# ---- mem_arbiter ----
Fig. 1: mem_arbiter, signal wires on met1
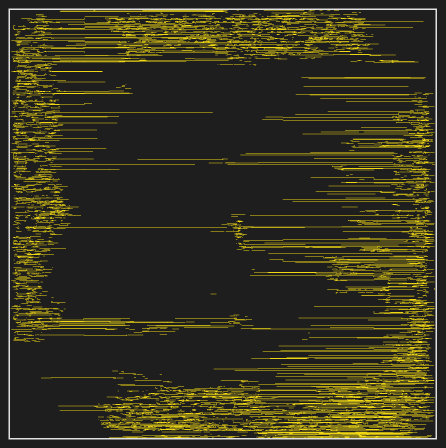

File: src/rtl/mem_arbiter_pkg.sv
// rtl/mem_arbiter_pkg.sv - shared widths and FSM encoding for the cache/memory arbiter
package mem_arbiter_pkg;

  localparam int BLK_ADDR_W = 28;
  localparam int BLK_DATA_W = 128;

  typedef enum logic [1:0] {
    IDLE    = 2'd0,
    BUSY_I  = 2'd1,
    BUSY_D  = 2'd2,
    RELEASE = 2'd3
  } arb_state_t;

endpackage

File: src/rtl/mem_arbiter.sv
// rtl/mem_arbiter.sv - shares one memory port between I-cache and D-cache, one owner at a time
module mem_arbiter
  import mem_arbiter_pkg::*;
#(
  parameter int ADDR_W = BLK_ADDR_W,
  parameter int DATA_W = BLK_DATA_W,
  parameter int RR_EN  = 0,
  parameter int CNT_W  = 16
) (
  input  logic              i_clk,
  input  logic              rst_n,
  input  logic              ic_read,
  input  logic              ic_write,
  input  logic [ADDR_W-1:0] ic_addr,
  input  logic [DATA_W-1:0] ic_wdata,
  output logic [DATA_W-1:0] ic_rdata,
  output logic              ic_ready,
  input  logic              dc_read,
  input  logic              dc_write,
  input  logic [ADDR_W-1:0] dc_addr,
  input  logic [DATA_W-1:0] dc_wdata,
  output logic [DATA_W-1:0] dc_rdata,
  output logic              dc_ready,
  output logic              mem_read,
  output logic              mem_write,
  output logic [ADDR_W-1:0] mem_addr,
  output logic [DATA_W-1:0] mem_wdata,
  input  logic [DATA_W-1:0] mem_rdata,
  input  logic              mem_ready,
  output logic [CNT_W-1:0]  ic_grants,
  output logic [CNT_W-1:0]  dc_grants
);

  arb_state_t state, next_state;
  logic       last_d;
  logic       grant_i, grant_d, done_i, done_d;
  logic       req_i, req_d;

  assign req_i = ic_read | ic_write;
  assign req_d = dc_read | dc_write;

  always_comb begin
    next_state = state;
    grant_i    = 1'b0;
    grant_d    = 1'b0;
    done_i     = 1'b0;
    done_d     = 1'b0;
    case (state)
      IDLE: begin
        // On a tie, D wins unless round-robin says D went last
        grant_d = req_d & (~req_i | (RR_EN == 0) | ~last_d);
        grant_i = req_i & ~grant_d;
        if (grant_d)      next_state = BUSY_D;
        else if (grant_i) next_state = BUSY_I;
      end
      BUSY_I: begin
        done_i = mem_ready;
        if (mem_ready) next_state = RELEASE;
      end
      BUSY_D: begin
        done_d = mem_ready;
        if (mem_ready) next_state = RELEASE;
      end
      default: next_state = IDLE;
    endcase
  end

  always_ff @(posedge i_clk or negedge rst_n) begin
    if (!rst_n) begin
      state     <= IDLE;
      last_d    <= 1'b0;
      mem_read  <= 1'b0;
      mem_write <= 1'b0;
      mem_addr  <= '0;
      mem_wdata <= '0;
      ic_rdata  <= '0;
      dc_rdata  <= '0;
      ic_ready  <= 1'b0;
      dc_ready  <= 1'b0;
      ic_grants <= '0;
      dc_grants <= '0;
    end else begin
      state    <= next_state;
      ic_ready <= done_i;
      dc_ready <= done_d;
      if (grant_i) begin
        last_d    <= 1'b0;
        mem_addr  <= ic_addr;
        mem_wdata <= ic_wdata;
        mem_write <= ic_write;
        mem_read  <= ic_read & ~ic_write;
      end
      if (grant_d) begin
        last_d    <= 1'b1;
        mem_addr  <= dc_addr;
        mem_wdata <= dc_wdata;
        mem_write <= dc_write;
        mem_read  <= dc_read & ~dc_write;
      end
      if (done_i | done_d) begin
        mem_read  <= 1'b0;
        mem_write <= 1'b0;
      end
      if (done_i) begin
        ic_rdata <= mem_rdata;
        if (ic_grants != '1) ic_grants <= ic_grants + CNT_W'(1);
      end
      if (done_d) begin
        dc_rdata <= mem_rdata;
        if (dc_grants != '1) dc_grants <= dc_grants + CNT_W'(1);
      end
    end
  end

endmodule

File: config.mk
export PLATFORM = sky130hd
export DESIGN_NAME = mem_arbiter
export DESIGN_NICKNAME = d
export VERILOG_FILES = /design/src/rtl/mem_arbiter_pkg.sv /design/src/rtl/mem_arbiter.sv
export SDC_FILE = /design/constraint.sdc
export NUM_CORES = 1
export LEC_CHECK = 0
export ABC_CLOCK_PERIOD_IN_PS = 2400
export CAP_MARGIN = 20
export CORE_AREA = 3 3 352 354
export CTS_BUF_LIST = sky130_fd_sc_hd__clkbuf_16
export DETAILED_ROUTE_END_ITERATION = 8
export DIE_AREA = 0 0 355 357
export DONT_BUFFER_PORTS = 1
export GPL_TIMING_DRIVEN = 0
export SYNTH_ARGS = -nofsm -noshare
export SYNTH_HDL_FRONTEND = slang
export SYNTH_SLANG_ARGS = --single-unit
export TNS_END_PERCENT = 100
File: constraint.sdc
create_clock -name i_clk -period 2.4 [get_ports i_clk]
set_input_delay 0.6 -clock i_clk [delete_from_list [all_inputs] [get_ports i_clk]]
set_output_delay 0.6 -clock i_clk [all_outputs]
set_load 0.01 [all_outputs]
# ---- bist_response_analyzer ----
[src/rtl/bist_response_analyzer.sv]
// BIST output response analyzer: compacts CUT responses into a MISR and checks
// signature/cycle count against golden values. Optional ORA_STICKY_FAIL_EN adds fail_sticky.
module bist_response_analyzer #(
  parameter int                RESP_W     = 4,
  parameter int                MISR_W     = 16,
  parameter logic [MISR_W-1:0] POLY       = 16'h1021,
  parameter logic [MISR_W-1:0] SEED       = 16'h0000,
  parameter logic [MISR_W-1:0] GOLDEN     = 16'h0000,
  parameter int                CNT_W      = 16,
  parameter int                EXP_CYCLES = 10
) (
  input  logic              clk,
  input  logic              reset,
  input  logic              running,
  input  logic              bist_end,
  input  logic [RESP_W-1:0] resp,
  output logic [MISR_W-1:0] signature,
  output logic [CNT_W-1:0]  cycles,
  output logic              done,
  output logic              pass,
  output logic              fail,
  output logic              aborted
`ifdef ORA_STICKY_FAIL_EN
  ,
  output logic              fail_sticky
`endif
);

  // state   | meaning
  // IDLE    | waiting for running; stale bist_end ignored
  // COMPACT | folding resp into MISR every running cycle
  // COMPARE | one cycle: judge signature and count
  // DONE    | result held until next session or reset
  typedef enum logic [1:0] {S_IDLE, S_COMPACT, S_COMPARE, S_DONE} state_t;

  state_t            r_state, w_state_nxt;
  logic [MISR_W-1:0] r_misr, w_misr_nxt;
  logic [CNT_W-1:0]  r_cycles, w_cycles_nxt;
  logic              r_done, w_done_nxt;
  logic              r_pass, w_pass_nxt;
  logic              r_fail, w_fail_nxt;
  logic              r_aborted, w_aborted_nxt;
  logic              w_match;
  logic [CNT_W-1:0]  w_cycles_inc;
`ifdef ORA_STICKY_FAIL_EN
  logic              r_sticky, w_sticky_nxt;
`endif

  function automatic logic [MISR_W-1:0] misr_step(input logic [MISR_W-1:0] m,
                                                  input logic [RESP_W-1:0] r);
    logic [MISR_W-1:0] ext;
    ext = '0;
    ext[RESP_W-1:0] = r;
    return {m[MISR_W-2:0], 1'b0} ^ (m[MISR_W-1] ? POLY : '0) ^ ext;
  endfunction

  assign w_match      = (r_misr == GOLDEN) && (r_cycles == CNT_W'(EXP_CYCLES));
  assign w_cycles_inc = (r_cycles == '1) ? r_cycles : r_cycles + CNT_W'(1);

  always_comb begin
    w_state_nxt   = r_state;
    w_misr_nxt    = r_misr;
    w_cycles_nxt  = r_cycles;
    w_done_nxt    = r_done;
    w_pass_nxt    = r_pass;
    w_fail_nxt    = r_fail;
    w_aborted_nxt = 1'b0;
`ifdef ORA_STICKY_FAIL_EN
    w_sticky_nxt  = r_sticky;
`endif
    case (r_state)
      S_IDLE, S_DONE: begin
        if (running) begin
          w_misr_nxt   = misr_step(SEED, resp);
          w_cycles_nxt = CNT_W'(1);
          w_done_nxt   = 1'b0;
          w_pass_nxt   = 1'b0;
          w_fail_nxt   = 1'b0;
          w_state_nxt  = S_COMPACT;
        end
      end
      S_COMPACT: begin
        if (running) begin
          w_misr_nxt   = misr_step(r_misr, resp);
          w_cycles_nxt = w_cycles_inc;
        end
        if (bist_end) begin
          w_state_nxt = S_COMPARE;
        end else if (!running) begin
          // abort: MISR and count stay frozen for debug
          w_aborted_nxt = 1'b1;
          w_state_nxt   = S_IDLE;
`ifdef ORA_STICKY_FAIL_EN
          w_sticky_nxt  = 1'b1;
`endif
        end
      end
      S_COMPARE: begin
        w_done_nxt  = 1'b1;
        w_pass_nxt  = w_match;
        w_fail_nxt  = !w_match;
        w_state_nxt = S_DONE;
`ifdef ORA_STICKY_FAIL_EN
        if (!w_match) w_sticky_nxt = 1'b1;
`endif
      end
      default: w_state_nxt = S_IDLE;
    endcase
  end

  always_ff @(posedge clk) begin
    if (reset) begin
      r_state   <= S_IDLE;
      r_misr    <= SEED;
      r_cycles  <= '0;
      r_done    <= 1'b0;
      r_pass    <= 1'b0;
      r_fail    <= 1'b0;
      r_aborted <= 1'b0;
`ifdef ORA_STICKY_FAIL_EN
      r_sticky  <= 1'b0;
`endif
    end else begin
      r_state   <= w_state_nxt;
      r_misr    <= w_misr_nxt;
      r_cycles  <= w_cycles_nxt;
      r_done    <= w_done_nxt;
      r_pass    <= w_pass_nxt;
      r_fail    <= w_fail_nxt;
      r_aborted <= w_aborted_nxt;
`ifdef ORA_STICKY_FAIL_EN
      r_sticky  <= w_sticky_nxt;
`endif
    end
  end

  assign signature = r_misr;
  assign cycles    = r_cycles;
  assign done      = r_done;
  assign pass      = r_pass;
  assign fail      = r_fail;
  assign aborted   = r_aborted;
`ifdef ORA_STICKY_FAIL_EN
  assign fail_sticky = r_sticky;
`endif

endmodule
[config.mk]
export PLATFORM = sky130hd
export DESIGN_NAME = bist_response_analyzer
export DESIGN_NICKNAME = d
export VERILOG_FILES = /design/src/rtl/bist_response_analyzer.sv
export SDC_FILE = /design/constraint.sdc
export NUM_CORES = 1
export LEC_CHECK = 0
export CAP_MARGIN = 30
export CORE_MARGIN = 4
export CORE_UTILIZATION = 33
export DETAILED_ROUTE_END_ITERATION = 16
export PLACE_DENSITY = 0.54
export SLEW_MARGIN = 20
export SYNTH_ARGS = -nofsm -noshare
export SYNTH_HDL_FRONTEND = slang
export SYNTH_SLANG_ARGS = --single-unit
[constraint.sdc]
create_clock -name clk -period 2.2 [get_ports clk]
set_input_delay 0.55 -clock clk [delete_from_list [all_inputs] [get_ports clk]]
set_output_delay 0.55 -clock clk [all_outputs]
set_load 0.03 [all_outputs]

==> screenshots <==
Port wiring.
picture 1
Bar = 100 µm.
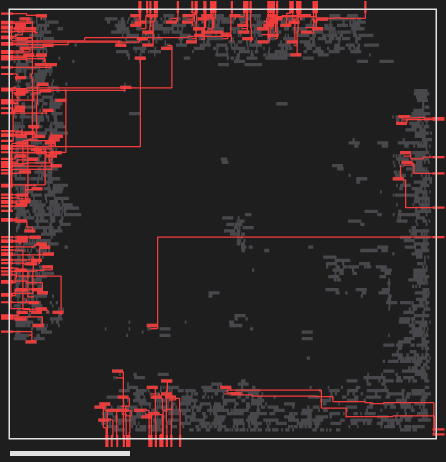
picture 2
Bar = 20 µm.
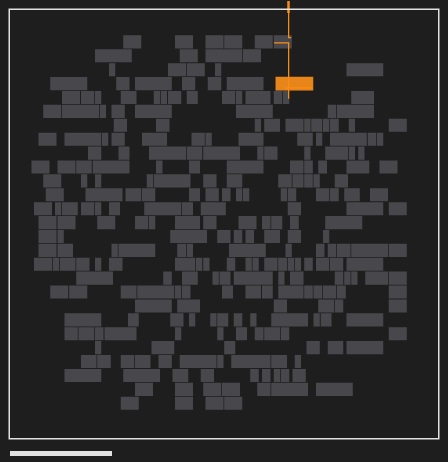
- largest die: picture 1
bist_response_analyzer: picture 2
mem_arbiter: picture 1

Fig. 2: bist_response_analyzer, routing congestion map
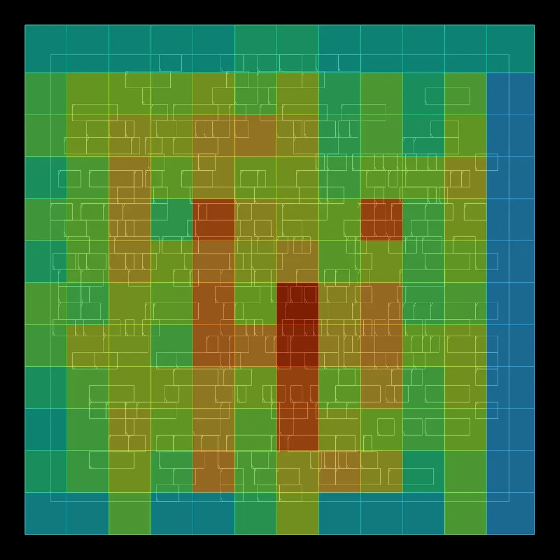
global-route layer with the greatest usage: met2
met1 track demand over resource in global routing: 21.8%

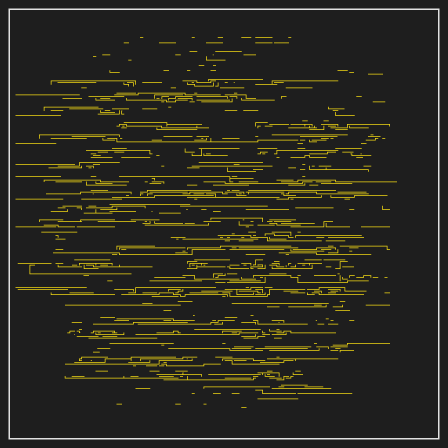
Fig. 3. Signal wires on met1 (bist_response_analyzer).
The layer holds 50% of the routed length. The longest straight run is 27.6 µm. The wires run mostly horizontal.
overall routed net length: 5330 µm
Vias: 1845

==> writeup.txt, bist_response_analyzer <==
The run finished with clean final reports. The flow measured a signed area growth from synthesis to layout of 36.2%. The path class of the tightest hold or removal check is reg2reg. Yosys mapped the design onto 43 distinct sky130hd cell types. The repair_antennas step left the layout with diodes totalling 0. The synthesized netlist devotes 2.77% of its cell area to XOR and XNOR gates. The worst-case hold path end point was fail. Most instantiated flip-flop cell in the synthesis netlist: sky130_fd_sc_hd__dfxtp_1. Logged for this run, the post-placement worst setup slack is 107 ps. Counting plain and timing-repair buffers in the layout gives 58. The multi-input combinational cells in the finished layout cover a total of 0.00105 mm².

Yosys printed 0 warnings. Clock buffers in the final layout number 7. The type of element capturing the critical path was an output port. In this run, post-CTS hold repair placed 0 buffers. Reg-to-reg critical path startpoint: r_state[0]. The number of nets at floorplan came out at 237. The number of H-tree levels was 2; the number of nets at the end of the flow was 289. By startpoint and endpoint, the worst setup path is classified as reg2out. Across every metal layer, demand over resource in global routing totals 15.5%. The final layout reports a setup TNS of 0 ps. The routed design could run at a clock period as short as 2080 ps. In the final run the clock tree shows a worst skew of 3.98 ps. Number of pins exceeding their max-slew limit in the final report: 0. The number of placement rows is 27, and the core area is 0.00554 mm². After layout, the worst path uses 94.5% of the clock period.

With the final HPWL from detailed placement at 3890 µm, the multiplexer area fraction after synthesis is 1.12%. The run gives 0 for the number of antenna violations at the first check in global routing. The tools report the cell at the root of the clock tree as sky130_fd_sc_hd__clkbuf_8.

The clock-pin slew reported for the worst setup and hold paths after clock tree synthesis was 70 ps. The via count of the first global-routing pass came out at 1792.
[bist_response_analyzer: report_power, final]
| group | total, mW | internal, mW | switching, mW | leakage [nW] |
|---|---|---|---|---|
| logic | 0.776 | 0.300 | 0.476 | 0.544 |
| clock network | 0.499 | 0.253 | 0.246 | 0.0482 |
| registers | 0.786 | 0.739 | 0.0473 | 0.308 |
| total | 2.06 | 1.29 | 0.769 | 0.900 |
[bist_response_analyzer: layer usage]
layer	vias up	GRT usage, %	wire (µm)
met1	856	21.8	2680
met3	4	3.75	261
met5	-	0	0
met4	0	3.80	40
met2	53	23.8	2350
li1	932	-	-
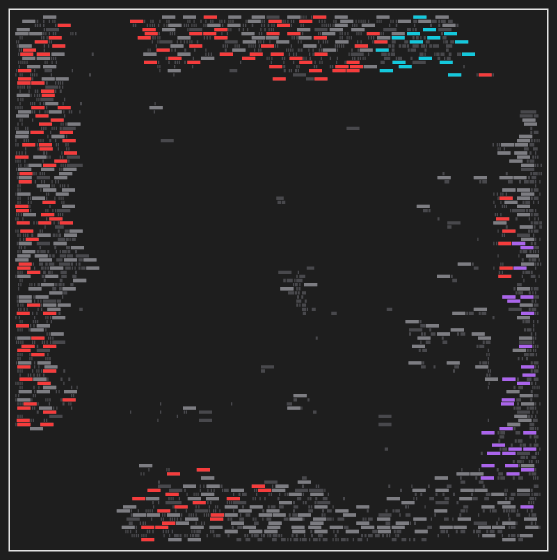
Fig. 4. Sequential cells grouped by signal name (mem_arbiter).
Red is ic_rdata, placed flops 128. Cyan is ic_grants, placed flops 16, where north-east. Purple is mem_addr, placed flops 28.
Another 278 sequential cells are not coloured.
Flop area: 0.0113 mm²
core occupancy in the finished layout: 18.4%
power attributed to sequential cells: 17.5 mW

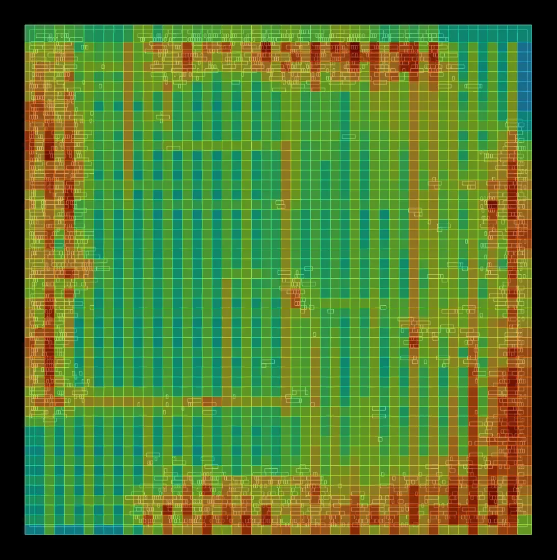
Fig. 5. Routing congestion map (mem_arbiter).
met1 track demand over resource in global routing: 17.7%
Overall Global Routing Usage: 15.6%
met3 Track Usage GR: 5.71%
global-route layer with the greatest usage: met2

Notes on Fig. 1 above:
The longest straight run is 156 µm. The wires run mostly horizontal. The layer carries 38.7 mm of wire.
overall routed net length: 104000 µm
Vias: 14600

==> writeup.txt, mem_arbiter <==
The worst hold margin was -316 ps. The synthesized design contains 450 register bits. Counting endpoints that fail hold in the final report gives 450. The final reports fail on negative hold slack. For this run, design rule violations remaining after detail routing come to 0. The CTS sink count was 450.

For the worst reg-to-reg path, the startpoint reported by OpenROAD is state[1]. Before any placement, the netlist area is recorded as 0.0185 mm². The number of antenna violations at the first check in global routing is 31. After detailed placement, the design holds a cell count of 3566. The commonest cells after synthesis are sky130_fd_sc_hd__nand2_1 (781), sky130_fd_sc_hd__dfrtp_1 (450), sky130_fd_sc_hd__nor2_1 (166).

Across the run, the number of max-cap violations was 0. Post-synth the commonest register cell is sky130_fd_sc_hd__dfrtp_1. The flow ran to the end, but the final reports show violations. All stages included, the depth of the critical timing path comes to 8. After synthesis, the netlist uses 42 different library cells. The run gives 135000 µm as the first-pass GRT wire length.
-- mem_arbiter: per-layer routing --
| metal | global-route usage [%] | up-vias | share of wire [%] |
|---|---|---|---|
| met5 | 0 | - | 0.038 |
| met4 | 6.68 | 6 | 4.5 |
| met3 | 5.71 | 153 | 9.6 |
| met2 | 26.4 | 811 | 49 |
| met1 | 17.7 | 7283 | 37 |
| li1 | - | 6365 | - |
-- mem_arbiter: state kept, by name, summed over array words and instances, names as in the netlist --
name and count:
mem_wdata 128, mem_read 1, dc_ready 1, state 2
dc_grants 16, ic_ready 1, mem_write 1, dc_rdata 128
mem_addr 28, ic_grants 16, ic_rdata 128

# ---- clock_divider_multi ----
Fig. 6: clock_divider_multi, routing congestion map
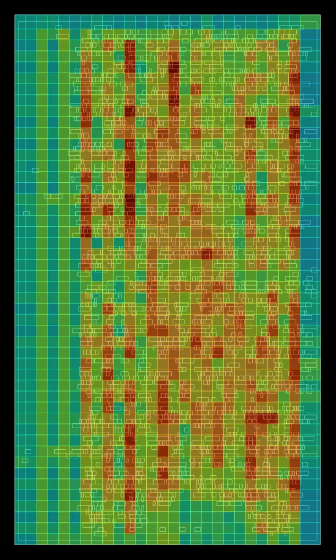

## src/rtl/clock_divider_pkg.sv

```systemverilog
// Shared constants and period helpers for the multi-channel clock divider.
// Helpers work on a fixed 32-bit calculation width; callers zero-extend counters.
package clock_divider_pkg;

  localparam int DEFAULT_CNT_W = 24;
  localparam int CALC_W        = 32;

  // Periods below 2 cannot toggle, so they are clamped to 2.
  function automatic logic [CALC_W-1:0] eff_period(input logic [CALC_W-1:0] p);
    return (p < CALC_W'(2)) ? CALC_W'(2) : p;
  endfunction

  function automatic logic [CALC_W-1:0] half(input logic [CALC_W-1:0] p);
    return p >> 1;
  endfunction

endpackage

```

## src/rtl/clock_divider_channel.sv

```systemverilog
// One divider channel: counter, active/shadow config, pending flag, registered outputs.
// CLOCK_DIVIDER_DUTY_EN selects a programmable high time; otherwise duty is 50%.
module clock_divider_channel
  import clock_divider_pkg::*;
#(
  parameter int          CNT_W          = DEFAULT_CNT_W,
  parameter int unsigned DEFAULT_PERIOD = 12000000,
  parameter int unsigned DEFAULT_HIGH   = 6000000
) (
  input  logic             clock,
  input  logic             reset,
  input  logic             en,
  input  logic             wr,
  input  logic [CNT_W-1:0] wr_period,
  input  logic [CNT_W-1:0] wr_high,
  output logic             pending,
  output logic             div_clock,
  output logic             tick
);

  logic [CNT_W-1:0]  cnt_reg;
  logic [CNT_W-1:0]  cnt_next;
  logic [CNT_W-1:0]  active_period_reg;
  logic [CNT_W-1:0]  shadow_period_reg;
  logic              pending_reg;
  logic              pending_next;
  logic              div_clock_reg;
  logic              tick_reg;
  logic [CALC_W-1:0] cnt_w;
  logic [CALC_W-1:0] period_w;
  logic [CALC_W-1:0] high_w;
  logic              wrap;
  logic              load_shadow;
  logic              load_active;
  logic              apply_shadow;

  assign cnt_w    = CALC_W'(cnt_reg);
  assign period_w = eff_period(CALC_W'(active_period_reg));
  assign wrap     = en & (cnt_w >= period_w - CALC_W'(1));

  // A running channel defers new config to its boundary; a stopped one takes it at once.
  assign load_shadow  = wr & en;
  assign load_active  = wr & ~en;
  assign apply_shadow = pending_reg & (wrap | ~en);

  always_comb begin
    cnt_next     = '0;
    pending_next = pending_reg;
    if (en && !wrap) begin
      cnt_next = cnt_reg + CNT_W'(1);
    end
    if (apply_shadow) begin
      pending_next = 1'b0;
    end
    if (load_shadow) begin
      pending_next = 1'b1;
    end
  end

  always_ff @(posedge clock) begin
    if (reset) begin
      cnt_reg           <= '0;
      pending_reg       <= 1'b0;
      div_clock_reg     <= 1'b0;
      tick_reg          <= 1'b0;
      active_period_reg <= CNT_W'(DEFAULT_PERIOD);
      shadow_period_reg <= CNT_W'(DEFAULT_PERIOD);
    end else begin
      cnt_reg       <= cnt_next;
      pending_reg   <= pending_next;
      div_clock_reg <= en & (cnt_w < high_w);
      tick_reg      <= en & (cnt_reg == '0);
      if (load_shadow) begin
        shadow_period_reg <= wr_period;
      end
      if (load_active) begin
        active_period_reg <= wr_period;
      end else if (apply_shadow) begin
        active_period_reg <= shadow_period_reg;
      end
    end
  end

`ifdef CLOCK_DIVIDER_DUTY_EN
  logic [CNT_W-1:0] active_high_reg;
  logic [CNT_W-1:0] shadow_high_reg;

  always_ff @(posedge clock) begin
    if (reset) begin
      active_high_reg <= CNT_W'(DEFAULT_HIGH);
      shadow_high_reg <= CNT_W'(DEFAULT_HIGH);
    end else begin
      if (load_shadow) begin
        shadow_high_reg <= wr_high;
      end
      if (load_active) begin
        active_high_reg <= wr_high;
      end else if (apply_shadow) begin
        active_high_reg <= shadow_high_reg;
      end
    end
  end

  assign high_w = CALC_W'(active_high_reg);
`else
  logic unused_high_cfg;
  assign unused_high_cfg = ^{wr_high, CNT_W'(DEFAULT_HIGH)};
  assign high_w          = half(period_w);
`endif

  assign pending   = pending_reg;
  assign div_clock = div_clock_reg;
  assign tick      = tick_reg;

endmodule

```

## src/rtl/clock_divider_multi.sv

```systemverilog
// NUM_CH independent programmable clock dividers behind one valid/ready config port.
// Define CLOCK_DIVIDER_DUTY_EN to enable per-channel programmable high time.
module clock_divider_multi
  import clock_divider_pkg::*;
#(
  parameter int          NUM_CH         = 4,
  parameter int          CNT_W          = DEFAULT_CNT_W,
  parameter int unsigned DEFAULT_PERIOD = 12000000,
  parameter int unsigned DEFAULT_HIGH   = 6000000,
  localparam int         CH_W           = (NUM_CH > 1) ? $clog2(NUM_CH) : 1
) (
  input  logic              clock,
  input  logic              reset,
  input  logic [NUM_CH-1:0] enable,
  input  logic              cfg_valid,
  output logic              cfg_ready,
  input  logic [CH_W-1:0]   cfg_ch,
  input  logic [CNT_W-1:0]  cfg_period,
  input  logic [CNT_W-1:0]  cfg_high,
  output logic [NUM_CH-1:0] div_clock,
  output logic [NUM_CH-1:0] tick
);

  logic [NUM_CH-1:0]    pending;
  logic [NUM_CH-1:0]    wr;
  logic [(1<<CH_W)-1:0] pending_pad;

  // Unused channel indices read as not pending, so writes to them are accepted and dropped.
  always_comb begin
    pending_pad             = '0;
    pending_pad[NUM_CH-1:0] = pending;
  end

  assign cfg_ready = ~pending_pad[cfg_ch];

  genvar gi;
  generate
    for (gi = 0; gi < NUM_CH; gi++) begin : g_ch
      assign wr[gi] = cfg_valid & cfg_ready & (cfg_ch == CH_W'(gi));

      clock_divider_channel #(
        .CNT_W          (CNT_W),
        .DEFAULT_PERIOD (DEFAULT_PERIOD),
        .DEFAULT_HIGH   (DEFAULT_HIGH)
      ) u_ch (
        .clock     (clock),
        .reset     (reset),
        .en        (enable[gi]),
        .wr        (wr[gi]),
        .wr_period (cfg_period),
        .wr_high   (cfg_high),
        .pending   (pending[gi]),
        .div_clock (div_clock[gi]),
        .tick      (tick[gi])
      );
    end
  endgenerate

endmodule

```

## config.mk

```make
export PLATFORM = sky130hd
export DESIGN_NAME = clock_divider_multi
export DESIGN_NICKNAME = d
export VERILOG_FILES = /design/src/rtl/clock_divider_pkg.sv /design/src/rtl/clock_divider_channel.sv /design/src/rtl/clock_divider_multi.sv
export SDC_FILE = /design/constraint.sdc
export NUM_CORES = 1
export LEC_CHECK = 0
export ABC_CLOCK_PERIOD_IN_PS = 5400
export CAP_MARGIN = 20
export CORE_ASPECT_RATIO = 1.75
export CORE_MARGIN = 2
export CORE_UTILIZATION = 30
export DETAILED_ROUTE_END_ITERATION = 10
export MAX_ROUTING_LAYER = met4
export PLACE_DENSITY = 0.44
export SYNTH_ARGS = -nofsm -noshare
export SYNTH_HDL_FRONTEND = slang
export SYNTH_SLANG_ARGS = --single-unit
```

## constraint.sdc

```tcl
create_clock -name clock -period 5.4 [get_ports clock]
set_input_delay 1.08 -clock clock [delete_from_list [all_inputs] [get_ports clock]]
set_output_delay 1.08 -clock clock [all_outputs]
set_load 0.01 [all_outputs]
```

# ---- step_seq_gen ----
<file path="src/rtl/step_seq_gen.sv">
// Stepper coil-phase sequencer: turns a move command into the {A,B,a,b} phase-code
// stream at the commanded step rate and tracks the absolute step position.
module step_seq_gen #(
   parameter int POS_W = 16,
   parameter int DIV_W = 16
) (
   input  logic             clk,
   input  logic             rst,
   input  logic             Enable,
   input  logic             start,
   input  logic             dir,
   input  logic             half_step,
   input  logic [POS_W-1:0] steps,
   input  logic [DIV_W-1:0] period,
   output logic             A,
   output logic             B,
   output logic             a,
   output logic             b,
   output logic             busy,
   output logic             done,
   output logic             abort,
   output logic [POS_W-1:0] position
);

   typedef enum logic [1:0] {
      S_IDLE = 2'd0,
      S_RUN  = 2'd1,
      S_DONE = 2'd2
   } state_t;

   localparam logic [POS_W-1:0] POS_ZERO = {POS_W{1'b0}};
   localparam logic [POS_W-1:0] POS_ONE  = {{(POS_W-1){1'b0}}, 1'b1};
   localparam logic [DIV_W-1:0] DIV_ZERO = {DIV_W{1'b0}};
   localparam logic [DIV_W-1:0] DIV_ONE  = {{(DIV_W-1){1'b0}}, 1'b1};

   // Only these eight codes are legal on the coil lines; anything else means de-energised.
   function automatic logic [3:0] phase_code(input logic [2:0] idx);
      logic [3:0] code;
      case (idx)
         3'd0:    code = 4'b1000;
         3'd1:    code = 4'b1010;
         3'd2:    code = 4'b0010;
         3'd3:    code = 4'b0110;
         3'd4:    code = 4'b0100;
         3'd5:    code = 4'b0101;
         3'd6:    code = 4'b0001;
         3'd7:    code = 4'b1001;
         default: code = 4'b0000;
      endcase
      return code;
   endfunction

   state_t           state_r, state_s;
   logic [2:0]       idx_r, idx_s;
   logic [POS_W-1:0] position_r, position_s;
   logic [POS_W-1:0] rem_r, rem_s;
   logic [DIV_W-1:0] timer_r, timer_s;
   logic [DIV_W-1:0] reload_r, reload_s;
   logic             dir_r, dir_s;
   logic             half_r, half_s;
   logic [3:0]       phase_r;
   logic             busy_r, done_r, abort_r;
   logic [2:0]       step_amt_s;
   logic [DIV_W-1:0] reload_in_s;

   // Next-state and datapath update for the move sequencer.
   always_comb begin
      state_s     = state_r;
      idx_s       = idx_r;
      position_s  = position_r;
      rem_s       = rem_r;
      timer_s     = timer_r;
      reload_s    = reload_r;
      dir_s       = dir_r;
      half_s      = half_r;
      step_amt_s  = half_r ? 3'd1 : 3'd2;
      // A zero period behaves like one: step every cycle.
      reload_in_s = (period == DIV_ZERO) ? DIV_ZERO : (period - DIV_ONE);

      case (state_r)
         S_IDLE: begin
            if (start && Enable) begin
               if (steps != POS_ZERO) begin
                  state_s  = S_RUN;
                  dir_s    = dir;
                  half_s   = half_step;
                  rem_s    = steps;
                  reload_s = reload_in_s;
                  timer_s  = reload_in_s;
               end else begin
                  state_s = S_DONE;
               end
            end else begin
               state_s = S_IDLE;
            end
         end
         S_RUN: begin
            if (!Enable) begin
               state_s = S_IDLE;
            end else if (timer_r != DIV_ZERO) begin
               timer_s = timer_r - DIV_ONE;
            end else begin
               idx_s      = dir_r ? (idx_r + step_amt_s) : (idx_r - step_amt_s);
               position_s = dir_r ? (position_r + POS_ONE) : (position_r - POS_ONE);
               rem_s      = rem_r - POS_ONE;
               timer_s    = reload_r;
               state_s    = (rem_r == POS_ONE) ? S_DONE : S_RUN;
            end
         end
         S_DONE: begin
            state_s = S_IDLE;
         end
         default: begin
            state_s = S_IDLE;
         end
      endcase
   end

   // State, datapath and registered outputs; phases follow idx on the same edge.
   always_ff @(posedge clk) begin
      if (rst) begin
         state_r    <= S_IDLE;
         idx_r      <= 3'd0;
         position_r <= POS_ZERO;
         rem_r      <= POS_ZERO;
         timer_r    <= DIV_ZERO;
         reload_r   <= DIV_ZERO;
         dir_r      <= 1'b0;
         half_r     <= 1'b0;
         phase_r    <= 4'b0000;
         busy_r     <= 1'b0;
         done_r     <= 1'b0;
         abort_r    <= 1'b0;
      end else begin
         state_r    <= state_s;
         idx_r      <= idx_s;
         position_r <= position_s;
         rem_r      <= rem_s;
         timer_r    <= timer_s;
         reload_r   <= reload_s;
         dir_r      <= dir_s;
         half_r     <= half_s;
         phase_r    <= Enable ? phase_code(idx_s) : 4'b0000;
         busy_r     <= (state_s == S_RUN);
         done_r     <= (state_s == S_DONE);
         abort_r    <= (state_r == S_RUN) && !Enable;
      end
   end

   assign {A, B, a, b} = phase_r;
   assign busy         = busy_r;
   assign done         = done_r;
   assign abort        = abort_r;
   assign position     = position_r;

endmodule

</file>
<file path="config.mk">
export PLATFORM = sky130hd
export DESIGN_NAME = step_seq_gen
export DESIGN_NICKNAME = d
export VERILOG_FILES = /design/src/rtl/step_seq_gen.sv
export SDC_FILE = /design/constraint.sdc
export NUM_CORES = 1
export LEC_CHECK = 0
export CORE_MARGIN = 2
export CORE_UTILIZATION = 45
export CTS_CLUSTER_SIZE = 28
export DETAILED_ROUTE_END_ITERATION = 7
export PLACE_DENSITY = 0.67
export SYNTH_ARGS = -nofsm -noshare
export SYNTH_HDL_FRONTEND = slang
export SYNTH_SLANG_ARGS = --single-unit
</file>
<file path="constraint.sdc">
create_clock -name clk -period 8.1 [get_ports clk]
set_clock_uncertainty 0.05 [all_clocks]
set_input_delay 1.62 -clock clk [delete_from_list [all_inputs] [get_ports clk]]
set_output_delay 1.62 -clock clk [all_outputs]
set_load 0.01 [all_outputs]
</file>

==> screenshots <==
Sequential cells grouped by signal name.
shot_01.png
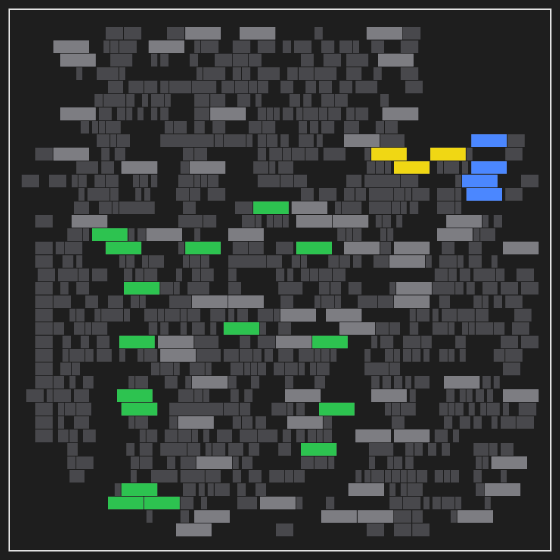
shot_02.png
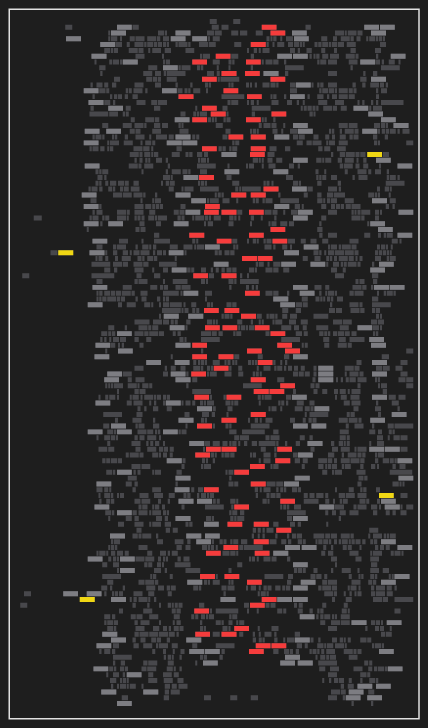
- clock_divider_multi = shot_02.png
- step_seq_gen = shot_01.png
- most cells: shot_02.png

Fig. 7: clock_divider_multi, clock network drawn from the DEF
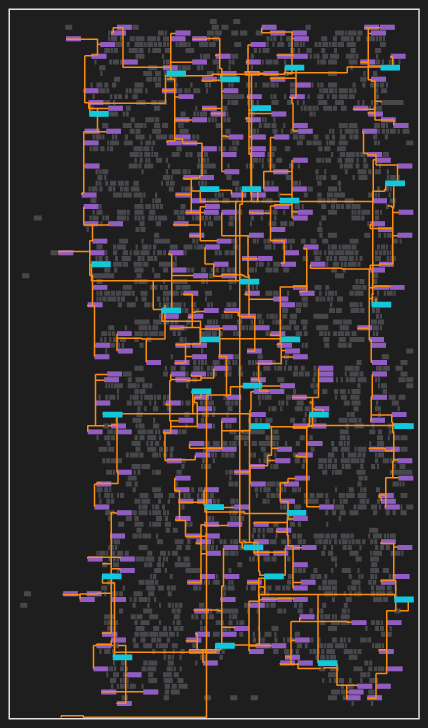
Cyan is clock-net drivers, count 31. Orange is clock wires, length 4850 µm. Purple is flip-flops, count 300.
Position of the flops: widely spread.
Clk. pwr: 2.40 mW
clock share of power: 45.9%
Clk Latency, worst-skew pair: 610 ps
Layout Skew: 15.4 ps

Notes on Fig. 6 above:
Overall Global Routing Usage: 17.2%
per-cell routed wire length: 17.6 µm
met3 Track Usage GR: 1.55%

==> writeup.txt, clock_divider_multi <==
The flow ran to the end, and the final reports show no timing, DRC or antenna violations. The worst slack after detailed placement is 99.0 ps. Class of the most critical hold timing path: reg2reg.

The routed design uses 1250 µm of met3 wire. The clock-pin slew reported for the worst setup and hold paths after clock tree synthesis was 70 ps. In this run the count of I/O pins placed on the die edge is 66. Number of nets at floorplan: 2517. The run gives 0.829 for the routability congestion estimate. The floorplan step records an initial core utilization of 30.3%.

Most used logic cell in the final layout: sky130_fd_sc_hd__dfxtp_1. Combinational logic burns 10.1% of the power. Looking at the group totals, the largest power group turns out to be clock. For this design the total switching power over the nets is 1.37 mW.

The worst slew slack as a fraction of its limit is 35.0%, and the compound-gate portion of the synthesized area is 13.2%. The highest metal layer used by the detailed router is met4. The layout-stage area growth over the synthesis result is 13.6%. Per the synthesis report, the single largest cell type by area occupies 32.3% of cell area. Yosys reports that the most numerous cell types are sky130_fd_sc_hd__dfxtp_1 (300), sky130_fd_sc_hd__nand2_1 (276), sky130_fd_sc_hd__nor2_1 (210).

The setup slack on the worst flop-to-flop path came out at 280 ps. Internal power comes to 3.86 mW.
[clock_divider_multi: layout make-up]
class | count | area [µm²] | share of cell area [%]
inverter | 109 | 409 | 1.94
multi-input combinational | 1721 | 11700 | 55.5
clock inverter | 22 | 294 | 1.39
clock buffer | 36 | 825 | 3.91
timing repair buffer | 90 | 872 | 4.13
sequential | 300 | 6010 | 28.5
tap | 793 | 992 | 4.70
[clock_divider_multi: worst max-delay path: cells and delay by family, from the launching register on]
family,cells,cell delay [ps]
flops,1,360
buf+inv,3,520
compound gates,5,1320
fa+ha+maj,2,490
simple gates,8,2170
xor+xnor,1,170
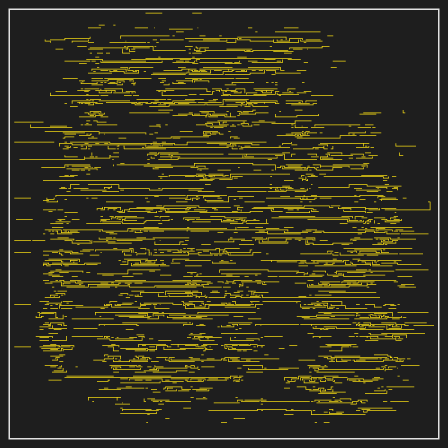
Fig. 8. Signal wires on met1 (step_seq_gen).
The wires run mostly horizontal. The longest straight run is 43.2 µm. 685 nets have wire on it. The layer holds 48% of the routed length. The layer carries 6130 µm of wire.
Vias: 4823
overall routed net length: 12800 µm

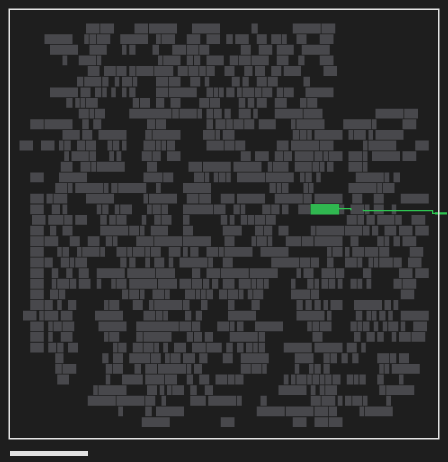
Fig. 9. Port wiring (step_seq_gen).
Bar = 20 µm.
Green is busy, bits 1, direction output, edge east, end cells 1, buffers 1, wire 23.4 µm.
number of I/O port buffers: 60
io pins: 61

==> writeup.txt, step_seq_gen <==
The run finished with clean final reports. The delay contributed by the slowest stage of the critical path works out to 820 ps. The via count of the first global-routing pass was 4402; the placement-stage cell area was 0.00564 mm². Looking at the reg2reg group, the worst path ends at timer_r[10]. The total track usage is 21.5%.

Global routing used 29.0% of the available met1 tracks. The timing report attributes the biggest portion of critical-path delay to AND-OR/OR-AND gates. Once iteration 0 of detailed routing completed, the report listed 325 DRC markers. According to the report, the first pass of detailed routing completed in 5 iterations. Sequential cell count of the final layout: 78. At the pin with the least slew margin, the transition time is 993 ps. The run gives 2 for the number of stages on the worst hold path. The hold violation count in the final report came out at 0. The run gives 0 as the number of maximum-capacitance constraint violations. The main area contributors are sky130_fd_sc_hd__dfxtp_1 (31%), sky130_fd_sc_hd__nor2_1 (6.2%), sky130_fd_sc_hd__ha_1 (5.0%). Multi-input gates account for 55.0% of the area.
## step_seq_gen: per-stage QoR
step	power, mW	utilization, %	hold slack, ps	std cells	worst slack [ps]
after global routing	1.02	54.0	421	826	3590
after CTS	0.975	54.0	414	826	3930
after floorplan	0.587	-	383	644	4680
final	0.971	54.0	413	826	3940
after detailed placement	0.650	52.0	401	810	3530
after global placement	0.645	52.0	393	810	3570
## step_seq_gen: sequential cells by signal, summed over array words and instances (netlist names)
register / flops
done: 1
half_r: 1
idx_r: 3
phase_r: 4
abort: 1
timer_r: 16
busy: 1
reload_r: 16
dir_r: 1
rem_r: 16
position: 16
state_r: 2

# ---- dice_bank_mux ----
Fig. 10: dice_bank_mux, routing congestion map
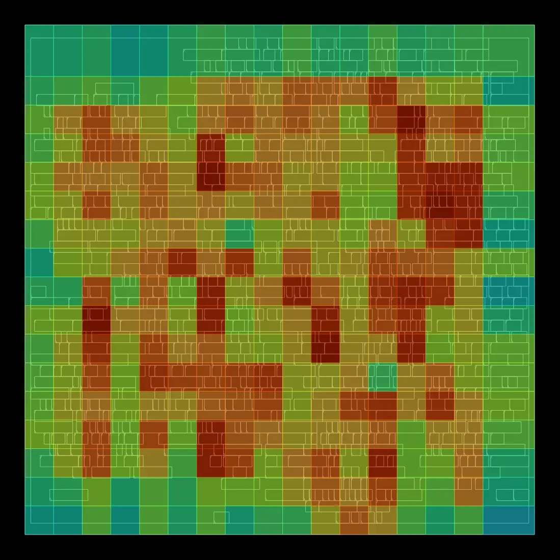

File: src/rtl/dice_pkg.sv
// rtl/dice_pkg.sv - shared types, LFSR constants and 7-segment glyphs for the dice bank
package dice_pkg;

  typedef enum logic [1:0] {
    DIE_IDLE    = 2'd0,
    DIE_ROLLING = 2'd1,
    DIE_HELD    = 2'd2
  } die_state_t;

  localparam logic [15:0] LFSR_SEED = 16'hACE1;
  localparam logic [15:0] LFSR_TAPS = 16'hB400;

  // Segment order {g,f,e,d,c,b,a}, active-high.
  localparam logic [6:0] SEG_BLANK = 7'h00;
  localparam logic [6:0] SEG_DASH  = 7'h40;

  function automatic logic [6:0] seg_glyph(input logic [3:0] d);
    case (d)
      4'd0:    return 7'h3F;
      4'd1:    return 7'h06;
      4'd2:    return 7'h5B;
      4'd3:    return 7'h4F;
      4'd4:    return 7'h66;
      4'd5:    return 7'h6D;
      4'd6:    return 7'h7D;
      4'd7:    return 7'h07;
      4'd8:    return 7'h7F;
      4'd9:    return 7'h6F;
      default: return SEG_DASH;
    endcase
  endfunction

endpackage

File: src/rtl/dice_channel.sv
// rtl/dice_channel.sv - one die: button synchroniser, debouncer, roll FSM, running counter, held value
module dice_channel
  import dice_pkg::*;
#(
  parameter int FACES        = 6,
  parameter int DEBOUNCE_CYC = 50000,
  parameter int ROLL_CYC     = 200000
) (
  input  logic       i_clk,
  input  logic       i_rst_n,
  input  logic       i_btn,
  input  logic       i_press_all,
  input  logic       i_lfsr_bit,
  output die_state_t o_state,
  output logic [3:0] o_run,
  output logic [3:0] o_val,
  output logic       o_rolled
);

  localparam int DBW = (DEBOUNCE_CYC > 1) ? $clog2(DEBOUNCE_CYC) : 1;
  localparam int RW  = (ROLL_CYC > 1) ? $clog2(ROLL_CYC) : 1;

  logic           r_sync1;
  logic           r_sync2;
  logic           r_deb;
  logic           r_deb_d;
  logic [DBW-1:0] r_deb_cnt;
  die_state_t     r_state;
  logic [RW-1:0]  r_timer;
  logic [3:0]     r_run;
  logic [3:0]     r_val;
  logic           r_rolled;
  logic           w_press;
  logic           w_go;

  assign w_press = r_deb & ~r_deb_d;
  assign w_go    = w_press | i_press_all;

  // Debounced level flips only after DEBOUNCE_CYC consecutive samples disagree with it.
  always_ff @(posedge i_clk or negedge i_rst_n) begin
    if (!i_rst_n) begin
      r_sync1   <= 1'b0;
      r_sync2   <= 1'b0;
      r_deb     <= 1'b0;
      r_deb_d   <= 1'b0;
      r_deb_cnt <= '0;
    end else begin
      r_sync1 <= i_btn;
      r_sync2 <= r_sync1;
      r_deb_d <= r_deb;
      if (r_sync2 == r_deb) begin
        r_deb_cnt <= '0;
      end else if (r_deb_cnt == DBW'(DEBOUNCE_CYC - 1)) begin
        r_deb     <= r_sync2;
        r_deb_cnt <= '0;
      end else begin
        r_deb_cnt <= r_deb_cnt + 1'b1;
      end
    end
  end

  always_ff @(posedge i_clk or negedge i_rst_n) begin
    if (!i_rst_n) begin
      r_state  <= DIE_IDLE;
      r_timer  <= '0;
      r_run    <= 4'd1;
      r_val    <= 4'd0;
      r_rolled <= 1'b0;
    end else begin
      case (r_state)
        DIE_IDLE, DIE_HELD: begin
          if (w_go) begin
            r_state <= DIE_ROLLING;
            r_timer <= RW'(ROLL_CYC - 1);
          end
        end
        DIE_ROLLING: begin
          if (r_timer == '0) begin
            r_val    <= r_run;
            r_rolled <= 1'b1;
            r_state  <= DIE_HELD;
          end else begin
            r_timer <= r_timer - 1'b1;
          end
        end
        default: r_state <= DIE_IDLE;
      endcase
      if (i_lfsr_bit) begin
        r_run <= (r_run == 4'(FACES)) ? 4'd1 : r_run + 4'd1;
      end
    end
  end

  assign o_state  = r_state;
  assign o_run    = r_run;
  assign o_val    = r_val;
  assign o_rolled = r_rolled;

endmodule

File: src/rtl/dice_bank_mux.sv
// rtl/dice_bank_mux.sv - N-die dice bank with roll-all, shared LFSR and multiplexed 7-segment display
// Optional DOUBLES_BLINK_EN: blanks the display in the upper half of an 18-bit blink period while all dice match.
module dice_bank_mux
  import dice_pkg::*;
#(
  parameter int N_DICE       = 2,
  parameter int FACES        = 6,
  parameter int DEBOUNCE_CYC = 50000,
  parameter int ROLL_CYC     = 200000,
  parameter int SCAN_CYC     = 5000
) (
  input  logic                  clk,
  input  logic                  rst_n,
  input  logic [N_DICE-1:0]     roll_btn,
  input  logic                  roll_all,
  input  logic                  common_cathode,
  output logic [6:0]            seg,
  output logic [N_DICE-1:0]     dig_sel,
  output logic [N_DICE-1:0]     rolled,
  output logic [4*N_DICE-1:0]   dice_val,
  output logic                  all_equal
);

  localparam int DBW = (DEBOUNCE_CYC > 1) ? $clog2(DEBOUNCE_CYC) : 1;
  localparam int SW  = (SCAN_CYC > 1) ? $clog2(SCAN_CYC) : 1;

  logic           r_all_s1;
  logic           r_all_s2;
  logic           r_all_deb;
  logic           r_all_deb_d;
  logic [DBW-1:0] r_all_cnt;
  logic [15:0]    r_lfsr;
  logic [SW-1:0]  r_scan;
  logic [N_DICE-1:0] r_dig;
  logic [6:0]     r_seg;
  logic           r_all_eq;
  logic           w_press_all;
  logic [6:0]     w_glyph;
  logic [6:0]     w_seg_ah;
  logic           w_blank;
  logic           w_all_eq;
  die_state_t     w_state [N_DICE];
  logic [3:0]     w_run   [N_DICE];
  logic [3:0]     w_val   [N_DICE];

  assign w_press_all = r_all_deb & ~r_all_deb_d;

  always_ff @(posedge clk or negedge rst_n) begin
    if (!rst_n) begin
      r_all_s1    <= 1'b0;
      r_all_s2    <= 1'b0;
      r_all_deb   <= 1'b0;
      r_all_deb_d <= 1'b0;
      r_all_cnt   <= '0;
    end else begin
      r_all_s1    <= roll_all;
      r_all_s2    <= r_all_s1;
      r_all_deb_d <= r_all_deb;
      if (r_all_s2 == r_all_deb) begin
        r_all_cnt <= '0;
      end else if (r_all_cnt == DBW'(DEBOUNCE_CYC - 1)) begin
        r_all_deb <= r_all_s2;
        r_all_cnt <= '0;
      end else begin
        r_all_cnt <= r_all_cnt + 1'b1;
      end
    end
  end

  for (genvar g = 0; g < N_DICE; g++) begin : g_die
    dice_channel #(
      .FACES        (FACES),
      .DEBOUNCE_CYC (DEBOUNCE_CYC),
      .ROLL_CYC     (ROLL_CYC)
    ) u_die (
      .i_clk       (clk),
      .i_rst_n     (rst_n),
      .i_btn       (roll_btn[g]),
      .i_press_all (w_press_all),
      .i_lfsr_bit  (r_lfsr[g % 16]),
      .o_state     (w_state[g]),
      .o_run       (w_run[g]),
      .o_val       (w_val[g]),
      .o_rolled    (rolled[g])
    );
    assign dice_val[4*g +: 4] = w_val[g];
  end

  always_comb begin
    w_glyph = SEG_DASH;
    for (int k = 0; k < N_DICE; k++) begin
      if (r_dig[k]) begin
        if (w_state[k] == DIE_ROLLING)   w_glyph = seg_glyph(w_run[k]);
        else if (w_state[k] == DIE_HELD) w_glyph = seg_glyph(w_val[k]);
      end
    end
  end

  // A single die has nothing to compare against, so "all equal" degenerates to "has a result".
  always_comb begin
    w_all_eq = 1'b1;
    for (int k = 0; k < N_DICE; k++) begin
      if (w_state[k] != DIE_HELD || w_val[k] != w_val[0]) w_all_eq = 1'b0;
    end
    if (N_DICE == 1) w_all_eq = rolled[0];
  end

  always_ff @(posedge clk or negedge rst_n) begin
    if (!rst_n) begin
      r_lfsr   <= LFSR_SEED;
      r_scan   <= '0;
      r_dig    <= N_DICE'(1);
      r_seg    <= SEG_DASH;
      r_all_eq <= 1'b0;
    end else begin
      r_lfsr   <= r_lfsr[0] ? ((r_lfsr >> 1) ^ LFSR_TAPS) : (r_lfsr >> 1);
      r_seg    <= w_glyph;
      r_all_eq <= w_all_eq;
      if (r_scan == SW'(SCAN_CYC - 1)) begin
        r_scan <= '0;
        r_dig  <= (r_dig << 1) | (r_dig >> (N_DICE - 1));
      end else begin
        r_scan <= r_scan + 1'b1;
      end
    end
  end

`ifdef DOUBLES_BLINK_EN
  logic [17:0] r_blink;

  always_ff @(posedge clk or negedge rst_n) begin
    if (!rst_n)         r_blink <= '0;
    else if (!r_all_eq) r_blink <= '0;
    else                r_blink <= r_blink + 18'd1;
  end

  assign w_blank = r_all_eq & r_blink[17];
`else
  assign w_blank = 1'b0;
`endif

  assign w_seg_ah  = w_blank ? SEG_BLANK : r_seg;
  assign seg       = common_cathode ? w_seg_ah : ~w_seg_ah;
  assign dig_sel   = r_dig;
  assign all_equal = r_all_eq;

endmodule

File: config.mk
export PLATFORM = sky130hd
export DESIGN_NAME = dice_bank_mux
export DESIGN_NICKNAME = d
export VERILOG_FILES = /design/src/rtl/dice_pkg.sv /design/src/rtl/dice_channel.sv /design/src/rtl/dice_bank_mux.sv
export SDC_FILE = /design/constraint.sdc
export NUM_CORES = 1
export LEC_CHECK = 0
export CORE_UTILIZATION = 55
export DETAILED_ROUTE_END_ITERATION = 16
export GPL_TIMING_DRIVEN = 1
export PLACE_DENSITY = 0.75
export SYNTH_ARGS = -nofsm -noshare
export SYNTH_HDL_FRONTEND = slang
export SYNTH_HIERARCHICAL = 1
export SYNTH_SLANG_ARGS = --single-unit
File: constraint.sdc
create_clock -name clk -period 1.8 [get_ports clk]
set_input_delay 0.36 -clock clk [delete_from_list [all_inputs] [get_ports clk]]
set_output_delay 0.36 -clock clk [all_outputs]
set_load 0.005 [all_outputs]
# ---- jtdsp16_sio_rx ----
**config.mk**
```make
export PLATFORM = sky130hd
export DESIGN_NAME = jtdsp16_sio_rx
export DESIGN_NICKNAME = d
export VERILOG_FILES = /design/src/rtl/jtdsp16_sio_rx.sv
export SDC_FILE = /design/constraint.sdc
export NUM_CORES = 1
export LEC_CHECK = 0
export CORE_ASPECT_RATIO = 2
export CORE_MARGIN = 4
export CORE_UTILIZATION = 45
export DETAILED_ROUTE_END_ITERATION = 10
export PLACE_DENSITY = 0.7
export SYNTH_ARGS = -nofsm -noshare
export SYNTH_HDL_FRONTEND = slang
export SYNTH_SLANG_ARGS = --single-unit
export TNS_END_PERCENT = 10
```
**constraint.sdc**
```tcl
create_clock -name clk -period 5.8 [get_ports clk]
set_clock_uncertainty 0.2 [all_clocks]
set_input_delay 0.87 -clock clk [delete_from_list [all_inputs] [get_ports clk]]
set_output_delay 0.87 -clock clk [all_outputs]
set_load 0.01 [all_outputs]
```
**src/rtl/jtdsp16_sio_rx.sv**
```systemverilog
// DSP16 SIO receiver: samples DI/ICK/ILD, assembles 8/16-bit words
// into the SDX input buffer and drives IBF/overrun status.
module jtdsp16_sio_rx #(
  parameter int SYNC_STAGES = 2
) (
  input  logic        clk,
  input  logic        rst,
  input  logic        cen,
  input  logic        ick,
  input  logic        ild,
  input  logic        di,
  input  logic        ilen,
  input  logic        msb_first,
  input  logic        sdx_rd,
  output logic [15:0] sdx_dout,
  output logic        ibf,
  output logic        ovr,
  output logic        busy
);

  typedef enum logic {
    IDLE,
    SHIFT
  } state_t;

  state_t state, state_nx;

  logic [SYNC_STAGES-1:0] ick_q;
  logic [SYNC_STAGES-1:0] ild_q;
  logic [SYNC_STAGES-1:0] di_q;

  logic ick_s, ild_s, di_s;
  logic ick_d;
  logic rise, start, rd_ok;

  logic [15:0] sr, sr_nx;
  logic [4:0]  cnt, cnt_nx;
  logic        len8, len8_nx;
  logic        msbf, msbf_nx;

  logic        f_len8, f_msb;
  logic [15:0] base, shifted, word;
  logic [4:0]  cnt_inc, n_bits;
  logic        xfer;

  always_ff @(posedge clk or posedge rst) begin
    if (rst) begin
      ick_q <= '0;
      ild_q <= '0;
      di_q  <= '0;
      ick_d <= 1'b0;
    end else begin
      ick_q <= {ick_q[SYNC_STAGES-2:0], ick};
      ild_q <= {ild_q[SYNC_STAGES-2:0], ild};
      di_q  <= {di_q[SYNC_STAGES-2:0], di};
      ick_d <= ick_s;
    end
  end

  assign ick_s = ick_q[SYNC_STAGES-1];
  assign ild_s = ild_q[SYNC_STAGES-1];
  assign di_s  = di_q[SYNC_STAGES-1];

  assign rise  = ick_s & ~ick_d;
  assign start = rise & ild_s;
  assign rd_ok = sdx_rd & cen;
  assign busy  = (state == SHIFT);

  // A frame start shifts into a cleared register with fresh settings
  always_comb begin
    f_len8  = start ? ilen : len8;
    f_msb   = start ? msb_first : msbf;
    base    = start ? 16'h0000 : sr;
    cnt_inc = start ? 5'd1 : cnt + 5'd1;
    n_bits  = f_len8 ? 5'd8 : 5'd16;
    if (f_msb)
      shifted = {base[14:0], di_s};
    else if (f_len8)
      shifted = {8'h00, di_s, base[7:1]};
    else
      shifted = {di_s, base[15:1]};
    word = f_len8 ? {8'h00, shifted[7:0]} : shifted;
  end

  always_comb begin
    state_nx = state;
    sr_nx    = sr;
    cnt_nx   = cnt;
    len8_nx  = len8;
    msbf_nx  = msbf;
    xfer     = 1'b0;
    unique case (state)
      IDLE: begin
        if (start) begin
          state_nx = SHIFT;
          sr_nx    = shifted;
          cnt_nx   = 5'd1;
          len8_nx  = ilen;
          msbf_nx  = msb_first;
        end
      end
      SHIFT: begin
        if (rise) begin
          sr_nx   = shifted;
          cnt_nx  = cnt_inc;
          len8_nx = f_len8;
          msbf_nx = f_msb;
          if (cnt_inc == n_bits) begin
            xfer     = 1'b1;
            state_nx = IDLE;
          end
        end
      end
      default: state_nx = IDLE;
    endcase
  end

  always_ff @(posedge clk or posedge rst) begin
    if (rst) begin
      state <= IDLE;
      sr    <= '0;
      cnt   <= '0;
      len8  <= 1'b0;
      msbf  <= 1'b0;
    end else begin
      state <= state_nx;
      sr    <= sr_nx;
      cnt   <= cnt_nx;
      len8  <= len8_nx;
      msbf  <= msbf_nx;
    end
  end

  // A same-cycle read cannot raise overrun; the new word wins
  always_ff @(posedge clk or posedge rst) begin
    if (rst) begin
      sdx_dout <= '0;
      ibf      <= 1'b0;
      ovr      <= 1'b0;
    end else if (xfer) begin
      sdx_dout <= word;
      ibf      <= 1'b1;
      if (!rd_ok)
        ovr <= ovr | ibf;
    end else if (rd_ok) begin
      ibf <= 1'b0;
      ovr <= 1'b0;
    end
  end

endmodule

```
# ---- uart_tx_arb_flat ----
File: src/rtl/uart_tx_arb_if.sv
// Byte-stream bundle between N_REQ requesters, the round-robin arbiter and uart_tx.
// The master modport is the arbiter's view; the slave modport is the surrounding logic.
interface uart_tx_arb_if #(
  parameter int unsigned N_REQ = 4
);
  logic [N_REQ-1:0]   req_vld_i;
  logic [8*N_REQ-1:0] req_data_i;
  logic [N_REQ-1:0]   req_last_i;
  logic [N_REQ-1:0]   req_rdy_o;
  logic               uart_tx_data_vld_o;
  logic [7:0]         uart_tx_data_o;
  logic               uart_tx_data_rdy_i;
  logic [N_REQ-1:0]   grant_o;
  logic               busy_o;

  modport master (
    input  req_vld_i, req_data_i, req_last_i, uart_tx_data_rdy_i,
    output req_rdy_o, uart_tx_data_vld_o, uart_tx_data_o, grant_o, busy_o
  );

  modport slave (
    output req_vld_i, req_data_i, req_last_i, uart_tx_data_rdy_i,
    input  req_rdy_o, uart_tx_data_vld_o, uart_tx_data_o, grant_o, busy_o
  );
endinterface

File: src/rtl/uart_tx_arb.sv
// Packet-level round-robin arbiter sharing one uart_tx byte channel between N_REQ sources.
// A grant is held until the last byte or MAX_BURST bytes (0 = unlimited) are accepted.
module uart_tx_arb #(
  parameter int unsigned N_REQ     = 4,
  parameter int unsigned MAX_BURST = 16
) (
  input  logic          clk_i,
  input  logic          rst_n_i,
  uart_tx_arb_if.master bus
);

  localparam int unsigned IW = (N_REQ > 1) ? $clog2(N_REQ) : 1;
  localparam int unsigned CW = (MAX_BURST == 0) ? 1 : $clog2(MAX_BURST + 1);
  localparam logic [CW:0] BURST_LIM = (CW+1)'(MAX_BURST);

  typedef enum logic {IDLE, GRANT} state_e;

  state_e           state_q;
  logic [IW-1:0]    g_q;
  logic [IW-1:0]    ptr_q;
  logic [CW-1:0]    cnt_q;
  logic [N_REQ-1:0] grant_q;
  logic             busy_q;

  logic [IW-1:0]    win_c;
  int unsigned      idx_c;
  logic             xfer_c;
  logic [CW:0]      cnt_inc_c;
  logic             lim_hit_c;
  logic             release_c;
  logic [7:0]       req_byte [N_REQ];

  for (genvar k = 0; k < N_REQ; k++) begin : g_bytes
    assign req_byte[k] = bus.req_data_i[8*k +: 8];
  end

  // Round-robin pick: scan downward so the lowest offset from ptr+1 wins.
  always_comb begin
    win_c = '0;
    idx_c = 0;
    for (int unsigned i = N_REQ; i > 0; i--) begin
      idx_c = (32'(ptr_q) + i) % N_REQ;
      if (bus.req_vld_i[IW'(idx_c)]) begin
        win_c = IW'(idx_c);
      end
    end
  end

  assign xfer_c    = (state_q == GRANT) && bus.req_vld_i[g_q] && bus.uart_tx_data_rdy_i;
  assign cnt_inc_c = {1'b0, cnt_q} + (CW+1)'(1);
  assign lim_hit_c = (MAX_BURST != 0) && (cnt_inc_c == BURST_LIM);
  assign release_c = xfer_c && (bus.req_last_i[g_q] || lim_hit_c);

  // Data path is a pure passthrough of the granted requester; grant_q is zero while idle.
  assign bus.req_rdy_o          = grant_q & {N_REQ{bus.uart_tx_data_rdy_i}};
  assign bus.uart_tx_data_vld_o = |(grant_q & bus.req_vld_i);
  assign bus.uart_tx_data_o     = busy_q ? req_byte[g_q] : 8'h00;
  assign bus.grant_o            = grant_q;
  assign bus.busy_o             = busy_q;

  always_ff @(posedge clk_i or negedge rst_n_i) begin
    if (!rst_n_i) begin
      state_q <= IDLE;
      g_q     <= '0;
      ptr_q   <= IW'(N_REQ - 1);
      cnt_q   <= '0;
      grant_q <= '0;
      busy_q  <= 1'b0;
    end else begin
      case (state_q)
        IDLE: begin
          if (|bus.req_vld_i) begin
            state_q <= GRANT;
            g_q     <= win_c;
            cnt_q   <= '0;
            grant_q <= N_REQ'(1) << win_c;
            busy_q  <= 1'b1;
          end
        end
        GRANT: begin
          if (release_c) begin
            state_q <= IDLE;
            ptr_q   <= g_q;
            grant_q <= '0;
            busy_q  <= 1'b0;
          end else if (xfer_c) begin
            cnt_q <= cnt_q + CW'(1);
          end
        end
        default: state_q <= IDLE;
      endcase
    end
  end

endmodule

File: src/flat_wrapper.sv
// flat-port wrapper written by rule: the top's interface ports become plain ports
module uart_tx_arb_flat 
#(
  parameter int unsigned N_REQ     = 4,
  parameter int unsigned MAX_BURST = 16
)
  (clk_i, rst_n_i, bus_req_vld_i, bus_req_data_i, bus_req_last_i, bus_uart_tx_data_rdy_i, bus_req_rdy_o, bus_uart_tx_data_vld_o, bus_uart_tx_data_o, bus_grant_o, bus_busy_o);
  uart_tx_arb_if #(.N_REQ(N_REQ)) bus_i ();
  input  logic clk_i;
  input  logic rst_n_i;
  input wire logic [$bits(bus_i.req_vld_i)-1:0] bus_req_vld_i;
  input wire logic [$bits(bus_i.req_data_i)-1:0] bus_req_data_i;
  input wire logic [$bits(bus_i.req_last_i)-1:0] bus_req_last_i;
  input wire logic [$bits(bus_i.uart_tx_data_rdy_i)-1:0] bus_uart_tx_data_rdy_i;
  output wire logic [$bits(bus_i.req_rdy_o)-1:0] bus_req_rdy_o;
  output wire logic [$bits(bus_i.uart_tx_data_vld_o)-1:0] bus_uart_tx_data_vld_o;
  output wire logic [$bits(bus_i.uart_tx_data_o)-1:0] bus_uart_tx_data_o;
  output wire logic [$bits(bus_i.grant_o)-1:0] bus_grant_o;
  output wire logic [$bits(bus_i.busy_o)-1:0] bus_busy_o;
  assign bus_i.req_vld_i = bus_req_vld_i;
  assign bus_i.req_data_i = bus_req_data_i;
  assign bus_i.req_last_i = bus_req_last_i;
  assign bus_i.uart_tx_data_rdy_i = bus_uart_tx_data_rdy_i;
  assign bus_req_rdy_o = bus_i.req_rdy_o;
  assign bus_uart_tx_data_vld_o = bus_i.uart_tx_data_vld_o;
  assign bus_uart_tx_data_o = bus_i.uart_tx_data_o;
  assign bus_grant_o = bus_i.grant_o;
  assign bus_busy_o = bus_i.busy_o;
  uart_tx_arb #(.N_REQ(N_REQ), .MAX_BURST(MAX_BURST)) u_core (.clk_i(clk_i), .rst_n_i(rst_n_i), .bus(bus_i));
endmodule
File: config.mk
export PLATFORM = sky130hd
export DESIGN_NAME = uart_tx_arb_flat
export DESIGN_NICKNAME = d
export VERILOG_FILES = /design/src/rtl/uart_tx_arb_if.sv /design/src/rtl/uart_tx_arb.sv /design/src/flat_wrapper.sv
export SDC_FILE = /design/constraint.sdc
export NUM_CORES = 1
export LEC_CHECK = 0
export CAP_MARGIN = 20
export CORE_UTILIZATION = 40
export CTS_CLUSTER_DIAMETER = 100
export DETAILED_ROUTE_END_ITERATION = 12
export GPL_ROUTABILITY_DRIVEN = 0
export PLACE_DENSITY_LB_ADDON = 0.3
export SLEW_MARGIN = 20
export SYNTH_ARGS = -nofsm -noshare
export SYNTH_HDL_FRONTEND = slang
export SYNTH_SLANG_ARGS = --single-unit
File: constraint.sdc
create_clock -name clk_i -period 1.9 [get_ports clk_i]
set_input_delay 0.19 -clock clk_i [delete_from_list [all_inputs] [get_ports clk_i]]
set_output_delay 0.19 -clock clk_i [all_outputs]
set_load 0.01 [all_outputs]
# ---- dmem_ctrl ----
[config.mk]
export PLATFORM = sky130hd
export DESIGN_NAME = dmem_ctrl
export DESIGN_NICKNAME = d
export VERILOG_FILES = /design/src/rtl/dmem_ctrl_pkg.sv /design/src/rtl/dmem_ctrl_load_align.sv /design/src/rtl/dmem_ctrl.sv
export SDC_FILE = /design/constraint.sdc
export NUM_CORES = 1
export LEC_CHECK = 0
export ABC_AREA = 1
export CELL_PAD_IN_SITES_DETAIL_PLACEMENT = 2
export CELL_PAD_IN_SITES_GLOBAL_PLACEMENT = 2
export CORE_MARGIN = 2
export CORE_UTILIZATION = 35
export CTS_CLUSTER_DIAMETER = 120
export DETAILED_ROUTE_END_ITERATION = 7
export DONT_BUFFER_PORTS = 1
export PLACE_DENSITY_LB_ADDON = 0.1
export SLEW_MARGIN = 25
export SYNTH_ARGS = -nofsm -noshare
export SYNTH_HDL_FRONTEND = slang
export SYNTH_HIERARCHICAL = 1
export SYNTH_SLANG_ARGS = --single-unit
[constraint.sdc]
create_clock -name CLK -period 2.9 [get_ports CLK]
set_input_delay 0.29 -clock CLK [delete_from_list [all_inputs] [get_ports CLK]]
set_output_delay 0.29 -clock CLK [all_outputs]
set_load 0.01 [all_outputs]
[src/rtl/dmem_ctrl_pkg.sv]
`default_nettype none
// +-----------------------------------------------------------------------------+
// | Module  : dmem_ctrl_pkg                                                     |
// | Purpose : Shared size codes, FSM state encoding and lane-mask helpers for   |
// |           the data-memory controller and its load aligner.                 |
// | Config  : DMEM_MISALIGNED_SPLIT_EN (used by dmem_ctrl, not by this package) |
// | Revision: 1.0 - initial release                                             |
// +-----------------------------------------------------------------------------+
package dmem_ctrl_pkg;

   localparam logic [1:0] SZ_B = 2'b00;
   localparam logic [1:0] SZ_H = 2'b01;
   localparam logic [1:0] SZ_W = 2'b10;
   localparam logic [1:0] SZ_X = 2'b11;

   typedef enum logic [1:0] {
      ST_IDLE = 2'd0,
      ST_ACC0 = 2'd1,
      ST_ACC1 = 2'd2,
      ST_RESP = 2'd3
   } state_t;

   // Byte-enable mask over a two-word window: bits [3:0] hit the addressed
   // word, bits [7:4] spill into the following word.
   function automatic logic [7:0] lane_mask(input logic [1:0] size, input logic [1:0] offset);
      logic [7:0] base;
      case (size)
         SZ_B:    base = 8'h01;
         SZ_H:    base = 8'h03;
         SZ_W:    base = 8'h0F;
         default: base = 8'h00;
      endcase
      return base << offset;
   endfunction

   function automatic logic misaligned(input logic [1:0] size, input logic [1:0] offset);
      return ((size == SZ_H) && offset[0]) || ((size == SZ_W) && (offset != 2'b00));
   endfunction

endpackage
`default_nettype wire

[src/rtl/dmem_ctrl_load_align.sv]
`default_nettype none
// +-----------------------------------------------------------------------------+
// | Module  : dmem_load_align                                                   |
// | Purpose : Combinational load aligner. Shifts a 64-bit two-word window right |
// |           by the byte offset, selects byte/half/word and sign- or zero-     |
// |           extends it. Shared with the instruction fetch path.               |
// | Ports   : win_i      64-bit window {next word, addressed word}              |
// |           offset_i   byte offset within the addressed word                  |
// |           size_i     SZ_B / SZ_H / SZ_W (SZ_X yields 0)                     |
// |           unsigned_i zero-extend when 1                                     |
// |           data_o     extended 32-bit result                                 |
// | Revision: 1.0 - initial release                                             |
// +-----------------------------------------------------------------------------+
module dmem_load_align
   import dmem_ctrl_pkg::*;
(
   input  logic [63:0] win_i,
   input  logic [1:0]  offset_i,
   input  logic [1:0]  size_i,
   input  logic        unsigned_i,
   output logic [31:0] data_o
);

   logic [31:0] w_shifted;

   always_comb begin
      w_shifted = 32'(win_i >> {offset_i, 3'b000});
      case (size_i)
         SZ_B:    data_o = {{24{~unsigned_i & w_shifted[7]}},  w_shifted[7:0]};
         SZ_H:    data_o = {{16{~unsigned_i & w_shifted[15]}}, w_shifted[15:0]};
         SZ_W:    data_o = w_shifted;
         default: data_o = 32'h0;
      endcase
   end

endmodule
`default_nettype wire

[src/rtl/dmem_ctrl.sv]
`default_nettype none
// +-----------------------------------------------------------------------------+
// | Module  : dmem_ctrl                                                         |
// | Purpose : Data-memory controller between the load/store stage and four     |
// |           byte-wide BRAM lanes. One request per handshake, single-cycle    |
// |           response strobe, sign/zero-extended load data.                   |
// | Config  : DMEM_MISALIGNED_SPLIT_EN - when defined, misaligned accesses are  |
// |           split over two words (ACC0 then ACC1); otherwise they return an  |
// |           error without touching memory.                                   |
// | Ports   : CLK, RST (sync, active-high)                                      |
// |           REQ_VALID/REQ_READY handshake; REQ_WE, REQ_SIZE, REQ_UNSIGNED,    |
// |           REQ_ADDR, REQ_WDATA request fields                                |
// |           RSP_VALID strobe with RSP_RDATA / RSP_ERR                         |
// |           MEM_W_ADDR/MEM_R_ADDR word-aligned lane address, MEM_WE/MEM_RE   |
// |           per-lane enables, MEM_DIN lane write data, MEM_DOUT lane data    |
// | Revision: 1.0 - initial release                                             |
// +-----------------------------------------------------------------------------+
module dmem_ctrl
   import dmem_ctrl_pkg::*;
#(
   parameter int ADDR_WIDTH = 13
) (
   input  logic                  CLK,
   input  logic                  RST,
   input  logic                  REQ_VALID,
   output logic                  REQ_READY,
   input  logic                  REQ_WE,
   input  logic [1:0]            REQ_SIZE,
   input  logic                  REQ_UNSIGNED,
   input  logic [ADDR_WIDTH-1:0] REQ_ADDR,
   input  logic [31:0]           REQ_WDATA,
   output logic                  RSP_VALID,
   output logic [31:0]           RSP_RDATA,
   output logic                  RSP_ERR,
   output logic [ADDR_WIDTH-1:0] MEM_W_ADDR,
   output logic [ADDR_WIDTH-1:0] MEM_R_ADDR,
   output logic [3:0]            MEM_WE,
   output logic [3:0]            MEM_RE,
   output logic [31:0]           MEM_DIN,
   input  logic [31:0]           MEM_DOUT
);

   state_t                state_q, state_d;
   logic                  we_q;
   logic [1:0]            size_q;
   logic                  uns_q;
   logic [ADDR_WIDTH-1:0] addr_q;
   logic [31:0]           wdata_q;
   logic                  rsp_valid_q, rsp_valid_d;
   logic                  rsp_err_q, rsp_err_d;
   logic [31:0]           rsp_rdata_q, rsp_rdata_d;

   logic                  w_accept;
   logic                  w_req_bad;
   logic [ADDR_WIDTH-3:0] w_word;
   logic [3:0]            w_mask0;
   logic [31:0]           w_din0;
   logic [63:0]           w_win;
   logic [31:0]           w_load;
   logic [3:0]            w_we;
   logic [3:0]            w_re;
   logic [ADDR_WIDTH-1:0] w_addr;
   logic [31:0]           w_din;

`ifdef DMEM_MISALIGNED_SPLIT_EN
   logic [31:0]           word0_q;
   logic                  w_split;
   logic [3:0]            w_mask1;
   logic [31:0]           w_din1;
   logic [ADDR_WIDTH-3:0] w_word_nx;
`endif

   assign w_accept = (state_q == ST_IDLE) && REQ_VALID;
   assign w_word   = addr_q[ADDR_WIDTH-1:2];
   assign w_mask0  = 4'(lane_mask(size_q, addr_q[1:0]));
   assign w_din0   = wdata_q << {addr_q[1:0], 3'b000};

`ifdef DMEM_MISALIGNED_SPLIT_EN
   assign w_req_bad = (REQ_SIZE == SZ_X);
   assign w_split   = misaligned(size_q, addr_q[1:0]);
   assign w_mask1   = 4'(lane_mask(size_q, addr_q[1:0]) >> 4);
   assign w_din1    = 32'(({32'h0, wdata_q} << {addr_q[1:0], 3'b000}) >> 32);
   // Word index wraps naturally at the top of the lane address space.
   assign w_word_nx = w_word + (ADDR_WIDTH-2)'(1);
   assign w_win     = (state_q == ST_ACC1) ? {MEM_DOUT, word0_q} : {32'h0, MEM_DOUT};
`else
   assign w_req_bad = (REQ_SIZE == SZ_X) || misaligned(REQ_SIZE, REQ_ADDR[1:0]);
   assign w_win     = {32'h0, MEM_DOUT};
`endif

   dmem_load_align u_align (
      .win_i      (w_win),
      .offset_i   (addr_q[1:0]),
      .size_i     (size_q),
      .unsigned_i (uns_q),
      .data_o     (w_load)
   );

   always_comb begin
      state_d     = state_q;
      rsp_valid_d = 1'b0;
      rsp_err_d   = 1'b0;
      rsp_rdata_d = rsp_rdata_q;
      w_we        = 4'h0;
      w_re        = 4'h0;
      w_addr      = '0;
      w_din       = 32'h0;
      case (state_q)
         ST_IDLE: begin
            if (REQ_VALID) begin
               if (w_req_bad) begin
                  // Rejected requests never touch the lanes.
                  state_d     = ST_RESP;
                  rsp_valid_d = 1'b1;
                  rsp_err_d   = 1'b1;
                  rsp_rdata_d = 32'h0;
               end else begin
                  state_d = ST_ACC0;
               end
            end
         end
         ST_ACC0: begin
            w_addr = {w_word, 2'b00};
            if (we_q) begin
               w_we  = w_mask0;
               w_din = w_din0;
            end else begin
               w_re = 4'hF;
            end
`ifdef DMEM_MISALIGNED_SPLIT_EN
            if (w_split) state_d = ST_ACC1;
            else
`endif
            begin
               state_d     = ST_RESP;
               rsp_valid_d = 1'b1;
               rsp_rdata_d = we_q ? 32'h0 : w_load;
            end
         end
`ifdef DMEM_MISALIGNED_SPLIT_EN
         ST_ACC1: begin
            w_addr = {w_word_nx, 2'b00};
            if (we_q) begin
               w_we  = w_mask1;
               w_din = w_din1;
            end else begin
               w_re = w_mask1;
            end
            state_d     = ST_RESP;
            rsp_valid_d = 1'b1;
            rsp_rdata_d = we_q ? 32'h0 : w_load;
         end
`endif
         ST_RESP: state_d = ST_IDLE;
         default: state_d = ST_IDLE;
      endcase
   end

   always_ff @(posedge CLK) begin
      if (RST) begin
         state_q     <= ST_IDLE;
         we_q        <= 1'b0;
         size_q      <= SZ_B;
         uns_q       <= 1'b0;
         addr_q      <= '0;
         wdata_q     <= 32'h0;
         rsp_valid_q <= 1'b0;
         rsp_err_q   <= 1'b0;
         rsp_rdata_q <= 32'h0;
`ifdef DMEM_MISALIGNED_SPLIT_EN
         word0_q     <= 32'h0;
`endif
      end else begin
         state_q     <= state_d;
         rsp_valid_q <= rsp_valid_d;
         rsp_err_q   <= rsp_err_d;
         rsp_rdata_q <= rsp_rdata_d;
         if (w_accept) begin
            we_q    <= REQ_WE;
            size_q  <= REQ_SIZE;
            uns_q   <= REQ_UNSIGNED;
            addr_q  <= REQ_ADDR;
            wdata_q <= REQ_WDATA;
         end
`ifdef DMEM_MISALIGNED_SPLIT_EN
         if (state_q == ST_ACC0) word0_q <= MEM_DOUT;
`endif
      end
   end

   assign REQ_READY  = (state_q == ST_IDLE);
   assign RSP_VALID  = rsp_valid_q;
   assign RSP_ERR    = rsp_err_q;
   assign RSP_RDATA  = rsp_rdata_q;
   assign MEM_W_ADDR = w_addr;
   assign MEM_R_ADDR = w_addr;
   assign MEM_DIN    = w_din;
   // Lanes act on the negedge, so gating with the live reset suppresses any
   // write or read in a cycle where reset is high.
   assign MEM_WE     = w_we & {4{~RST}};
   assign MEM_RE     = w_re & {4{~RST}};

endmodule
`default_nettype wire

Fig. 11: dice_bank_mux, clock network drawn from the DEF
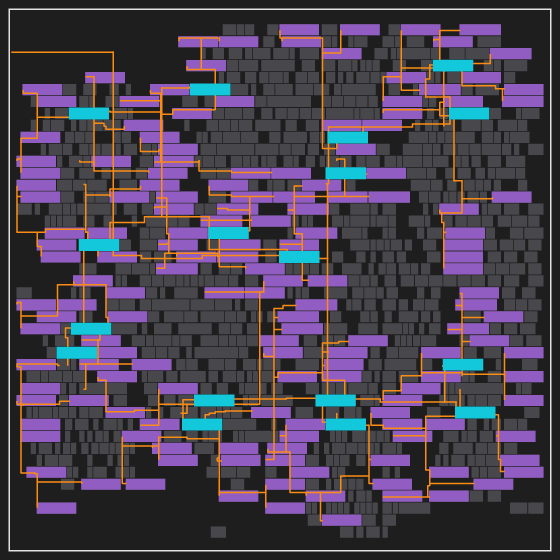
Orange is clock wires, length 1820 µm. Purple is flip-flops, count 157. Cyan is clock-net drivers, count 17.
Position of the flops: widely spread. There are 18 routed clock nets.
Clk Latency, worst-skew pair: 420 ps
Layout Skew: 9.28 ps
Clk. pwr: 3.56 mW

Notes on Fig. 10 above:
global-route layer with the greatest usage: met2
Overall Global Routing Usage: 24.0%

==> writeup.txt, dice_bank_mux <==
Looking at the critical path, the highest net fanout was 3. The flow ran to the end, but the final reports show violations. With the worst setup margin at -73.8 ps, the count of synthesis-stage warnings from yosys is 6. Among all cell classes, the greatest summed area belongs to combinational gates. The final reports fail on negative setup slack. Setup repair after global routing could not meet its margin everywhere.

The total cells reported by yosys after synthesis is 773. After layout, the clock buffer instance count stands at 17. The largest total area in the synthesized netlist belongs to sky130_fd_sc_hd__dfrtp_1.

Looking at the critical path, the single cell with the biggest stage delay is sky130_fd_sc_hd__or3_4. The cell area that synthesis handed to floorplanning was 0.00803 mm². The number of stages on the worst hold path came out at 0. The number of buffers on the longest clock path is 2, and the number of endpoints failing setup at the final stage is 10. The cell at the root of the clock tree is sky130_fd_sc_hd__clkbuf_16.

The critical path starts at g_die[0].u_die/r_timer[4]. The number of placed instances, taps included, is 1033. The number of sequential cells reported for the layout is 157. The vertical die dimension came out at 123 µm.
dice_bank_mux: logic make-up (layout without fill, tap and decap cells):
group / Yosys count / after routing / synth area share [%]
buffers and inverters: 54 / 196 / 2.77
muxes: 26 / 26 / 3.48
adders and majority gates: 28 / 28 / 4.36
xor gates and xnor gates: 90 / 90 / 9.82
and+or+nand+nor: 325 / 325 / 22.1
DFF: 157 / 157 / 49.1
AOI/OAI and AO/OA: 93 / 93 / 8.31
dice_bank_mux: timing repair:
action	in CTS	in global routing
setup endpoints to repair	39	43
buffers inserted	11	18
endpoints found under the hold margin	29	0
pin swaps	16	24
resized	40	40
hold buffers	1	0
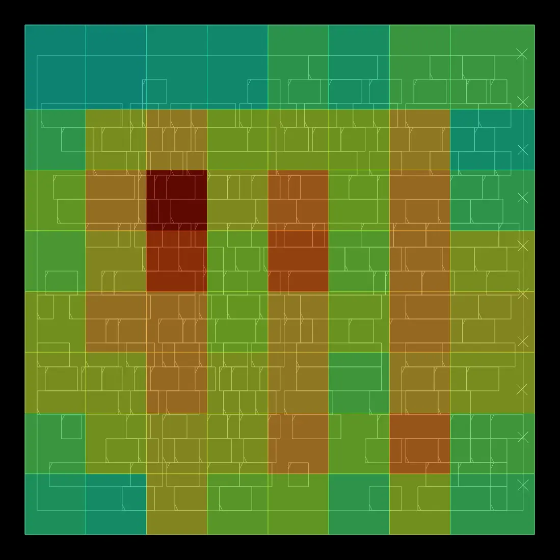
Fig. 12. Routing congestion map (uart_tx_arb_flat).
per-cell routed wire length: 15.4 µm
core occupancy in the finished layout: 69.5%
met3 Track Usage GR: 4.91%

==> writeup.txt, uart_tx_arb_flat <==
The flow ran to the end, but the final reports show violations. The checks that failed: design-rule violations. TritonCTS built the clock tree.

The maximum fanout along the worst path was 5; the number of distinct library cells after synthesis was 39. In the global route stage, met1 resource usage came out at 27.6%. For this run, the total global-route usage over all layers was measured as 22.5%.

Pin placement for this block handled 61 I/O pins. Signal nets in the final route climb as high as met4. Worst-skew pair later-pin latency: 290 ps.

The critical path depth in cells is 5. STA lists the endpoint of the worst register-to-register path as u_core.ptr_q[1]. The delay contributed by the slowest stage of the critical path was 490 ps; the area of all placed cells without fillers was 0.00198 mm². Of all flip-flops after synthesis, the portion carrying an async set or reset was 100%. After floorplanning, the core was sized to cover 0.00285 mm². With the flip-flop and latch count after synthesis at 15, the clock power share is 7.4%. Buffers added to address setup during post-CTS repair amount to 3. Across all stage logs, warnings added up to 28. Leaving out fill and tap cells, the most frequent cell in the layout is sky130_fd_sc_hd__clkdlybuf4s50_1. Among all cell types in the netlist, the one instantiated most often is sky130_fd_sc_hd__nand2_1. For the yosys-reported design area after synthesis, the log shows 0.00125 mm². With the fraction of met2 tracks used by global routing at 38.9%, the vertical die dimension is 57.9 µm.

Remaining design rule violation count: 10. The run gives 2 for the number of buffers on the longest clock path. For this configuration, the core starts out at a cell density of 43.8%.

Per the synthesis report, the single largest cell type by area occupies 26.1% of cell area. Across the routed clock network, the largest skew measured is 0.761 ps.
==> uart_tx_arb_flat: final cells by class <==
| cell class | instances | area, µm² | share of cell area [%] |
|---|---|---|---|
| inverter | 4 | 15.0 | 0.758 |
| tap | 31 | 38.8 | 1.96 |
| multi-input combinational | 100 | 827 | 41.7 |
| clock buffer | 4 | 26.3 | 1.33 |
| sequential | 15 | 380 | 19.2 |
| timing repair buffer | 75 | 694 | 35.0 |
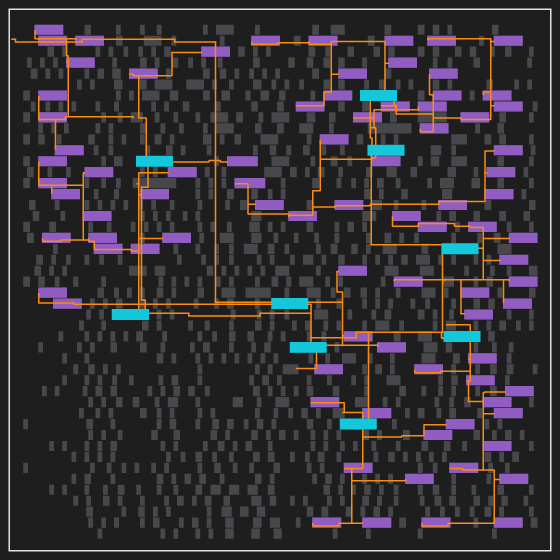
Fig. 13. Clock network drawn from the DEF (dmem_ctrl).
Orange is clock wires, length 1400 µm. Purple is flip-flops, count 85. Cyan is clock-net drivers, count 9.
Position of the flops: widely spread. There are 10 routed clock nets.
Clk. pwr: 1.31 mW
Clk Latency, worst-skew pair: 350 ps

==> writeup.txt, dmem_ctrl <==
The run finished with clean final reports. The class of the most critical hold timing path was in2reg. The synthesized area per cell is 6.00 µm². The plain and repair buffers instantiated in the layout total 12. Source of the critical timing path: addr_q[0]. The run gives 37.5% as the end-of-flow core utilization. The dominant cell type by area after synthesis was sky130_fd_sc_hd__dfxtp_1.

The layout report gives the multi-input gate share of total cell area as 54.8%. The clock tree has to reach 85 sinks. Of the synthesized area, sequential elements account for 28.7%.

The post-synth register bit count is 85. Per the run summary, max-cap violations total 0. The run gives 1 for the number of stages on the worst hold path.

The critical path runs through a total of 6 cells. Logic depth of the worst register-to-register path: 8. The delay contributed by the slowest stage of the critical path was 580 ps. The run gives 27.4% for the flop share of the area.

The most common logic cell in the final layout is sky130_fd_sc_hd__nand2_1. The run gives 383 MHz for the achievable clock frequency.
[dmem_ctrl: routing by layer]
layer  vias up  part of all wire (%)  GRT usage, %
met1      2858                    48          33.0
li1       2982                     -             -
met5         -                     0             0
met4         0                   1.2          6.49
met2       132                    45          37.7
met3        16                   5.3          5.56
[dmem_ctrl: power by group]
| part | switching (mW) | internal (mW) |
|---|---|---|
| sequential | 0.131 | 1.30 |
| clock | 0.543 | 0.768 |
| combinational | 0.781 | 0.340 |
[dmem_ctrl: state kept, by name, summed over array words and instances, names as in the netlist, 2 cells and up]
register   cells
RSP_RDATA     32
wdata_q       32
addr_q        13
size_q         2
state_q        2
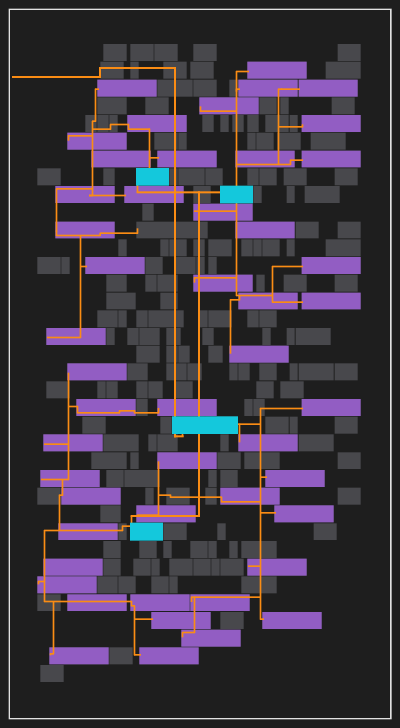
Fig. 14. Clock network drawn from the DEF (jtdsp16_sio_rx).
Orange is clock wires, length 591 µm. Purple is flip-flops, count 49. Cyan is clock-net drivers, count 5.
There are 6 routed clock nets.
clock share of power: 25.9%
Clk. pwr: 233 µW
Clk Latency, worst-skew pair: 300 ps

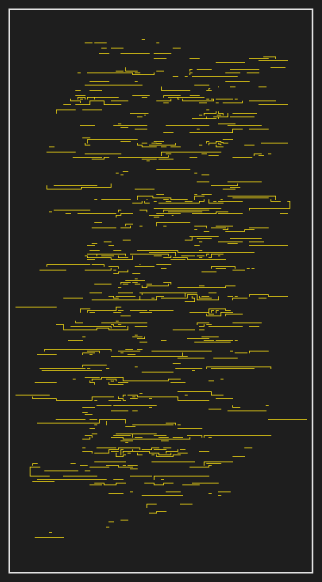
Fig. 15. Signal wires on met1 (jtdsp16_sio_rx).
The longest straight run is 14.7 µm. The layer holds 37% of the routed length. The wires run mostly horizontal. 209 nets have wire on it. The layer carries 1680 µm of wire.
met1 track demand over resource in global routing: 16.5%
overall routed net length: 4490 µm
Vias: 1520

==> writeup.txt, jtdsp16_sio_rx <==
The run finished with clean final reports. The delay contributed by the slowest stage of the critical path came out at 750 ps. With the average wire length per cell after detail routing at 16.2 µm, the sequential area share after synthesis is 53.9%. For reference, the final report shows the hold violation count at 0.

Counting pins that exceed their max-slew limit in the final report gives 0. The worst slew slack as a fraction of its limit is 34.6%, and the synthesized area per cell is 11.5 µm². Type of element capturing the critical path: a flop.

Among cell families on the critical path, the largest total delay comes from simple AND/OR/NAND/NOR gates. The final timing report derives a shortest allowable period of 2530 ps. Non-clock inverters in the final layout number 3. The net switching component of the power is 273 µW. The number of buffers on the longest clock path came out at 2. Multiplexer cells account for 16.3% of the synthesized area. The filler cells instantiated in the layout total 433. In this run the worst path has a maximum fanout of 23.
## jtdsp16_sio_rx: path summary, 6_finish.rpt
kind,start,endpoint,slack [ps],depth (start not counted)
max,ick_d,ovr,3270,7
min,di_q[0],di_q[1],160,0
max reg2reg,ick_d,ovr,3270,7
min reg2reg,di_q[0],di_q[1],160,0
max in group asynchronous,rst,ick_d,3880,2
min in group asynchronous,rst,sdx_dout[14],920,2
## jtdsp16_sio_rx: layer usage
metal  vias up  GRT usage, %  part of all wire [%]
met3         9          2.87                   3.1
li1        736             -                     -
met5         -             0                     0
met2        32          29.9                    56
met1       743          16.5                    37
met4         0          8.46                   3.1

# ---- regfile_alu_sequencer ----
Fig. 16: regfile_alu_sequencer, routing congestion map
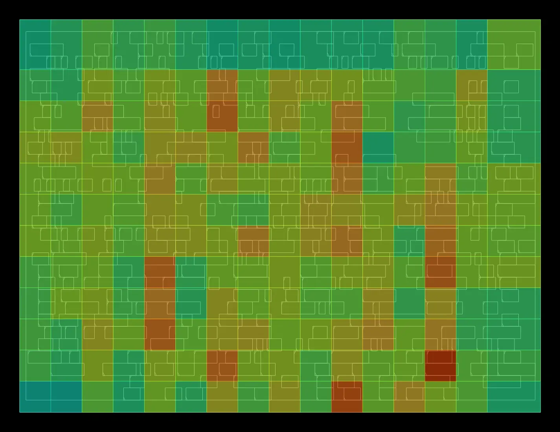

### src/rtl/regfile_alu_sequencer.sv
// Sequences register_file reads, ALU execution and write-back, and arbitrates the
// register-file write port with a host preload port. SEQ_INSTR_COUNT_EN adds instr_count.
module regfile_alu_sequencer #(
  parameter  int unsigned DATA_W = 12,
  parameter  int unsigned ADDR_W = 3,
  parameter  int unsigned OP_W   = 3,
  localparam int unsigned IW     = OP_W + 3 * ADDR_W,
  localparam int unsigned AW     = OP_W + 2 * DATA_W
) (
  input  logic              clk,
  input  logic              rst,
  input  logic              in_valid,
  output logic              in_ready,
  input  logic [IW-1:0]     in_instr,
  input  logic              host_we,
  input  logic [ADDR_W-1:0] host_addr,
  input  logic [DATA_W-1:0] host_data,
  output logic              host_ack,
  output logic [ADDR_W-1:0] read_addr1,
  output logic [ADDR_W-1:0] read_addr2,
  input  logic [DATA_W-1:0] read_out1,
  input  logic [DATA_W-1:0] read_out2,
  output logic [ADDR_W-1:0] write_addr,
  output logic [DATA_W-1:0] data_in,
  output logic              write_en,
  output logic [AW-1:0]     alu_ins,
  input  logic [DATA_W-1:0] alu_out,
  output logic              done,
`ifdef SEQ_INSTR_COUNT_EN
  output logic [15:0]       instr_count,
`endif
  output logic              busy
);

  localparam int unsigned CNT_W = 16;

  typedef enum logic [2:0] {
    S_IDLE   = 3'd0,
    S_HWRITE = 3'd1,
    S_READ   = 3'd2,
    S_EXEC   = 3'd3,
    S_WRITE  = 3'd4
  } state_t;

  state_t            r_state;
  state_t            w_next_state;

  logic [OP_W-1:0]   r_op;
  logic [ADDR_W-1:0] r_rd;
  logic [ADDR_W-1:0] r_read_addr1;
  logic [ADDR_W-1:0] r_read_addr2;
  logic [AW-1:0]     r_alu_ins;
  logic [ADDR_W-1:0] r_write_addr;
  logic [DATA_W-1:0] r_data_in;
  logic              r_write_en;
  logic              r_done;
  logic              r_host_ack;
  logic              r_busy;

  logic [OP_W-1:0]   w_op_nxt;
  logic [ADDR_W-1:0] w_rd_nxt;
  logic [ADDR_W-1:0] w_read_addr1_nxt;
  logic [ADDR_W-1:0] w_read_addr2_nxt;
  logic [AW-1:0]     w_alu_ins_nxt;
  logic [ADDR_W-1:0] w_write_addr_nxt;
  logic [DATA_W-1:0] w_data_in_nxt;
  logic              w_write_en_nxt;
  logic              w_done_nxt;
  logic              w_host_ack_nxt;
  logic              w_busy_nxt;

  // Instruction fields: {op, rd, rs1, rs2}
  logic [OP_W-1:0]   w_in_op;
  logic [ADDR_W-1:0] w_in_rd;
  logic [ADDR_W-1:0] w_in_rs1;
  logic [ADDR_W-1:0] w_in_rs2;

  assign w_in_op  = in_instr[IW-1 -: OP_W];
  assign w_in_rd  = in_instr[3*ADDR_W-1 -: ADDR_W];
  assign w_in_rs1 = in_instr[2*ADDR_W-1 -: ADDR_W];
  assign w_in_rs2 = in_instr[ADDR_W-1:0];

  assign in_ready = (r_state == S_IDLE) & ~host_we & ~rst;

  // Next-state and next-output logic; datapath registers hold unless a state updates them.
  always_comb begin
    w_next_state     = r_state;
    w_op_nxt         = r_op;
    w_rd_nxt         = r_rd;
    w_read_addr1_nxt = r_read_addr1;
    w_read_addr2_nxt = r_read_addr2;
    w_alu_ins_nxt    = r_alu_ins;
    w_write_addr_nxt = r_write_addr;
    w_data_in_nxt    = r_data_in;
    w_write_en_nxt   = 1'b0;
    w_done_nxt       = 1'b0;
    w_host_ack_nxt   = 1'b0;

    case (r_state)
      S_IDLE: begin
        if (host_we) begin
          w_next_state     = S_HWRITE;
          w_write_addr_nxt = host_addr;
          w_data_in_nxt    = host_data;
          w_write_en_nxt   = 1'b1;
          w_host_ack_nxt   = 1'b1;
        end else if (in_valid && in_ready) begin
          w_next_state     = S_READ;
          w_op_nxt         = w_in_op;
          w_rd_nxt         = w_in_rd;
          w_read_addr1_nxt = w_in_rs1;
          w_read_addr2_nxt = w_in_rs2;
        end
      end
      S_HWRITE: w_next_state = S_IDLE;
      S_READ: begin
        w_next_state  = S_EXEC;
        w_alu_ins_nxt = {r_op, read_out1, read_out2};
      end
      S_EXEC: begin
        if (r_op != '0) begin
          w_next_state     = S_WRITE;
          w_write_addr_nxt = r_rd;
          w_data_in_nxt    = alu_out;
          w_write_en_nxt   = 1'b1;
        end else begin
          w_next_state = S_IDLE;
          w_done_nxt   = 1'b1;
        end
      end
      S_WRITE: begin
        w_next_state = S_IDLE;
        w_done_nxt   = 1'b1;
      end
      default: w_next_state = S_IDLE;
    endcase

    w_busy_nxt = (w_next_state != S_IDLE);
  end

  always_ff @(posedge clk) begin
    if (rst) begin
      r_state      <= S_IDLE;
      r_op         <= '0;
      r_rd         <= '0;
      r_read_addr1 <= '0;
      r_read_addr2 <= '0;
      r_alu_ins    <= '0;
      r_write_addr <= '0;
      r_data_in    <= '0;
      r_write_en   <= 1'b0;
      r_done       <= 1'b0;
      r_host_ack   <= 1'b0;
      r_busy       <= 1'b0;
    end else begin
      r_state      <= w_next_state;
      r_op         <= w_op_nxt;
      r_rd         <= w_rd_nxt;
      r_read_addr1 <= w_read_addr1_nxt;
      r_read_addr2 <= w_read_addr2_nxt;
      r_alu_ins    <= w_alu_ins_nxt;
      r_write_addr <= w_write_addr_nxt;
      r_data_in    <= w_data_in_nxt;
      r_write_en   <= w_write_en_nxt;
      r_done       <= w_done_nxt;
      r_host_ack   <= w_host_ack_nxt;
      r_busy       <= w_busy_nxt;
    end
  end

  assign read_addr1 = r_read_addr1;
  assign read_addr2 = r_read_addr2;
  assign alu_ins    = r_alu_ins;
  assign write_addr = r_write_addr;
  assign data_in    = r_data_in;
  assign done       = r_done;
  assign host_ack   = r_host_ack;
  assign busy       = r_busy;
  // Reset also masks a write already on the port so an aborted write-back never lands.
  assign write_en   = r_write_en & ~rst;

`ifdef SEQ_INSTR_COUNT_EN
  logic [CNT_W-1:0] r_instr_count;

  always_ff @(posedge clk) begin
    if (rst) begin
      r_instr_count <= '0;
    end else if (w_done_nxt) begin
      r_instr_count <= r_instr_count + CNT_W'(1);
    end
  end

  assign instr_count = r_instr_count;
`endif

  a_we_single: assert property (@(posedge clk) disable iff (rst) r_write_en |=> !r_write_en);
  a_we_state:  assert property (@(posedge clk) disable iff (rst)
                 r_write_en |-> (r_state == S_HWRITE || r_state == S_WRITE));
  a_done_idle: assert property (@(posedge clk) disable iff (rst) r_done |-> (r_state == S_IDLE));

endmodule
### config.mk
export PLATFORM = sky130hd
export DESIGN_NAME = regfile_alu_sequencer
export DESIGN_NICKNAME = d
export VERILOG_FILES = /design/src/rtl/regfile_alu_sequencer.sv
export SDC_FILE = /design/constraint.sdc
export NUM_CORES = 1
export LEC_CHECK = 0
export ABC_CLOCK_PERIOD_IN_PS = 1400
export CAP_MARGIN = 5
export CELL_PAD_IN_SITES_DETAIL_PLACEMENT = 1
export CELL_PAD_IN_SITES_GLOBAL_PLACEMENT = 1
export CORE_ASPECT_RATIO = 0.75
export CORE_UTILIZATION = 26
export DETAILED_ROUTE_END_ITERATION = 8
export GPL_ROUTABILITY_DRIVEN = 0
export PLACE_DENSITY_LB_ADDON = 0.1
export SLEW_MARGIN = 20
export SYNTH_ARGS = -nofsm -noshare
export SYNTH_HDL_FRONTEND = slang
export SYNTH_SLANG_ARGS = --single-unit
### constraint.sdc
create_clock -name clk -period 1.4 [get_ports clk]
set_input_delay 0.28 -clock clk [delete_from_list [all_inputs] [get_ports clk]]
set_output_delay 0.28 -clock clk [all_outputs]
set_load 0.005 [all_outputs]
# ---- cmd_uart_tx ----
$ cat src/rtl/cmd_uart_tx.sv
// cmd_uart_tx
//    8N1 serial transmitter for the car command byte. A frame is launched
//    whenever the command differs from the last byte sent, when a change was
//    seen while a frame was in flight, or when the keep-alive timer
//    saturates after REFRESH_CYC idle cycles with the command unchanged.
//
// Ports
//    clk         system clock, all logic on the rising edge
//    rst         synchronous active-high reset
//    enable      1 = launches allowed; 0 = finish the current frame, then idle
//    cmd_in      command byte, sampled every cycle
//    txd         serial line, idle high
//    busy        high from the first start-bit cycle to the last stop-bit cycle
//    frame_done  one-cycle pulse in the cycle after the stop bit ends
//    sent_cmd    byte most recently latched for transmission
//
// state  | meaning
// -------+--------------------------------------------------------------
// IDLE   | line high; launch when enabled and something is owed
// START  | start bit (low) for DIV cycles
// DATA   | 8 data bits, LSB first, DIV cycles each
// STOP   | stop bit (high) for DIV cycles, then back to IDLE + frame_done

module cmd_uart_tx #(
   parameter int CLK_FREQ    = 100_000_000,
   parameter int BAUD        = 9600,
   parameter int REFRESH_CYC = 1_000_000
) (
   input  logic       clk,
   input  logic       rst,
   input  logic       enable,
   input  logic [7:0] cmd_in,
   output logic       txd,
   output logic       busy,
   output logic       frame_done,
   output logic [7:0] sent_cmd
);

   localparam int DIV    = CLK_FREQ / BAUD;
   localparam int BAUD_W = (DIV > 1) ? $clog2(DIV) : 1;
   localparam int REF_W  = (REFRESH_CYC > 1) ? $clog2(REFRESH_CYC) : 1;

   localparam logic [BAUD_W-1:0] BAUD_LAST = BAUD_W'(DIV - 1);
   localparam logic [REF_W-1:0]  REF_LAST  = REF_W'(REFRESH_CYC - 1);

   typedef enum logic [1:0] {
      ST_IDLE,
      ST_START,
      ST_DATA,
      ST_STOP
   } state_t;

   state_t              state_q,       state_d;
   logic [BAUD_W-1:0]   baud_cnt_q,    baud_cnt_d;
   logic [2:0]          bit_idx_q,     bit_idx_d;
   logic [7:0]          shreg_q,       shreg_d;
   logic [7:0]          last_sent_q,   last_sent_d;
   logic                pending_q,     pending_d;
   logic [REF_W-1:0]    refresh_cnt_q, refresh_cnt_d;
   logic                txd_q,         txd_d;
   logic                busy_q,        busy_d;
   logic                frame_done_q,  frame_done_d;

   logic                bit_end;

   always_comb begin
      state_d       = state_q;
      baud_cnt_d    = baud_cnt_q;
      bit_idx_d     = bit_idx_q;
      shreg_d       = shreg_q;
      last_sent_d   = last_sent_q;
      pending_d     = pending_q;
      refresh_cnt_d = refresh_cnt_q;
      frame_done_d  = 1'b0;
      bit_end       = (baud_cnt_q == BAUD_LAST);

      case (state_q)
         ST_IDLE: begin
            baud_cnt_d = '0;
            bit_idx_d  = 3'd0;
            // Timer and pending flag freeze while transmission is disabled.
            if (enable) begin
               if (refresh_cnt_q != REF_LAST) begin
                  refresh_cnt_d = refresh_cnt_q + REF_W'(1);
               end
               if ((cmd_in != last_sent_q) || pending_q || (refresh_cnt_q == REF_LAST)) begin
                  shreg_d       = cmd_in;
                  last_sent_d   = cmd_in;
                  pending_d     = 1'b0;
                  refresh_cnt_d = '0;
                  state_d       = ST_START;
               end
            end
         end
         default: begin
            // Frame in flight is never altered; a change only schedules a
            // follow-up frame carrying whatever cmd_in is at that time.
            if (cmd_in != last_sent_q) begin
               pending_d = 1'b1;
            end
            baud_cnt_d = bit_end ? '0 : baud_cnt_q + BAUD_W'(1);
            if (bit_end) begin
               case (state_q)
                  ST_START: state_d = ST_DATA;
                  ST_DATA: begin
                     if (bit_idx_q == 3'd7) begin
                        state_d = ST_STOP;
                     end else begin
                        bit_idx_d = bit_idx_q + 3'd1;
                        shreg_d   = {1'b0, shreg_q[7:1]};
                     end
                  end
                  default: begin
                     state_d      = ST_IDLE;
                     frame_done_d = 1'b1;
                  end
               endcase
            end
         end
      endcase

      // Line level is registered from the next state so txd is glitch-free.
      case (state_d)
         ST_START: txd_d = 1'b0;
         ST_DATA:  txd_d = shreg_d[0];
         default:  txd_d = 1'b1;
      endcase
      busy_d = (state_d != ST_IDLE);
   end

   always_ff @(posedge clk) begin
      if (rst) begin
         state_q       <= ST_IDLE;
         baud_cnt_q    <= '0;
         bit_idx_q     <= 3'd0;
         shreg_q       <= 8'h00;
         last_sent_q   <= 8'h00;
         pending_q     <= 1'b0;
         refresh_cnt_q <= '0;
         txd_q         <= 1'b1;
         busy_q        <= 1'b0;
         frame_done_q  <= 1'b0;
      end else begin
         state_q       <= state_d;
         baud_cnt_q    <= baud_cnt_d;
         bit_idx_q     <= bit_idx_d;
         shreg_q       <= shreg_d;
         last_sent_q   <= last_sent_d;
         pending_q     <= pending_d;
         refresh_cnt_q <= refresh_cnt_d;
         txd_q         <= txd_d;
         busy_q        <= busy_d;
         frame_done_q  <= frame_done_d;
      end
   end

   // last_sent and sent_cmd are latched together at every launch, so one
   // register serves both.
   assign txd        = txd_q;
   assign busy       = busy_q;
   assign frame_done = frame_done_q;
   assign sent_cmd   = last_sent_q;

endmodule

$ cat config.mk
export PLATFORM = sky130hd
export DESIGN_NAME = cmd_uart_tx
export DESIGN_NICKNAME = d
export VERILOG_FILES = /design/src/rtl/cmd_uart_tx.sv
export SDC_FILE = /design/constraint.sdc
export NUM_CORES = 1
export LEC_CHECK = 0
export ABC_AREA = 1
export ABC_CLOCK_PERIOD_IN_PS = 1910
export CORE_MARGIN = 1
export CORE_UTILIZATION = 50
export CTS_BUF_LIST = sky130_fd_sc_hd__clkbuf_2
export DETAILED_ROUTE_END_ITERATION = 6
export GPL_TIMING_DRIVEN = 0
export PLACE_DENSITY = 0.73
export SYNTH_ARGS = -nofsm -noshare
export SYNTH_HDL_FRONTEND = slang
export SYNTH_SLANG_ARGS = --single-unit
$ cat constraint.sdc
create_clock -name clk -period 1.91 [get_ports clk]
set_clock_uncertainty 0.15 [all_clocks]
set_input_delay 0.191 -clock clk [delete_from_list [all_inputs] [get_ports clk]]
set_output_delay 0.191 -clock clk [all_outputs]
set_load 0.005 [all_outputs]

==> layout pictures side by side <==
Clock network drawn from the DEF.
(a)
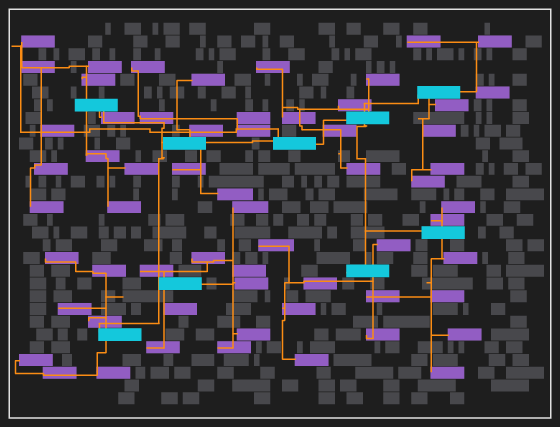
(b)
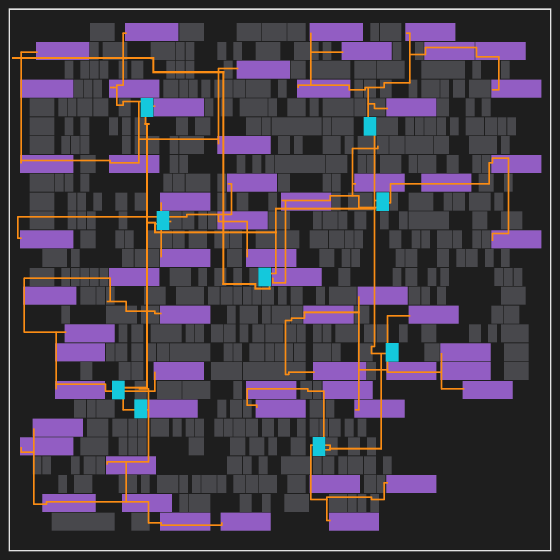
cmd_uart_tx: (b)
regfile_alu_sequencer: (a)

Fig. 17: regfile_alu_sequencer, sequential cells grouped by signal name
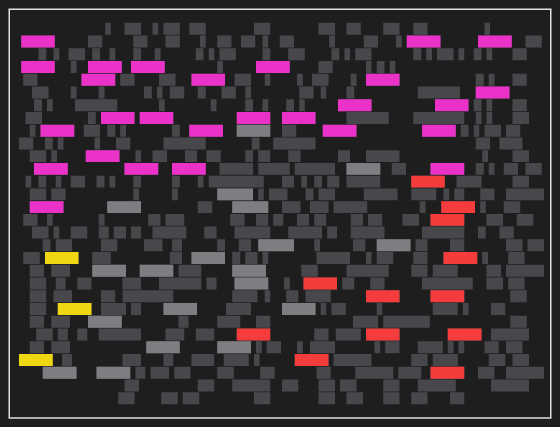
Red is data_in, placed flops 12. Yellow is read_addr2, placed flops 3. Magenta is alu_ins, placed flops 27.
flop share of the area: 27.1%
Flop area: 0.00122 mm²
power attributed to sequential cells: 1.92 mW

About Fig. 16:
Overall Global Routing Usage: 16.3%
met1 track demand over resource in global routing: 20.5%
global-route layer with the greatest usage: met2
core occupancy in the finished layout: 49.2%

==> writeup.txt, regfile_alu_sequencer <==
The flow ran to the end, but the final reports show violations. The checks that failed: negative setup slack. The type of element launching the critical path is a flop.

The iteration count recorded for the first detailed-route pass is 4. The synthesized netlist handed to floorplanning was reported with a cell count of 254. According to the cell report, the number of logic gates is 173. The report lists the number of standard-cell rows as 30. In this run the remaining antenna-violating nets after routing total 0. Worst slew slack as a fraction of its limit: 49.2%. With the number of antenna violations at the first check in global routing at 1, the layout-stage area growth over the synthesis result is 80.8%.

The tools report the reg-to-reg critical path startpoint as r_state[2]. For this design, the CTS-stage hold fixing added 0 buffers. The combined area of the multi-input logic cells was 0.00133 mm². In the power breakdown, the biggest contributor is clock.

Warnings reported by Yosys during synthesis add up to 0. After layout, the clock buffer instance count stands at 10. Remaining design rule violation count: 0. The critical path goes through nor4_4, nor2b_1, buf_2.

The run gives 112% for the final period utilization. In this run, the number of DRC markers left after iteration 0 of detailed routing was 63. The final report lists the setup-violating endpoint count as 38. The worst setup margin was -169 ps; the vertical die dimension was 87.0 µm. The sequential share of power is 35.4%, and the hold violation count in the final report is 0. According to the finish report, the design has a final net count of 460. The layout report lists the clock-cell share of area as 7.72%. The library cells used most frequently in the layout, excluding fill and tap cells, are sky130_fd_sc_hd__clkdlybuf4s50_1 (65), sky130_fd_sc_hd__dfxtp_1 (58), sky130_fd_sc_hd__nand2_1 (55), sky130_fd_sc_hd__dlygate4sd2_1 (51), sky130_fd_sc_hd__a21oi_1 (28). The number of different library cells used by synthesis comes to 31. Switching fraction of total power: 22.7%. The class of the most critical hold timing path was reg2reg. The number of nets at floorplan is 321, and the number of stages on the worst hold path is 2. The type of element capturing the critical path was an output port. The run gives 7650 µm as the sum of routed wire length over all layers. By instance count after routing, the leading logic cell type is sky130_fd_sc_hd__clkdlybuf4s50_1. Warnings raised by the tools during the run amount to 29. The run gives 0 for the overall overflow remaining after global route. Across all register-to-register paths, the minimum setup slack is -150 ps. The run gives 1200 mW/mm² for the power density over the cells.
[regfile_alu_sequencer: kinds of logic after synthesis]
family	after synthesis
simple gates	95
mux	27
compound gates	50
flops	61
buf+inv	21
[regfile_alu_sequencer: metrics by stage]
step | hold WS [ps] | area (µm²) | power, mW | worst slack (ps)
final | 451 | 4520 | 5.43 | -169
after global routing | 468 | 4520 | 5.67 | -239
after CTS | 455 | 4400 | 5.48 | -202
after detailed placement | 449 | 3960 | 2.88 | -390
after global placement | 442 | 3960 | 2.86 | -319
after floorplan | 405 | 2520 | 2.33 | -12.3
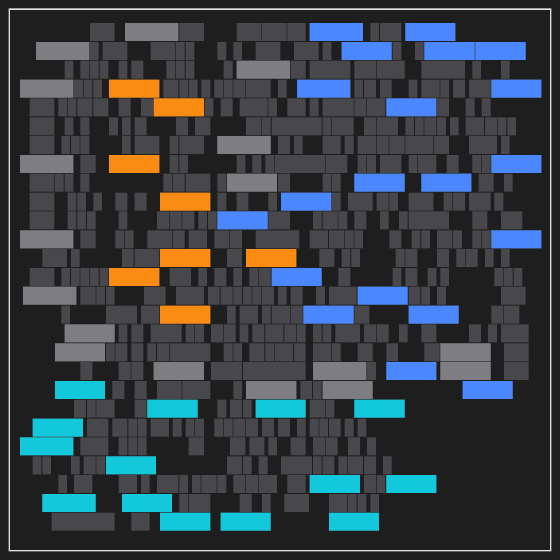
Fig. 18. Sequential cells grouped by signal name (cmd_uart_tx).
Blue is refresh_cnt_q, placed flops 20. Orange is shreg_q, placed flops 8. Cyan is baud_cnt_q, placed flops 14.
core occupancy in the finished layout: 65.2%
Flop area: 0.00120 mm²
power attributed to sequential cells: 1.30 mW

==> writeup.txt, cmd_uart_tx <==
The flow ran to the end, but the final reports show violations. The final reports fail on negative setup slack. The last element of the critical path is busy.

The synthesis report lists the most area-consuming cells as sky130_fd_sc_hd__dfxtp_1 (41%), sky130_fd_sc_hd__nand2_1 (11%), sky130_fd_sc_hd__inv_1 (8.6%). The worst path uses 101% of the clock period. The tools report the power consumption as 2.23 mW.

Setup repair after global routing could not meet its margin everywhere. sky130_fd_sc_hd__dfxtp_1 takes more of the synthesized area than any other cell. The worst setup path is launched from a flop. Combinational logic is responsible for 14.7% of the overall power. Total power normalized to cell area comes to 618 mW/mm². TritonCTS built the clock tree. Per the post-synthesis stats, the area per cell is 6.94 µm². In the synthesized netlist the dominant register cell turns out to be sky130_fd_sc_hd__dfxtp_1.

Per the timing report, the biggest fanout along the worst path comes to 4. The placement report lists the number of port buffers as 21. The cell that appears most often on the critical path is sky130_fd_sc_hd__nand2_2. The startpoint identified for the worst register-to-register timing path is baud_cnt_q[1]. The number of gates resized after cts was 21; the number of distinct library cells after synthesis was 31.

Class of the most critical hold timing path: in2reg. With the ratio of cells with drive above 1 in the final layout at 20.4%, the count of antenna-violating nets left after detailed routing is 0. In the final report, the number of endpoints failing setup comes to 8. Per the detail_route report, DRC violations left total 0. The worst setup margin came out at -18.4 ps. Worst slack after detailed placement: -345 ps. The run gives 33.9% for the fraction of met2 tracks used by global routing. Number of placement rows: 27. The met3 track demand over resource in global routing was 5.65%.

The run gives 0.00554 mm² as the core area. The timing report notes that buffer and inverter cells on the critical path total 2. Entering global routing, the biggest net connects 11 pins. The max-slew check reports its worst relative slack as 66.0%. The first global-routing pass estimated 10300 µm of wire. The analysis attributes to cell leakage a power of 1.45 nW.

The routed design shows a wire length per standard cell of 11.7 µm. With the yosys-reported design area after synthesis at 0.00289 mm², the post-synthesis share of cell area spent on and, or, nand and nor gates is 33.9%. The number of H-tree levels was 3; the flop share of the area was 33.2%. Per the layout report, the design carries 42 non-clock buffers. The biggest slice of the total power is consumed by sequential cells.

The worst hold path terminates at sent_cmd[3]. The via count of the first global-routing pass is 2362.
## cmd_uart_tx: registers in the layout, summed over array words and instances (netlist names)
signal	count
bit_idx_q	3
refresh_cnt_q	20
txd	1
baud_cnt_q	14
frame_done	1
busy	1
pending_q	1
state_q	2
shreg_q	8
sent_cmd	8
## cmd_uart_tx: per-layer routing
metal / part of all wire, % / routed length (µm) / up-vias
met5: 0 / 0 / -
met4: 1.1 / 68 / 0
met3: 2.6 / 161 / 5
met2: 48 / 3040 / 38
met1: 48 / 3010 / 1236
li1: - / - / 1436

# ---- echo_counter ----
Fig. 19: echo_counter, routing congestion map
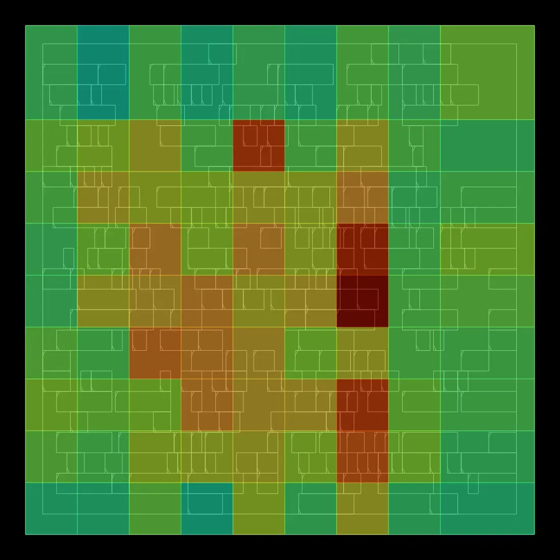
$ cat config.mk
export PLATFORM = sky130hd
export DESIGN_NAME = echo_counter
export DESIGN_NICKNAME = d
export VERILOG_FILES = /design/src/rtl/echo_counter.sv
export SDC_FILE = /design/constraint.sdc
export NUM_CORES = 1
export LEC_CHECK = 0
export CAP_MARGIN = 20
export CELL_PAD_IN_SITES_DETAIL_PLACEMENT = 0
export CELL_PAD_IN_SITES_GLOBAL_PLACEMENT = 1
export CORE_MARGIN = 2
export CORE_UTILIZATION = 40
export DETAILED_ROUTE_END_ITERATION = 7
export PLACE_DENSITY_LB_ADDON = 0.05
export SETUP_SLACK_MARGIN = 0.15
export SKIP_CTS_REPAIR_TIMING = 1
export SYNTH_ARGS = -nofsm -noshare
export SYNTH_HDL_FRONTEND = slang
export SYNTH_SLANG_ARGS = --single-unit
$ cat constraint.sdc
create_clock -name clk -period 1.9 [get_ports clk]
set_input_delay 0.38 -clock clk [delete_from_list [all_inputs] [get_ports clk]]
set_output_delay 0.38 -clock clk [all_outputs]
set_load 0.02 [all_outputs]
$ cat src/rtl/echo_counter.sv
// Echo pulse width meter: synchronizes the receiver echo, times each enabled
// pulse in clk cycles and holds the last completed width on distance_raw.
module echo_counter #(
   parameter int WIDTH       = 16,
   parameter int SYNC_STAGES = 2
) (
   input  logic             clk,
   input  logic             reset,
   input  logic             echo_pulse,
   input  logic             enable_count,
   output logic [WIDTH-1:0] distance_raw
);

   typedef enum logic {IDLE, MEASURE} state_t;

   localparam logic [WIDTH-1:0] CNT_MAX = '1;

   logic [SYNC_STAGES-1:0] sync_pipe;
   logic [SYNC_STAGES:0]   vld_pipe;
   logic                   echo_s;
   logic                   echo_d;
   logic                   rise;

   state_t                 state;
   state_t                 state_nxt;
   logic [WIDTH-1:0]       count;
   logic [WIDTH-1:0]       count_nxt;
   logic                   load;

   always_ff @(posedge clk) begin
      if (reset) begin
         sync_pipe <= '0;
         echo_d    <= 1'b0;
         vld_pipe  <= '0;
      end else begin
         sync_pipe <= {sync_pipe[SYNC_STAGES-2:0], echo_pulse};
         echo_d    <= echo_s;
         vld_pipe  <= {vld_pipe[SYNC_STAGES-1:0], 1'b1};
      end
   end

   assign echo_s = sync_pipe[SYNC_STAGES-1];

   // The zeros flushed in by reset are not real samples: a rise only counts
   // once echo_d holds a genuine sample, so an echo still high after reset
   // (its tail) is never mistaken for a new leading edge.
   assign rise = echo_s & ~echo_d & vld_pipe[SYNC_STAGES];

   always_ff @(posedge clk) begin
      if (reset) state <= IDLE;
      else       state <= state_nxt;
   end

   always_comb begin
      state_nxt = state;
      case (state)
         IDLE:    if (rise && enable_count) state_nxt = MEASURE;
         MEASURE: if (!enable_count || !echo_s) state_nxt = IDLE;
         default: state_nxt = IDLE;
      endcase
   end

   // Abort (enable low) wins over the falling edge and discards the count.
   always_comb begin
      count_nxt = count;
      load      = 1'b0;
      case (state)
         IDLE: begin
            if (rise && enable_count) count_nxt = {{(WIDTH-1){1'b0}}, 1'b1};
         end
         MEASURE: begin
            if (!enable_count) begin
               count_nxt = '0;
            end else if (echo_s) begin
               count_nxt = (count == CNT_MAX) ? count : count + 1'b1;
            end else begin
               load      = 1'b1;
               count_nxt = '0;
            end
         end
         default: count_nxt = '0;
      endcase
   end

   always_ff @(posedge clk) begin
      if (reset) begin
         count        <= '0;
         distance_raw <= '0;
      end else begin
         count <= count_nxt;
         if (load) distance_raw <= count;
      end
   end

endmodule

==> writeup.txt <==
Adding up every negative setup slack in the final design gives 0 ps. Summing over the stages, the warning tally comes to 27. The highest layer touched by signal routing is met4. The transition time at the pin with the least slew margin came out at 714 ps. The vertical die dimension came out at 67.7 µm. The synthesized area per cell is 8.20 µm², and the routability congestion estimate is 0.844. For the core area, the log shows 0.00394 mm².

The met2 layer wire length in the routed design came out at 2020 µm. Total number of vias: 1557. Post-synthesis share of cell area spent on and, or, nand and nor gates: 30.6%. The most instantiated flip-flop cell in the synthesis netlist is sky130_fd_sc_hd__dfxtp_1. Sequential cell count of the final layout: 39. The run gives 580 MHz for the achievable clock frequency. Endpoints with negative setup slack in the final report add up to 0.

The run gives 0 as the remaining design rule violation count. The count of antenna-violating nets left after detailed routing was 0. The die covers 0.00459 mm². Before antenna repair, the detailed router went through 4 iterations. The number of placement rows was 23. The worst-case IR drop observed on VDD is 438 µV. The layout contains a multi-input combinational cell count of 149. The number of cells reported by Yosys stat comes to 198.

The run finished with clean final reports.
About Fig. 19:
global-route layer with the greatest usage: met2
per-cell routed wire length: 13.8 µm
met3 Track Usage GR: 4.50%
met1 track demand over resource in global routing: 24.4%

power breakdown:
part | switching (mW) | internal, mW | leakage [nW]
clock | 0.271 | 0.331 | 0.0515
sequential | 0.00323 | 0.823 | 0.318
combinational | 0.0220 | 0.0177 | 0.381
total | 0.296 | 1.17 | 0.751
worst paths after layout:
path | to | start | cells after the start
hold reg to reg | sync_pipe[1] | sync_pipe[0] | 1
hold / removal | sync_pipe[1] | sync_pipe[0] | 1
setup reg to reg | count[6] | sync_pipe[1] | 5
setup / recovery | count[6] | sync_pipe[1] | 5


## Gallery

Sequential cells grouped by signal name.
Plate I
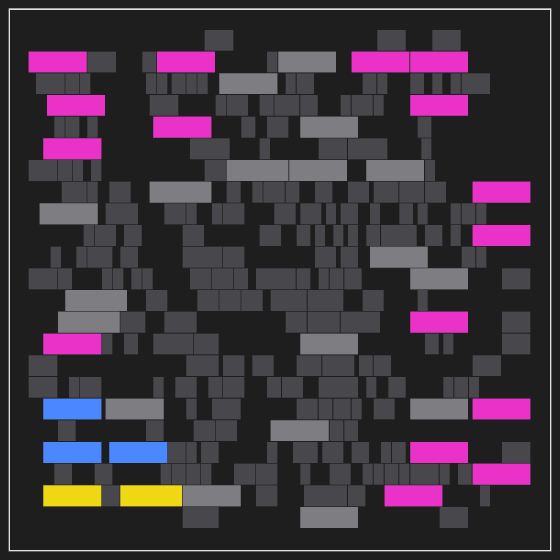
Plate II
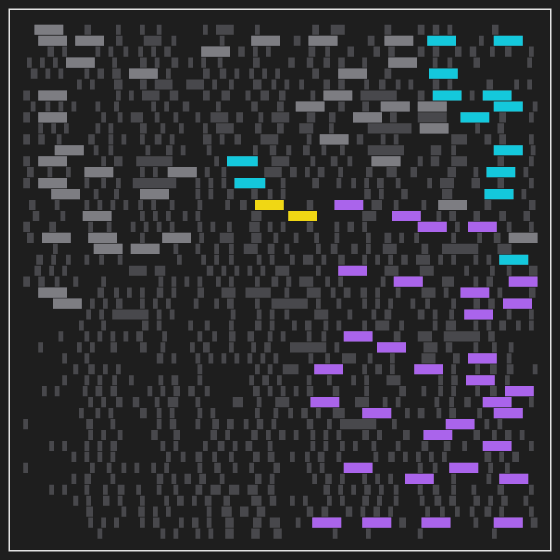
Plate III
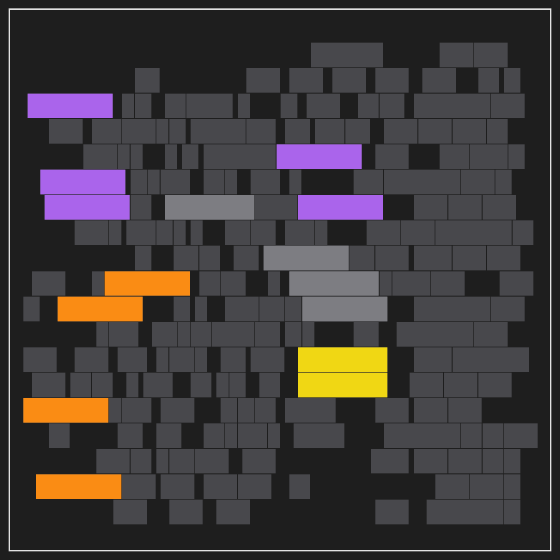
Plate IV
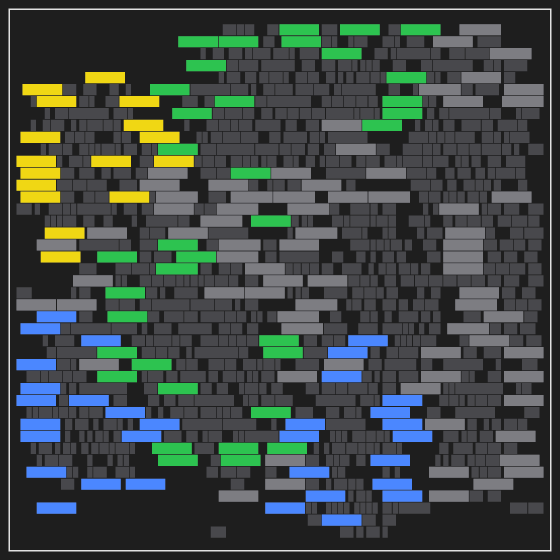
Plate V
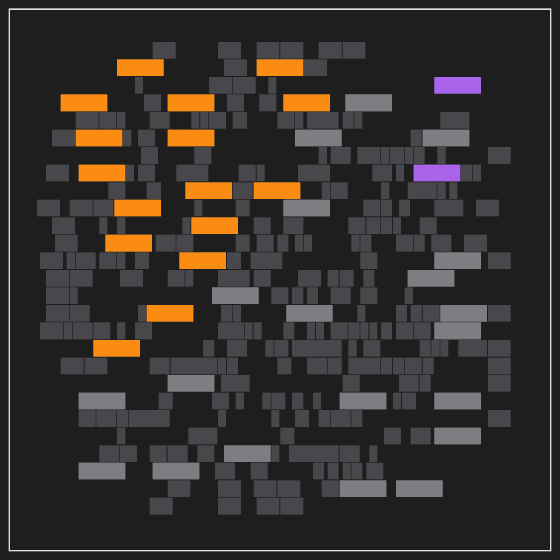
Plate VI
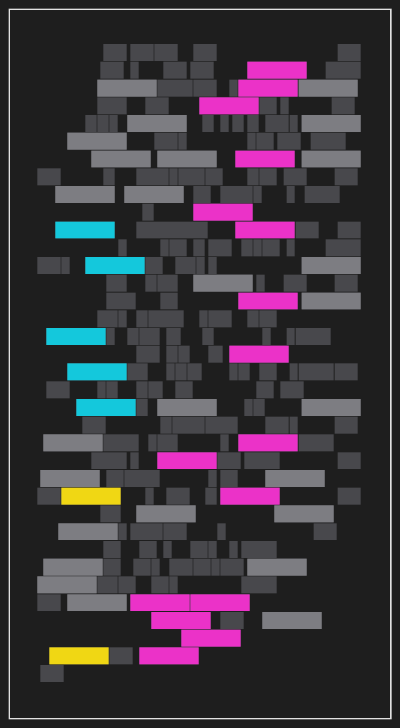
| picture | from |
|---|---|
| Plate VI | jtdsp16_sio_rx |
| Plate I | echo_counter |
| Plate IV | dice_bank_mux |
| Plate II | dmem_ctrl |
| Plate V | bist_response_analyzer |
| Plate III | uart_tx_arb_flat |
The one with the most sequential cells is Plate IV.
The one with the fewest cells is Plate III.

Key to Plate V:
Purple is r_state, placed flops 2. Orange is signature, placed flops 16.


## Gallery

Signal wires on met1.
panel A
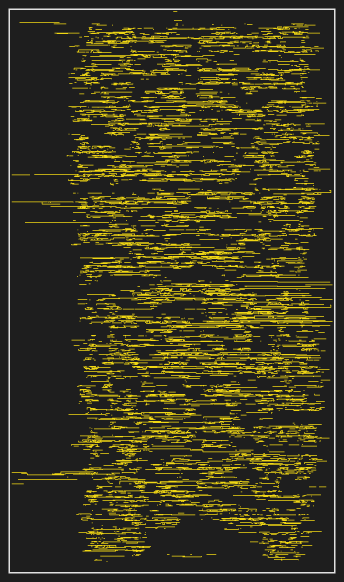
panel B
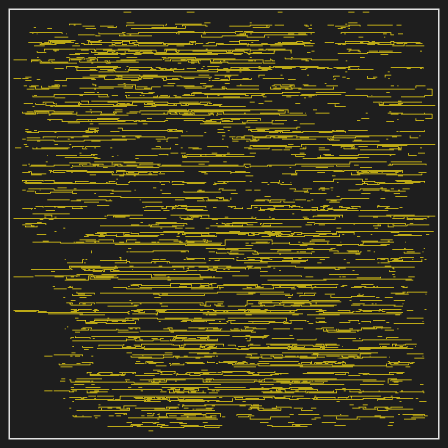
panel C
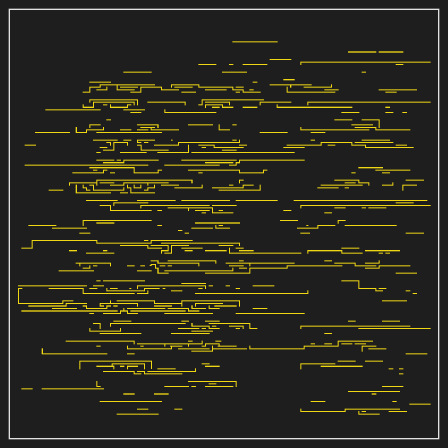
panel D
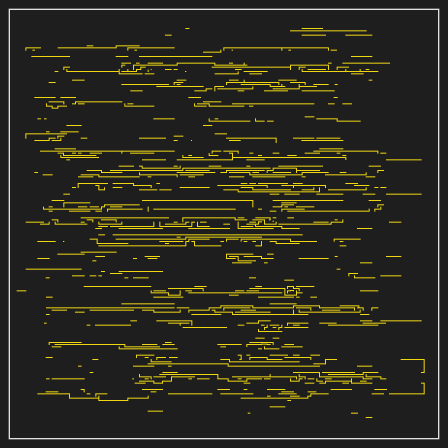
panel E
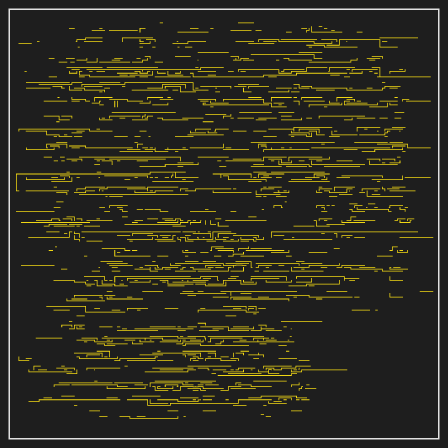
panel F
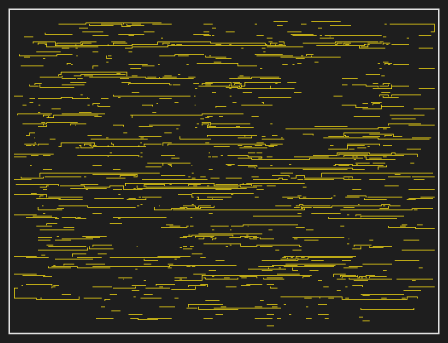
| picture | from |
|---|---|
| panel B | dmem_ctrl |
| panel F | regfile_alu_sequencer |
| panel A | clock_divider_multi |
| panel D | echo_counter |
| panel E | cmd_uart_tx |
| panel C | uart_tx_arb_flat |

Key to panel D:
The wires run mostly horizontal. The layer holds 46% of the routed length. 228 nets have wire on it. The layer carries 1850 µm of wire. The longest straight run is 29.9 µm.

No activity file was given, so power comes from the tool's default toggle rates.
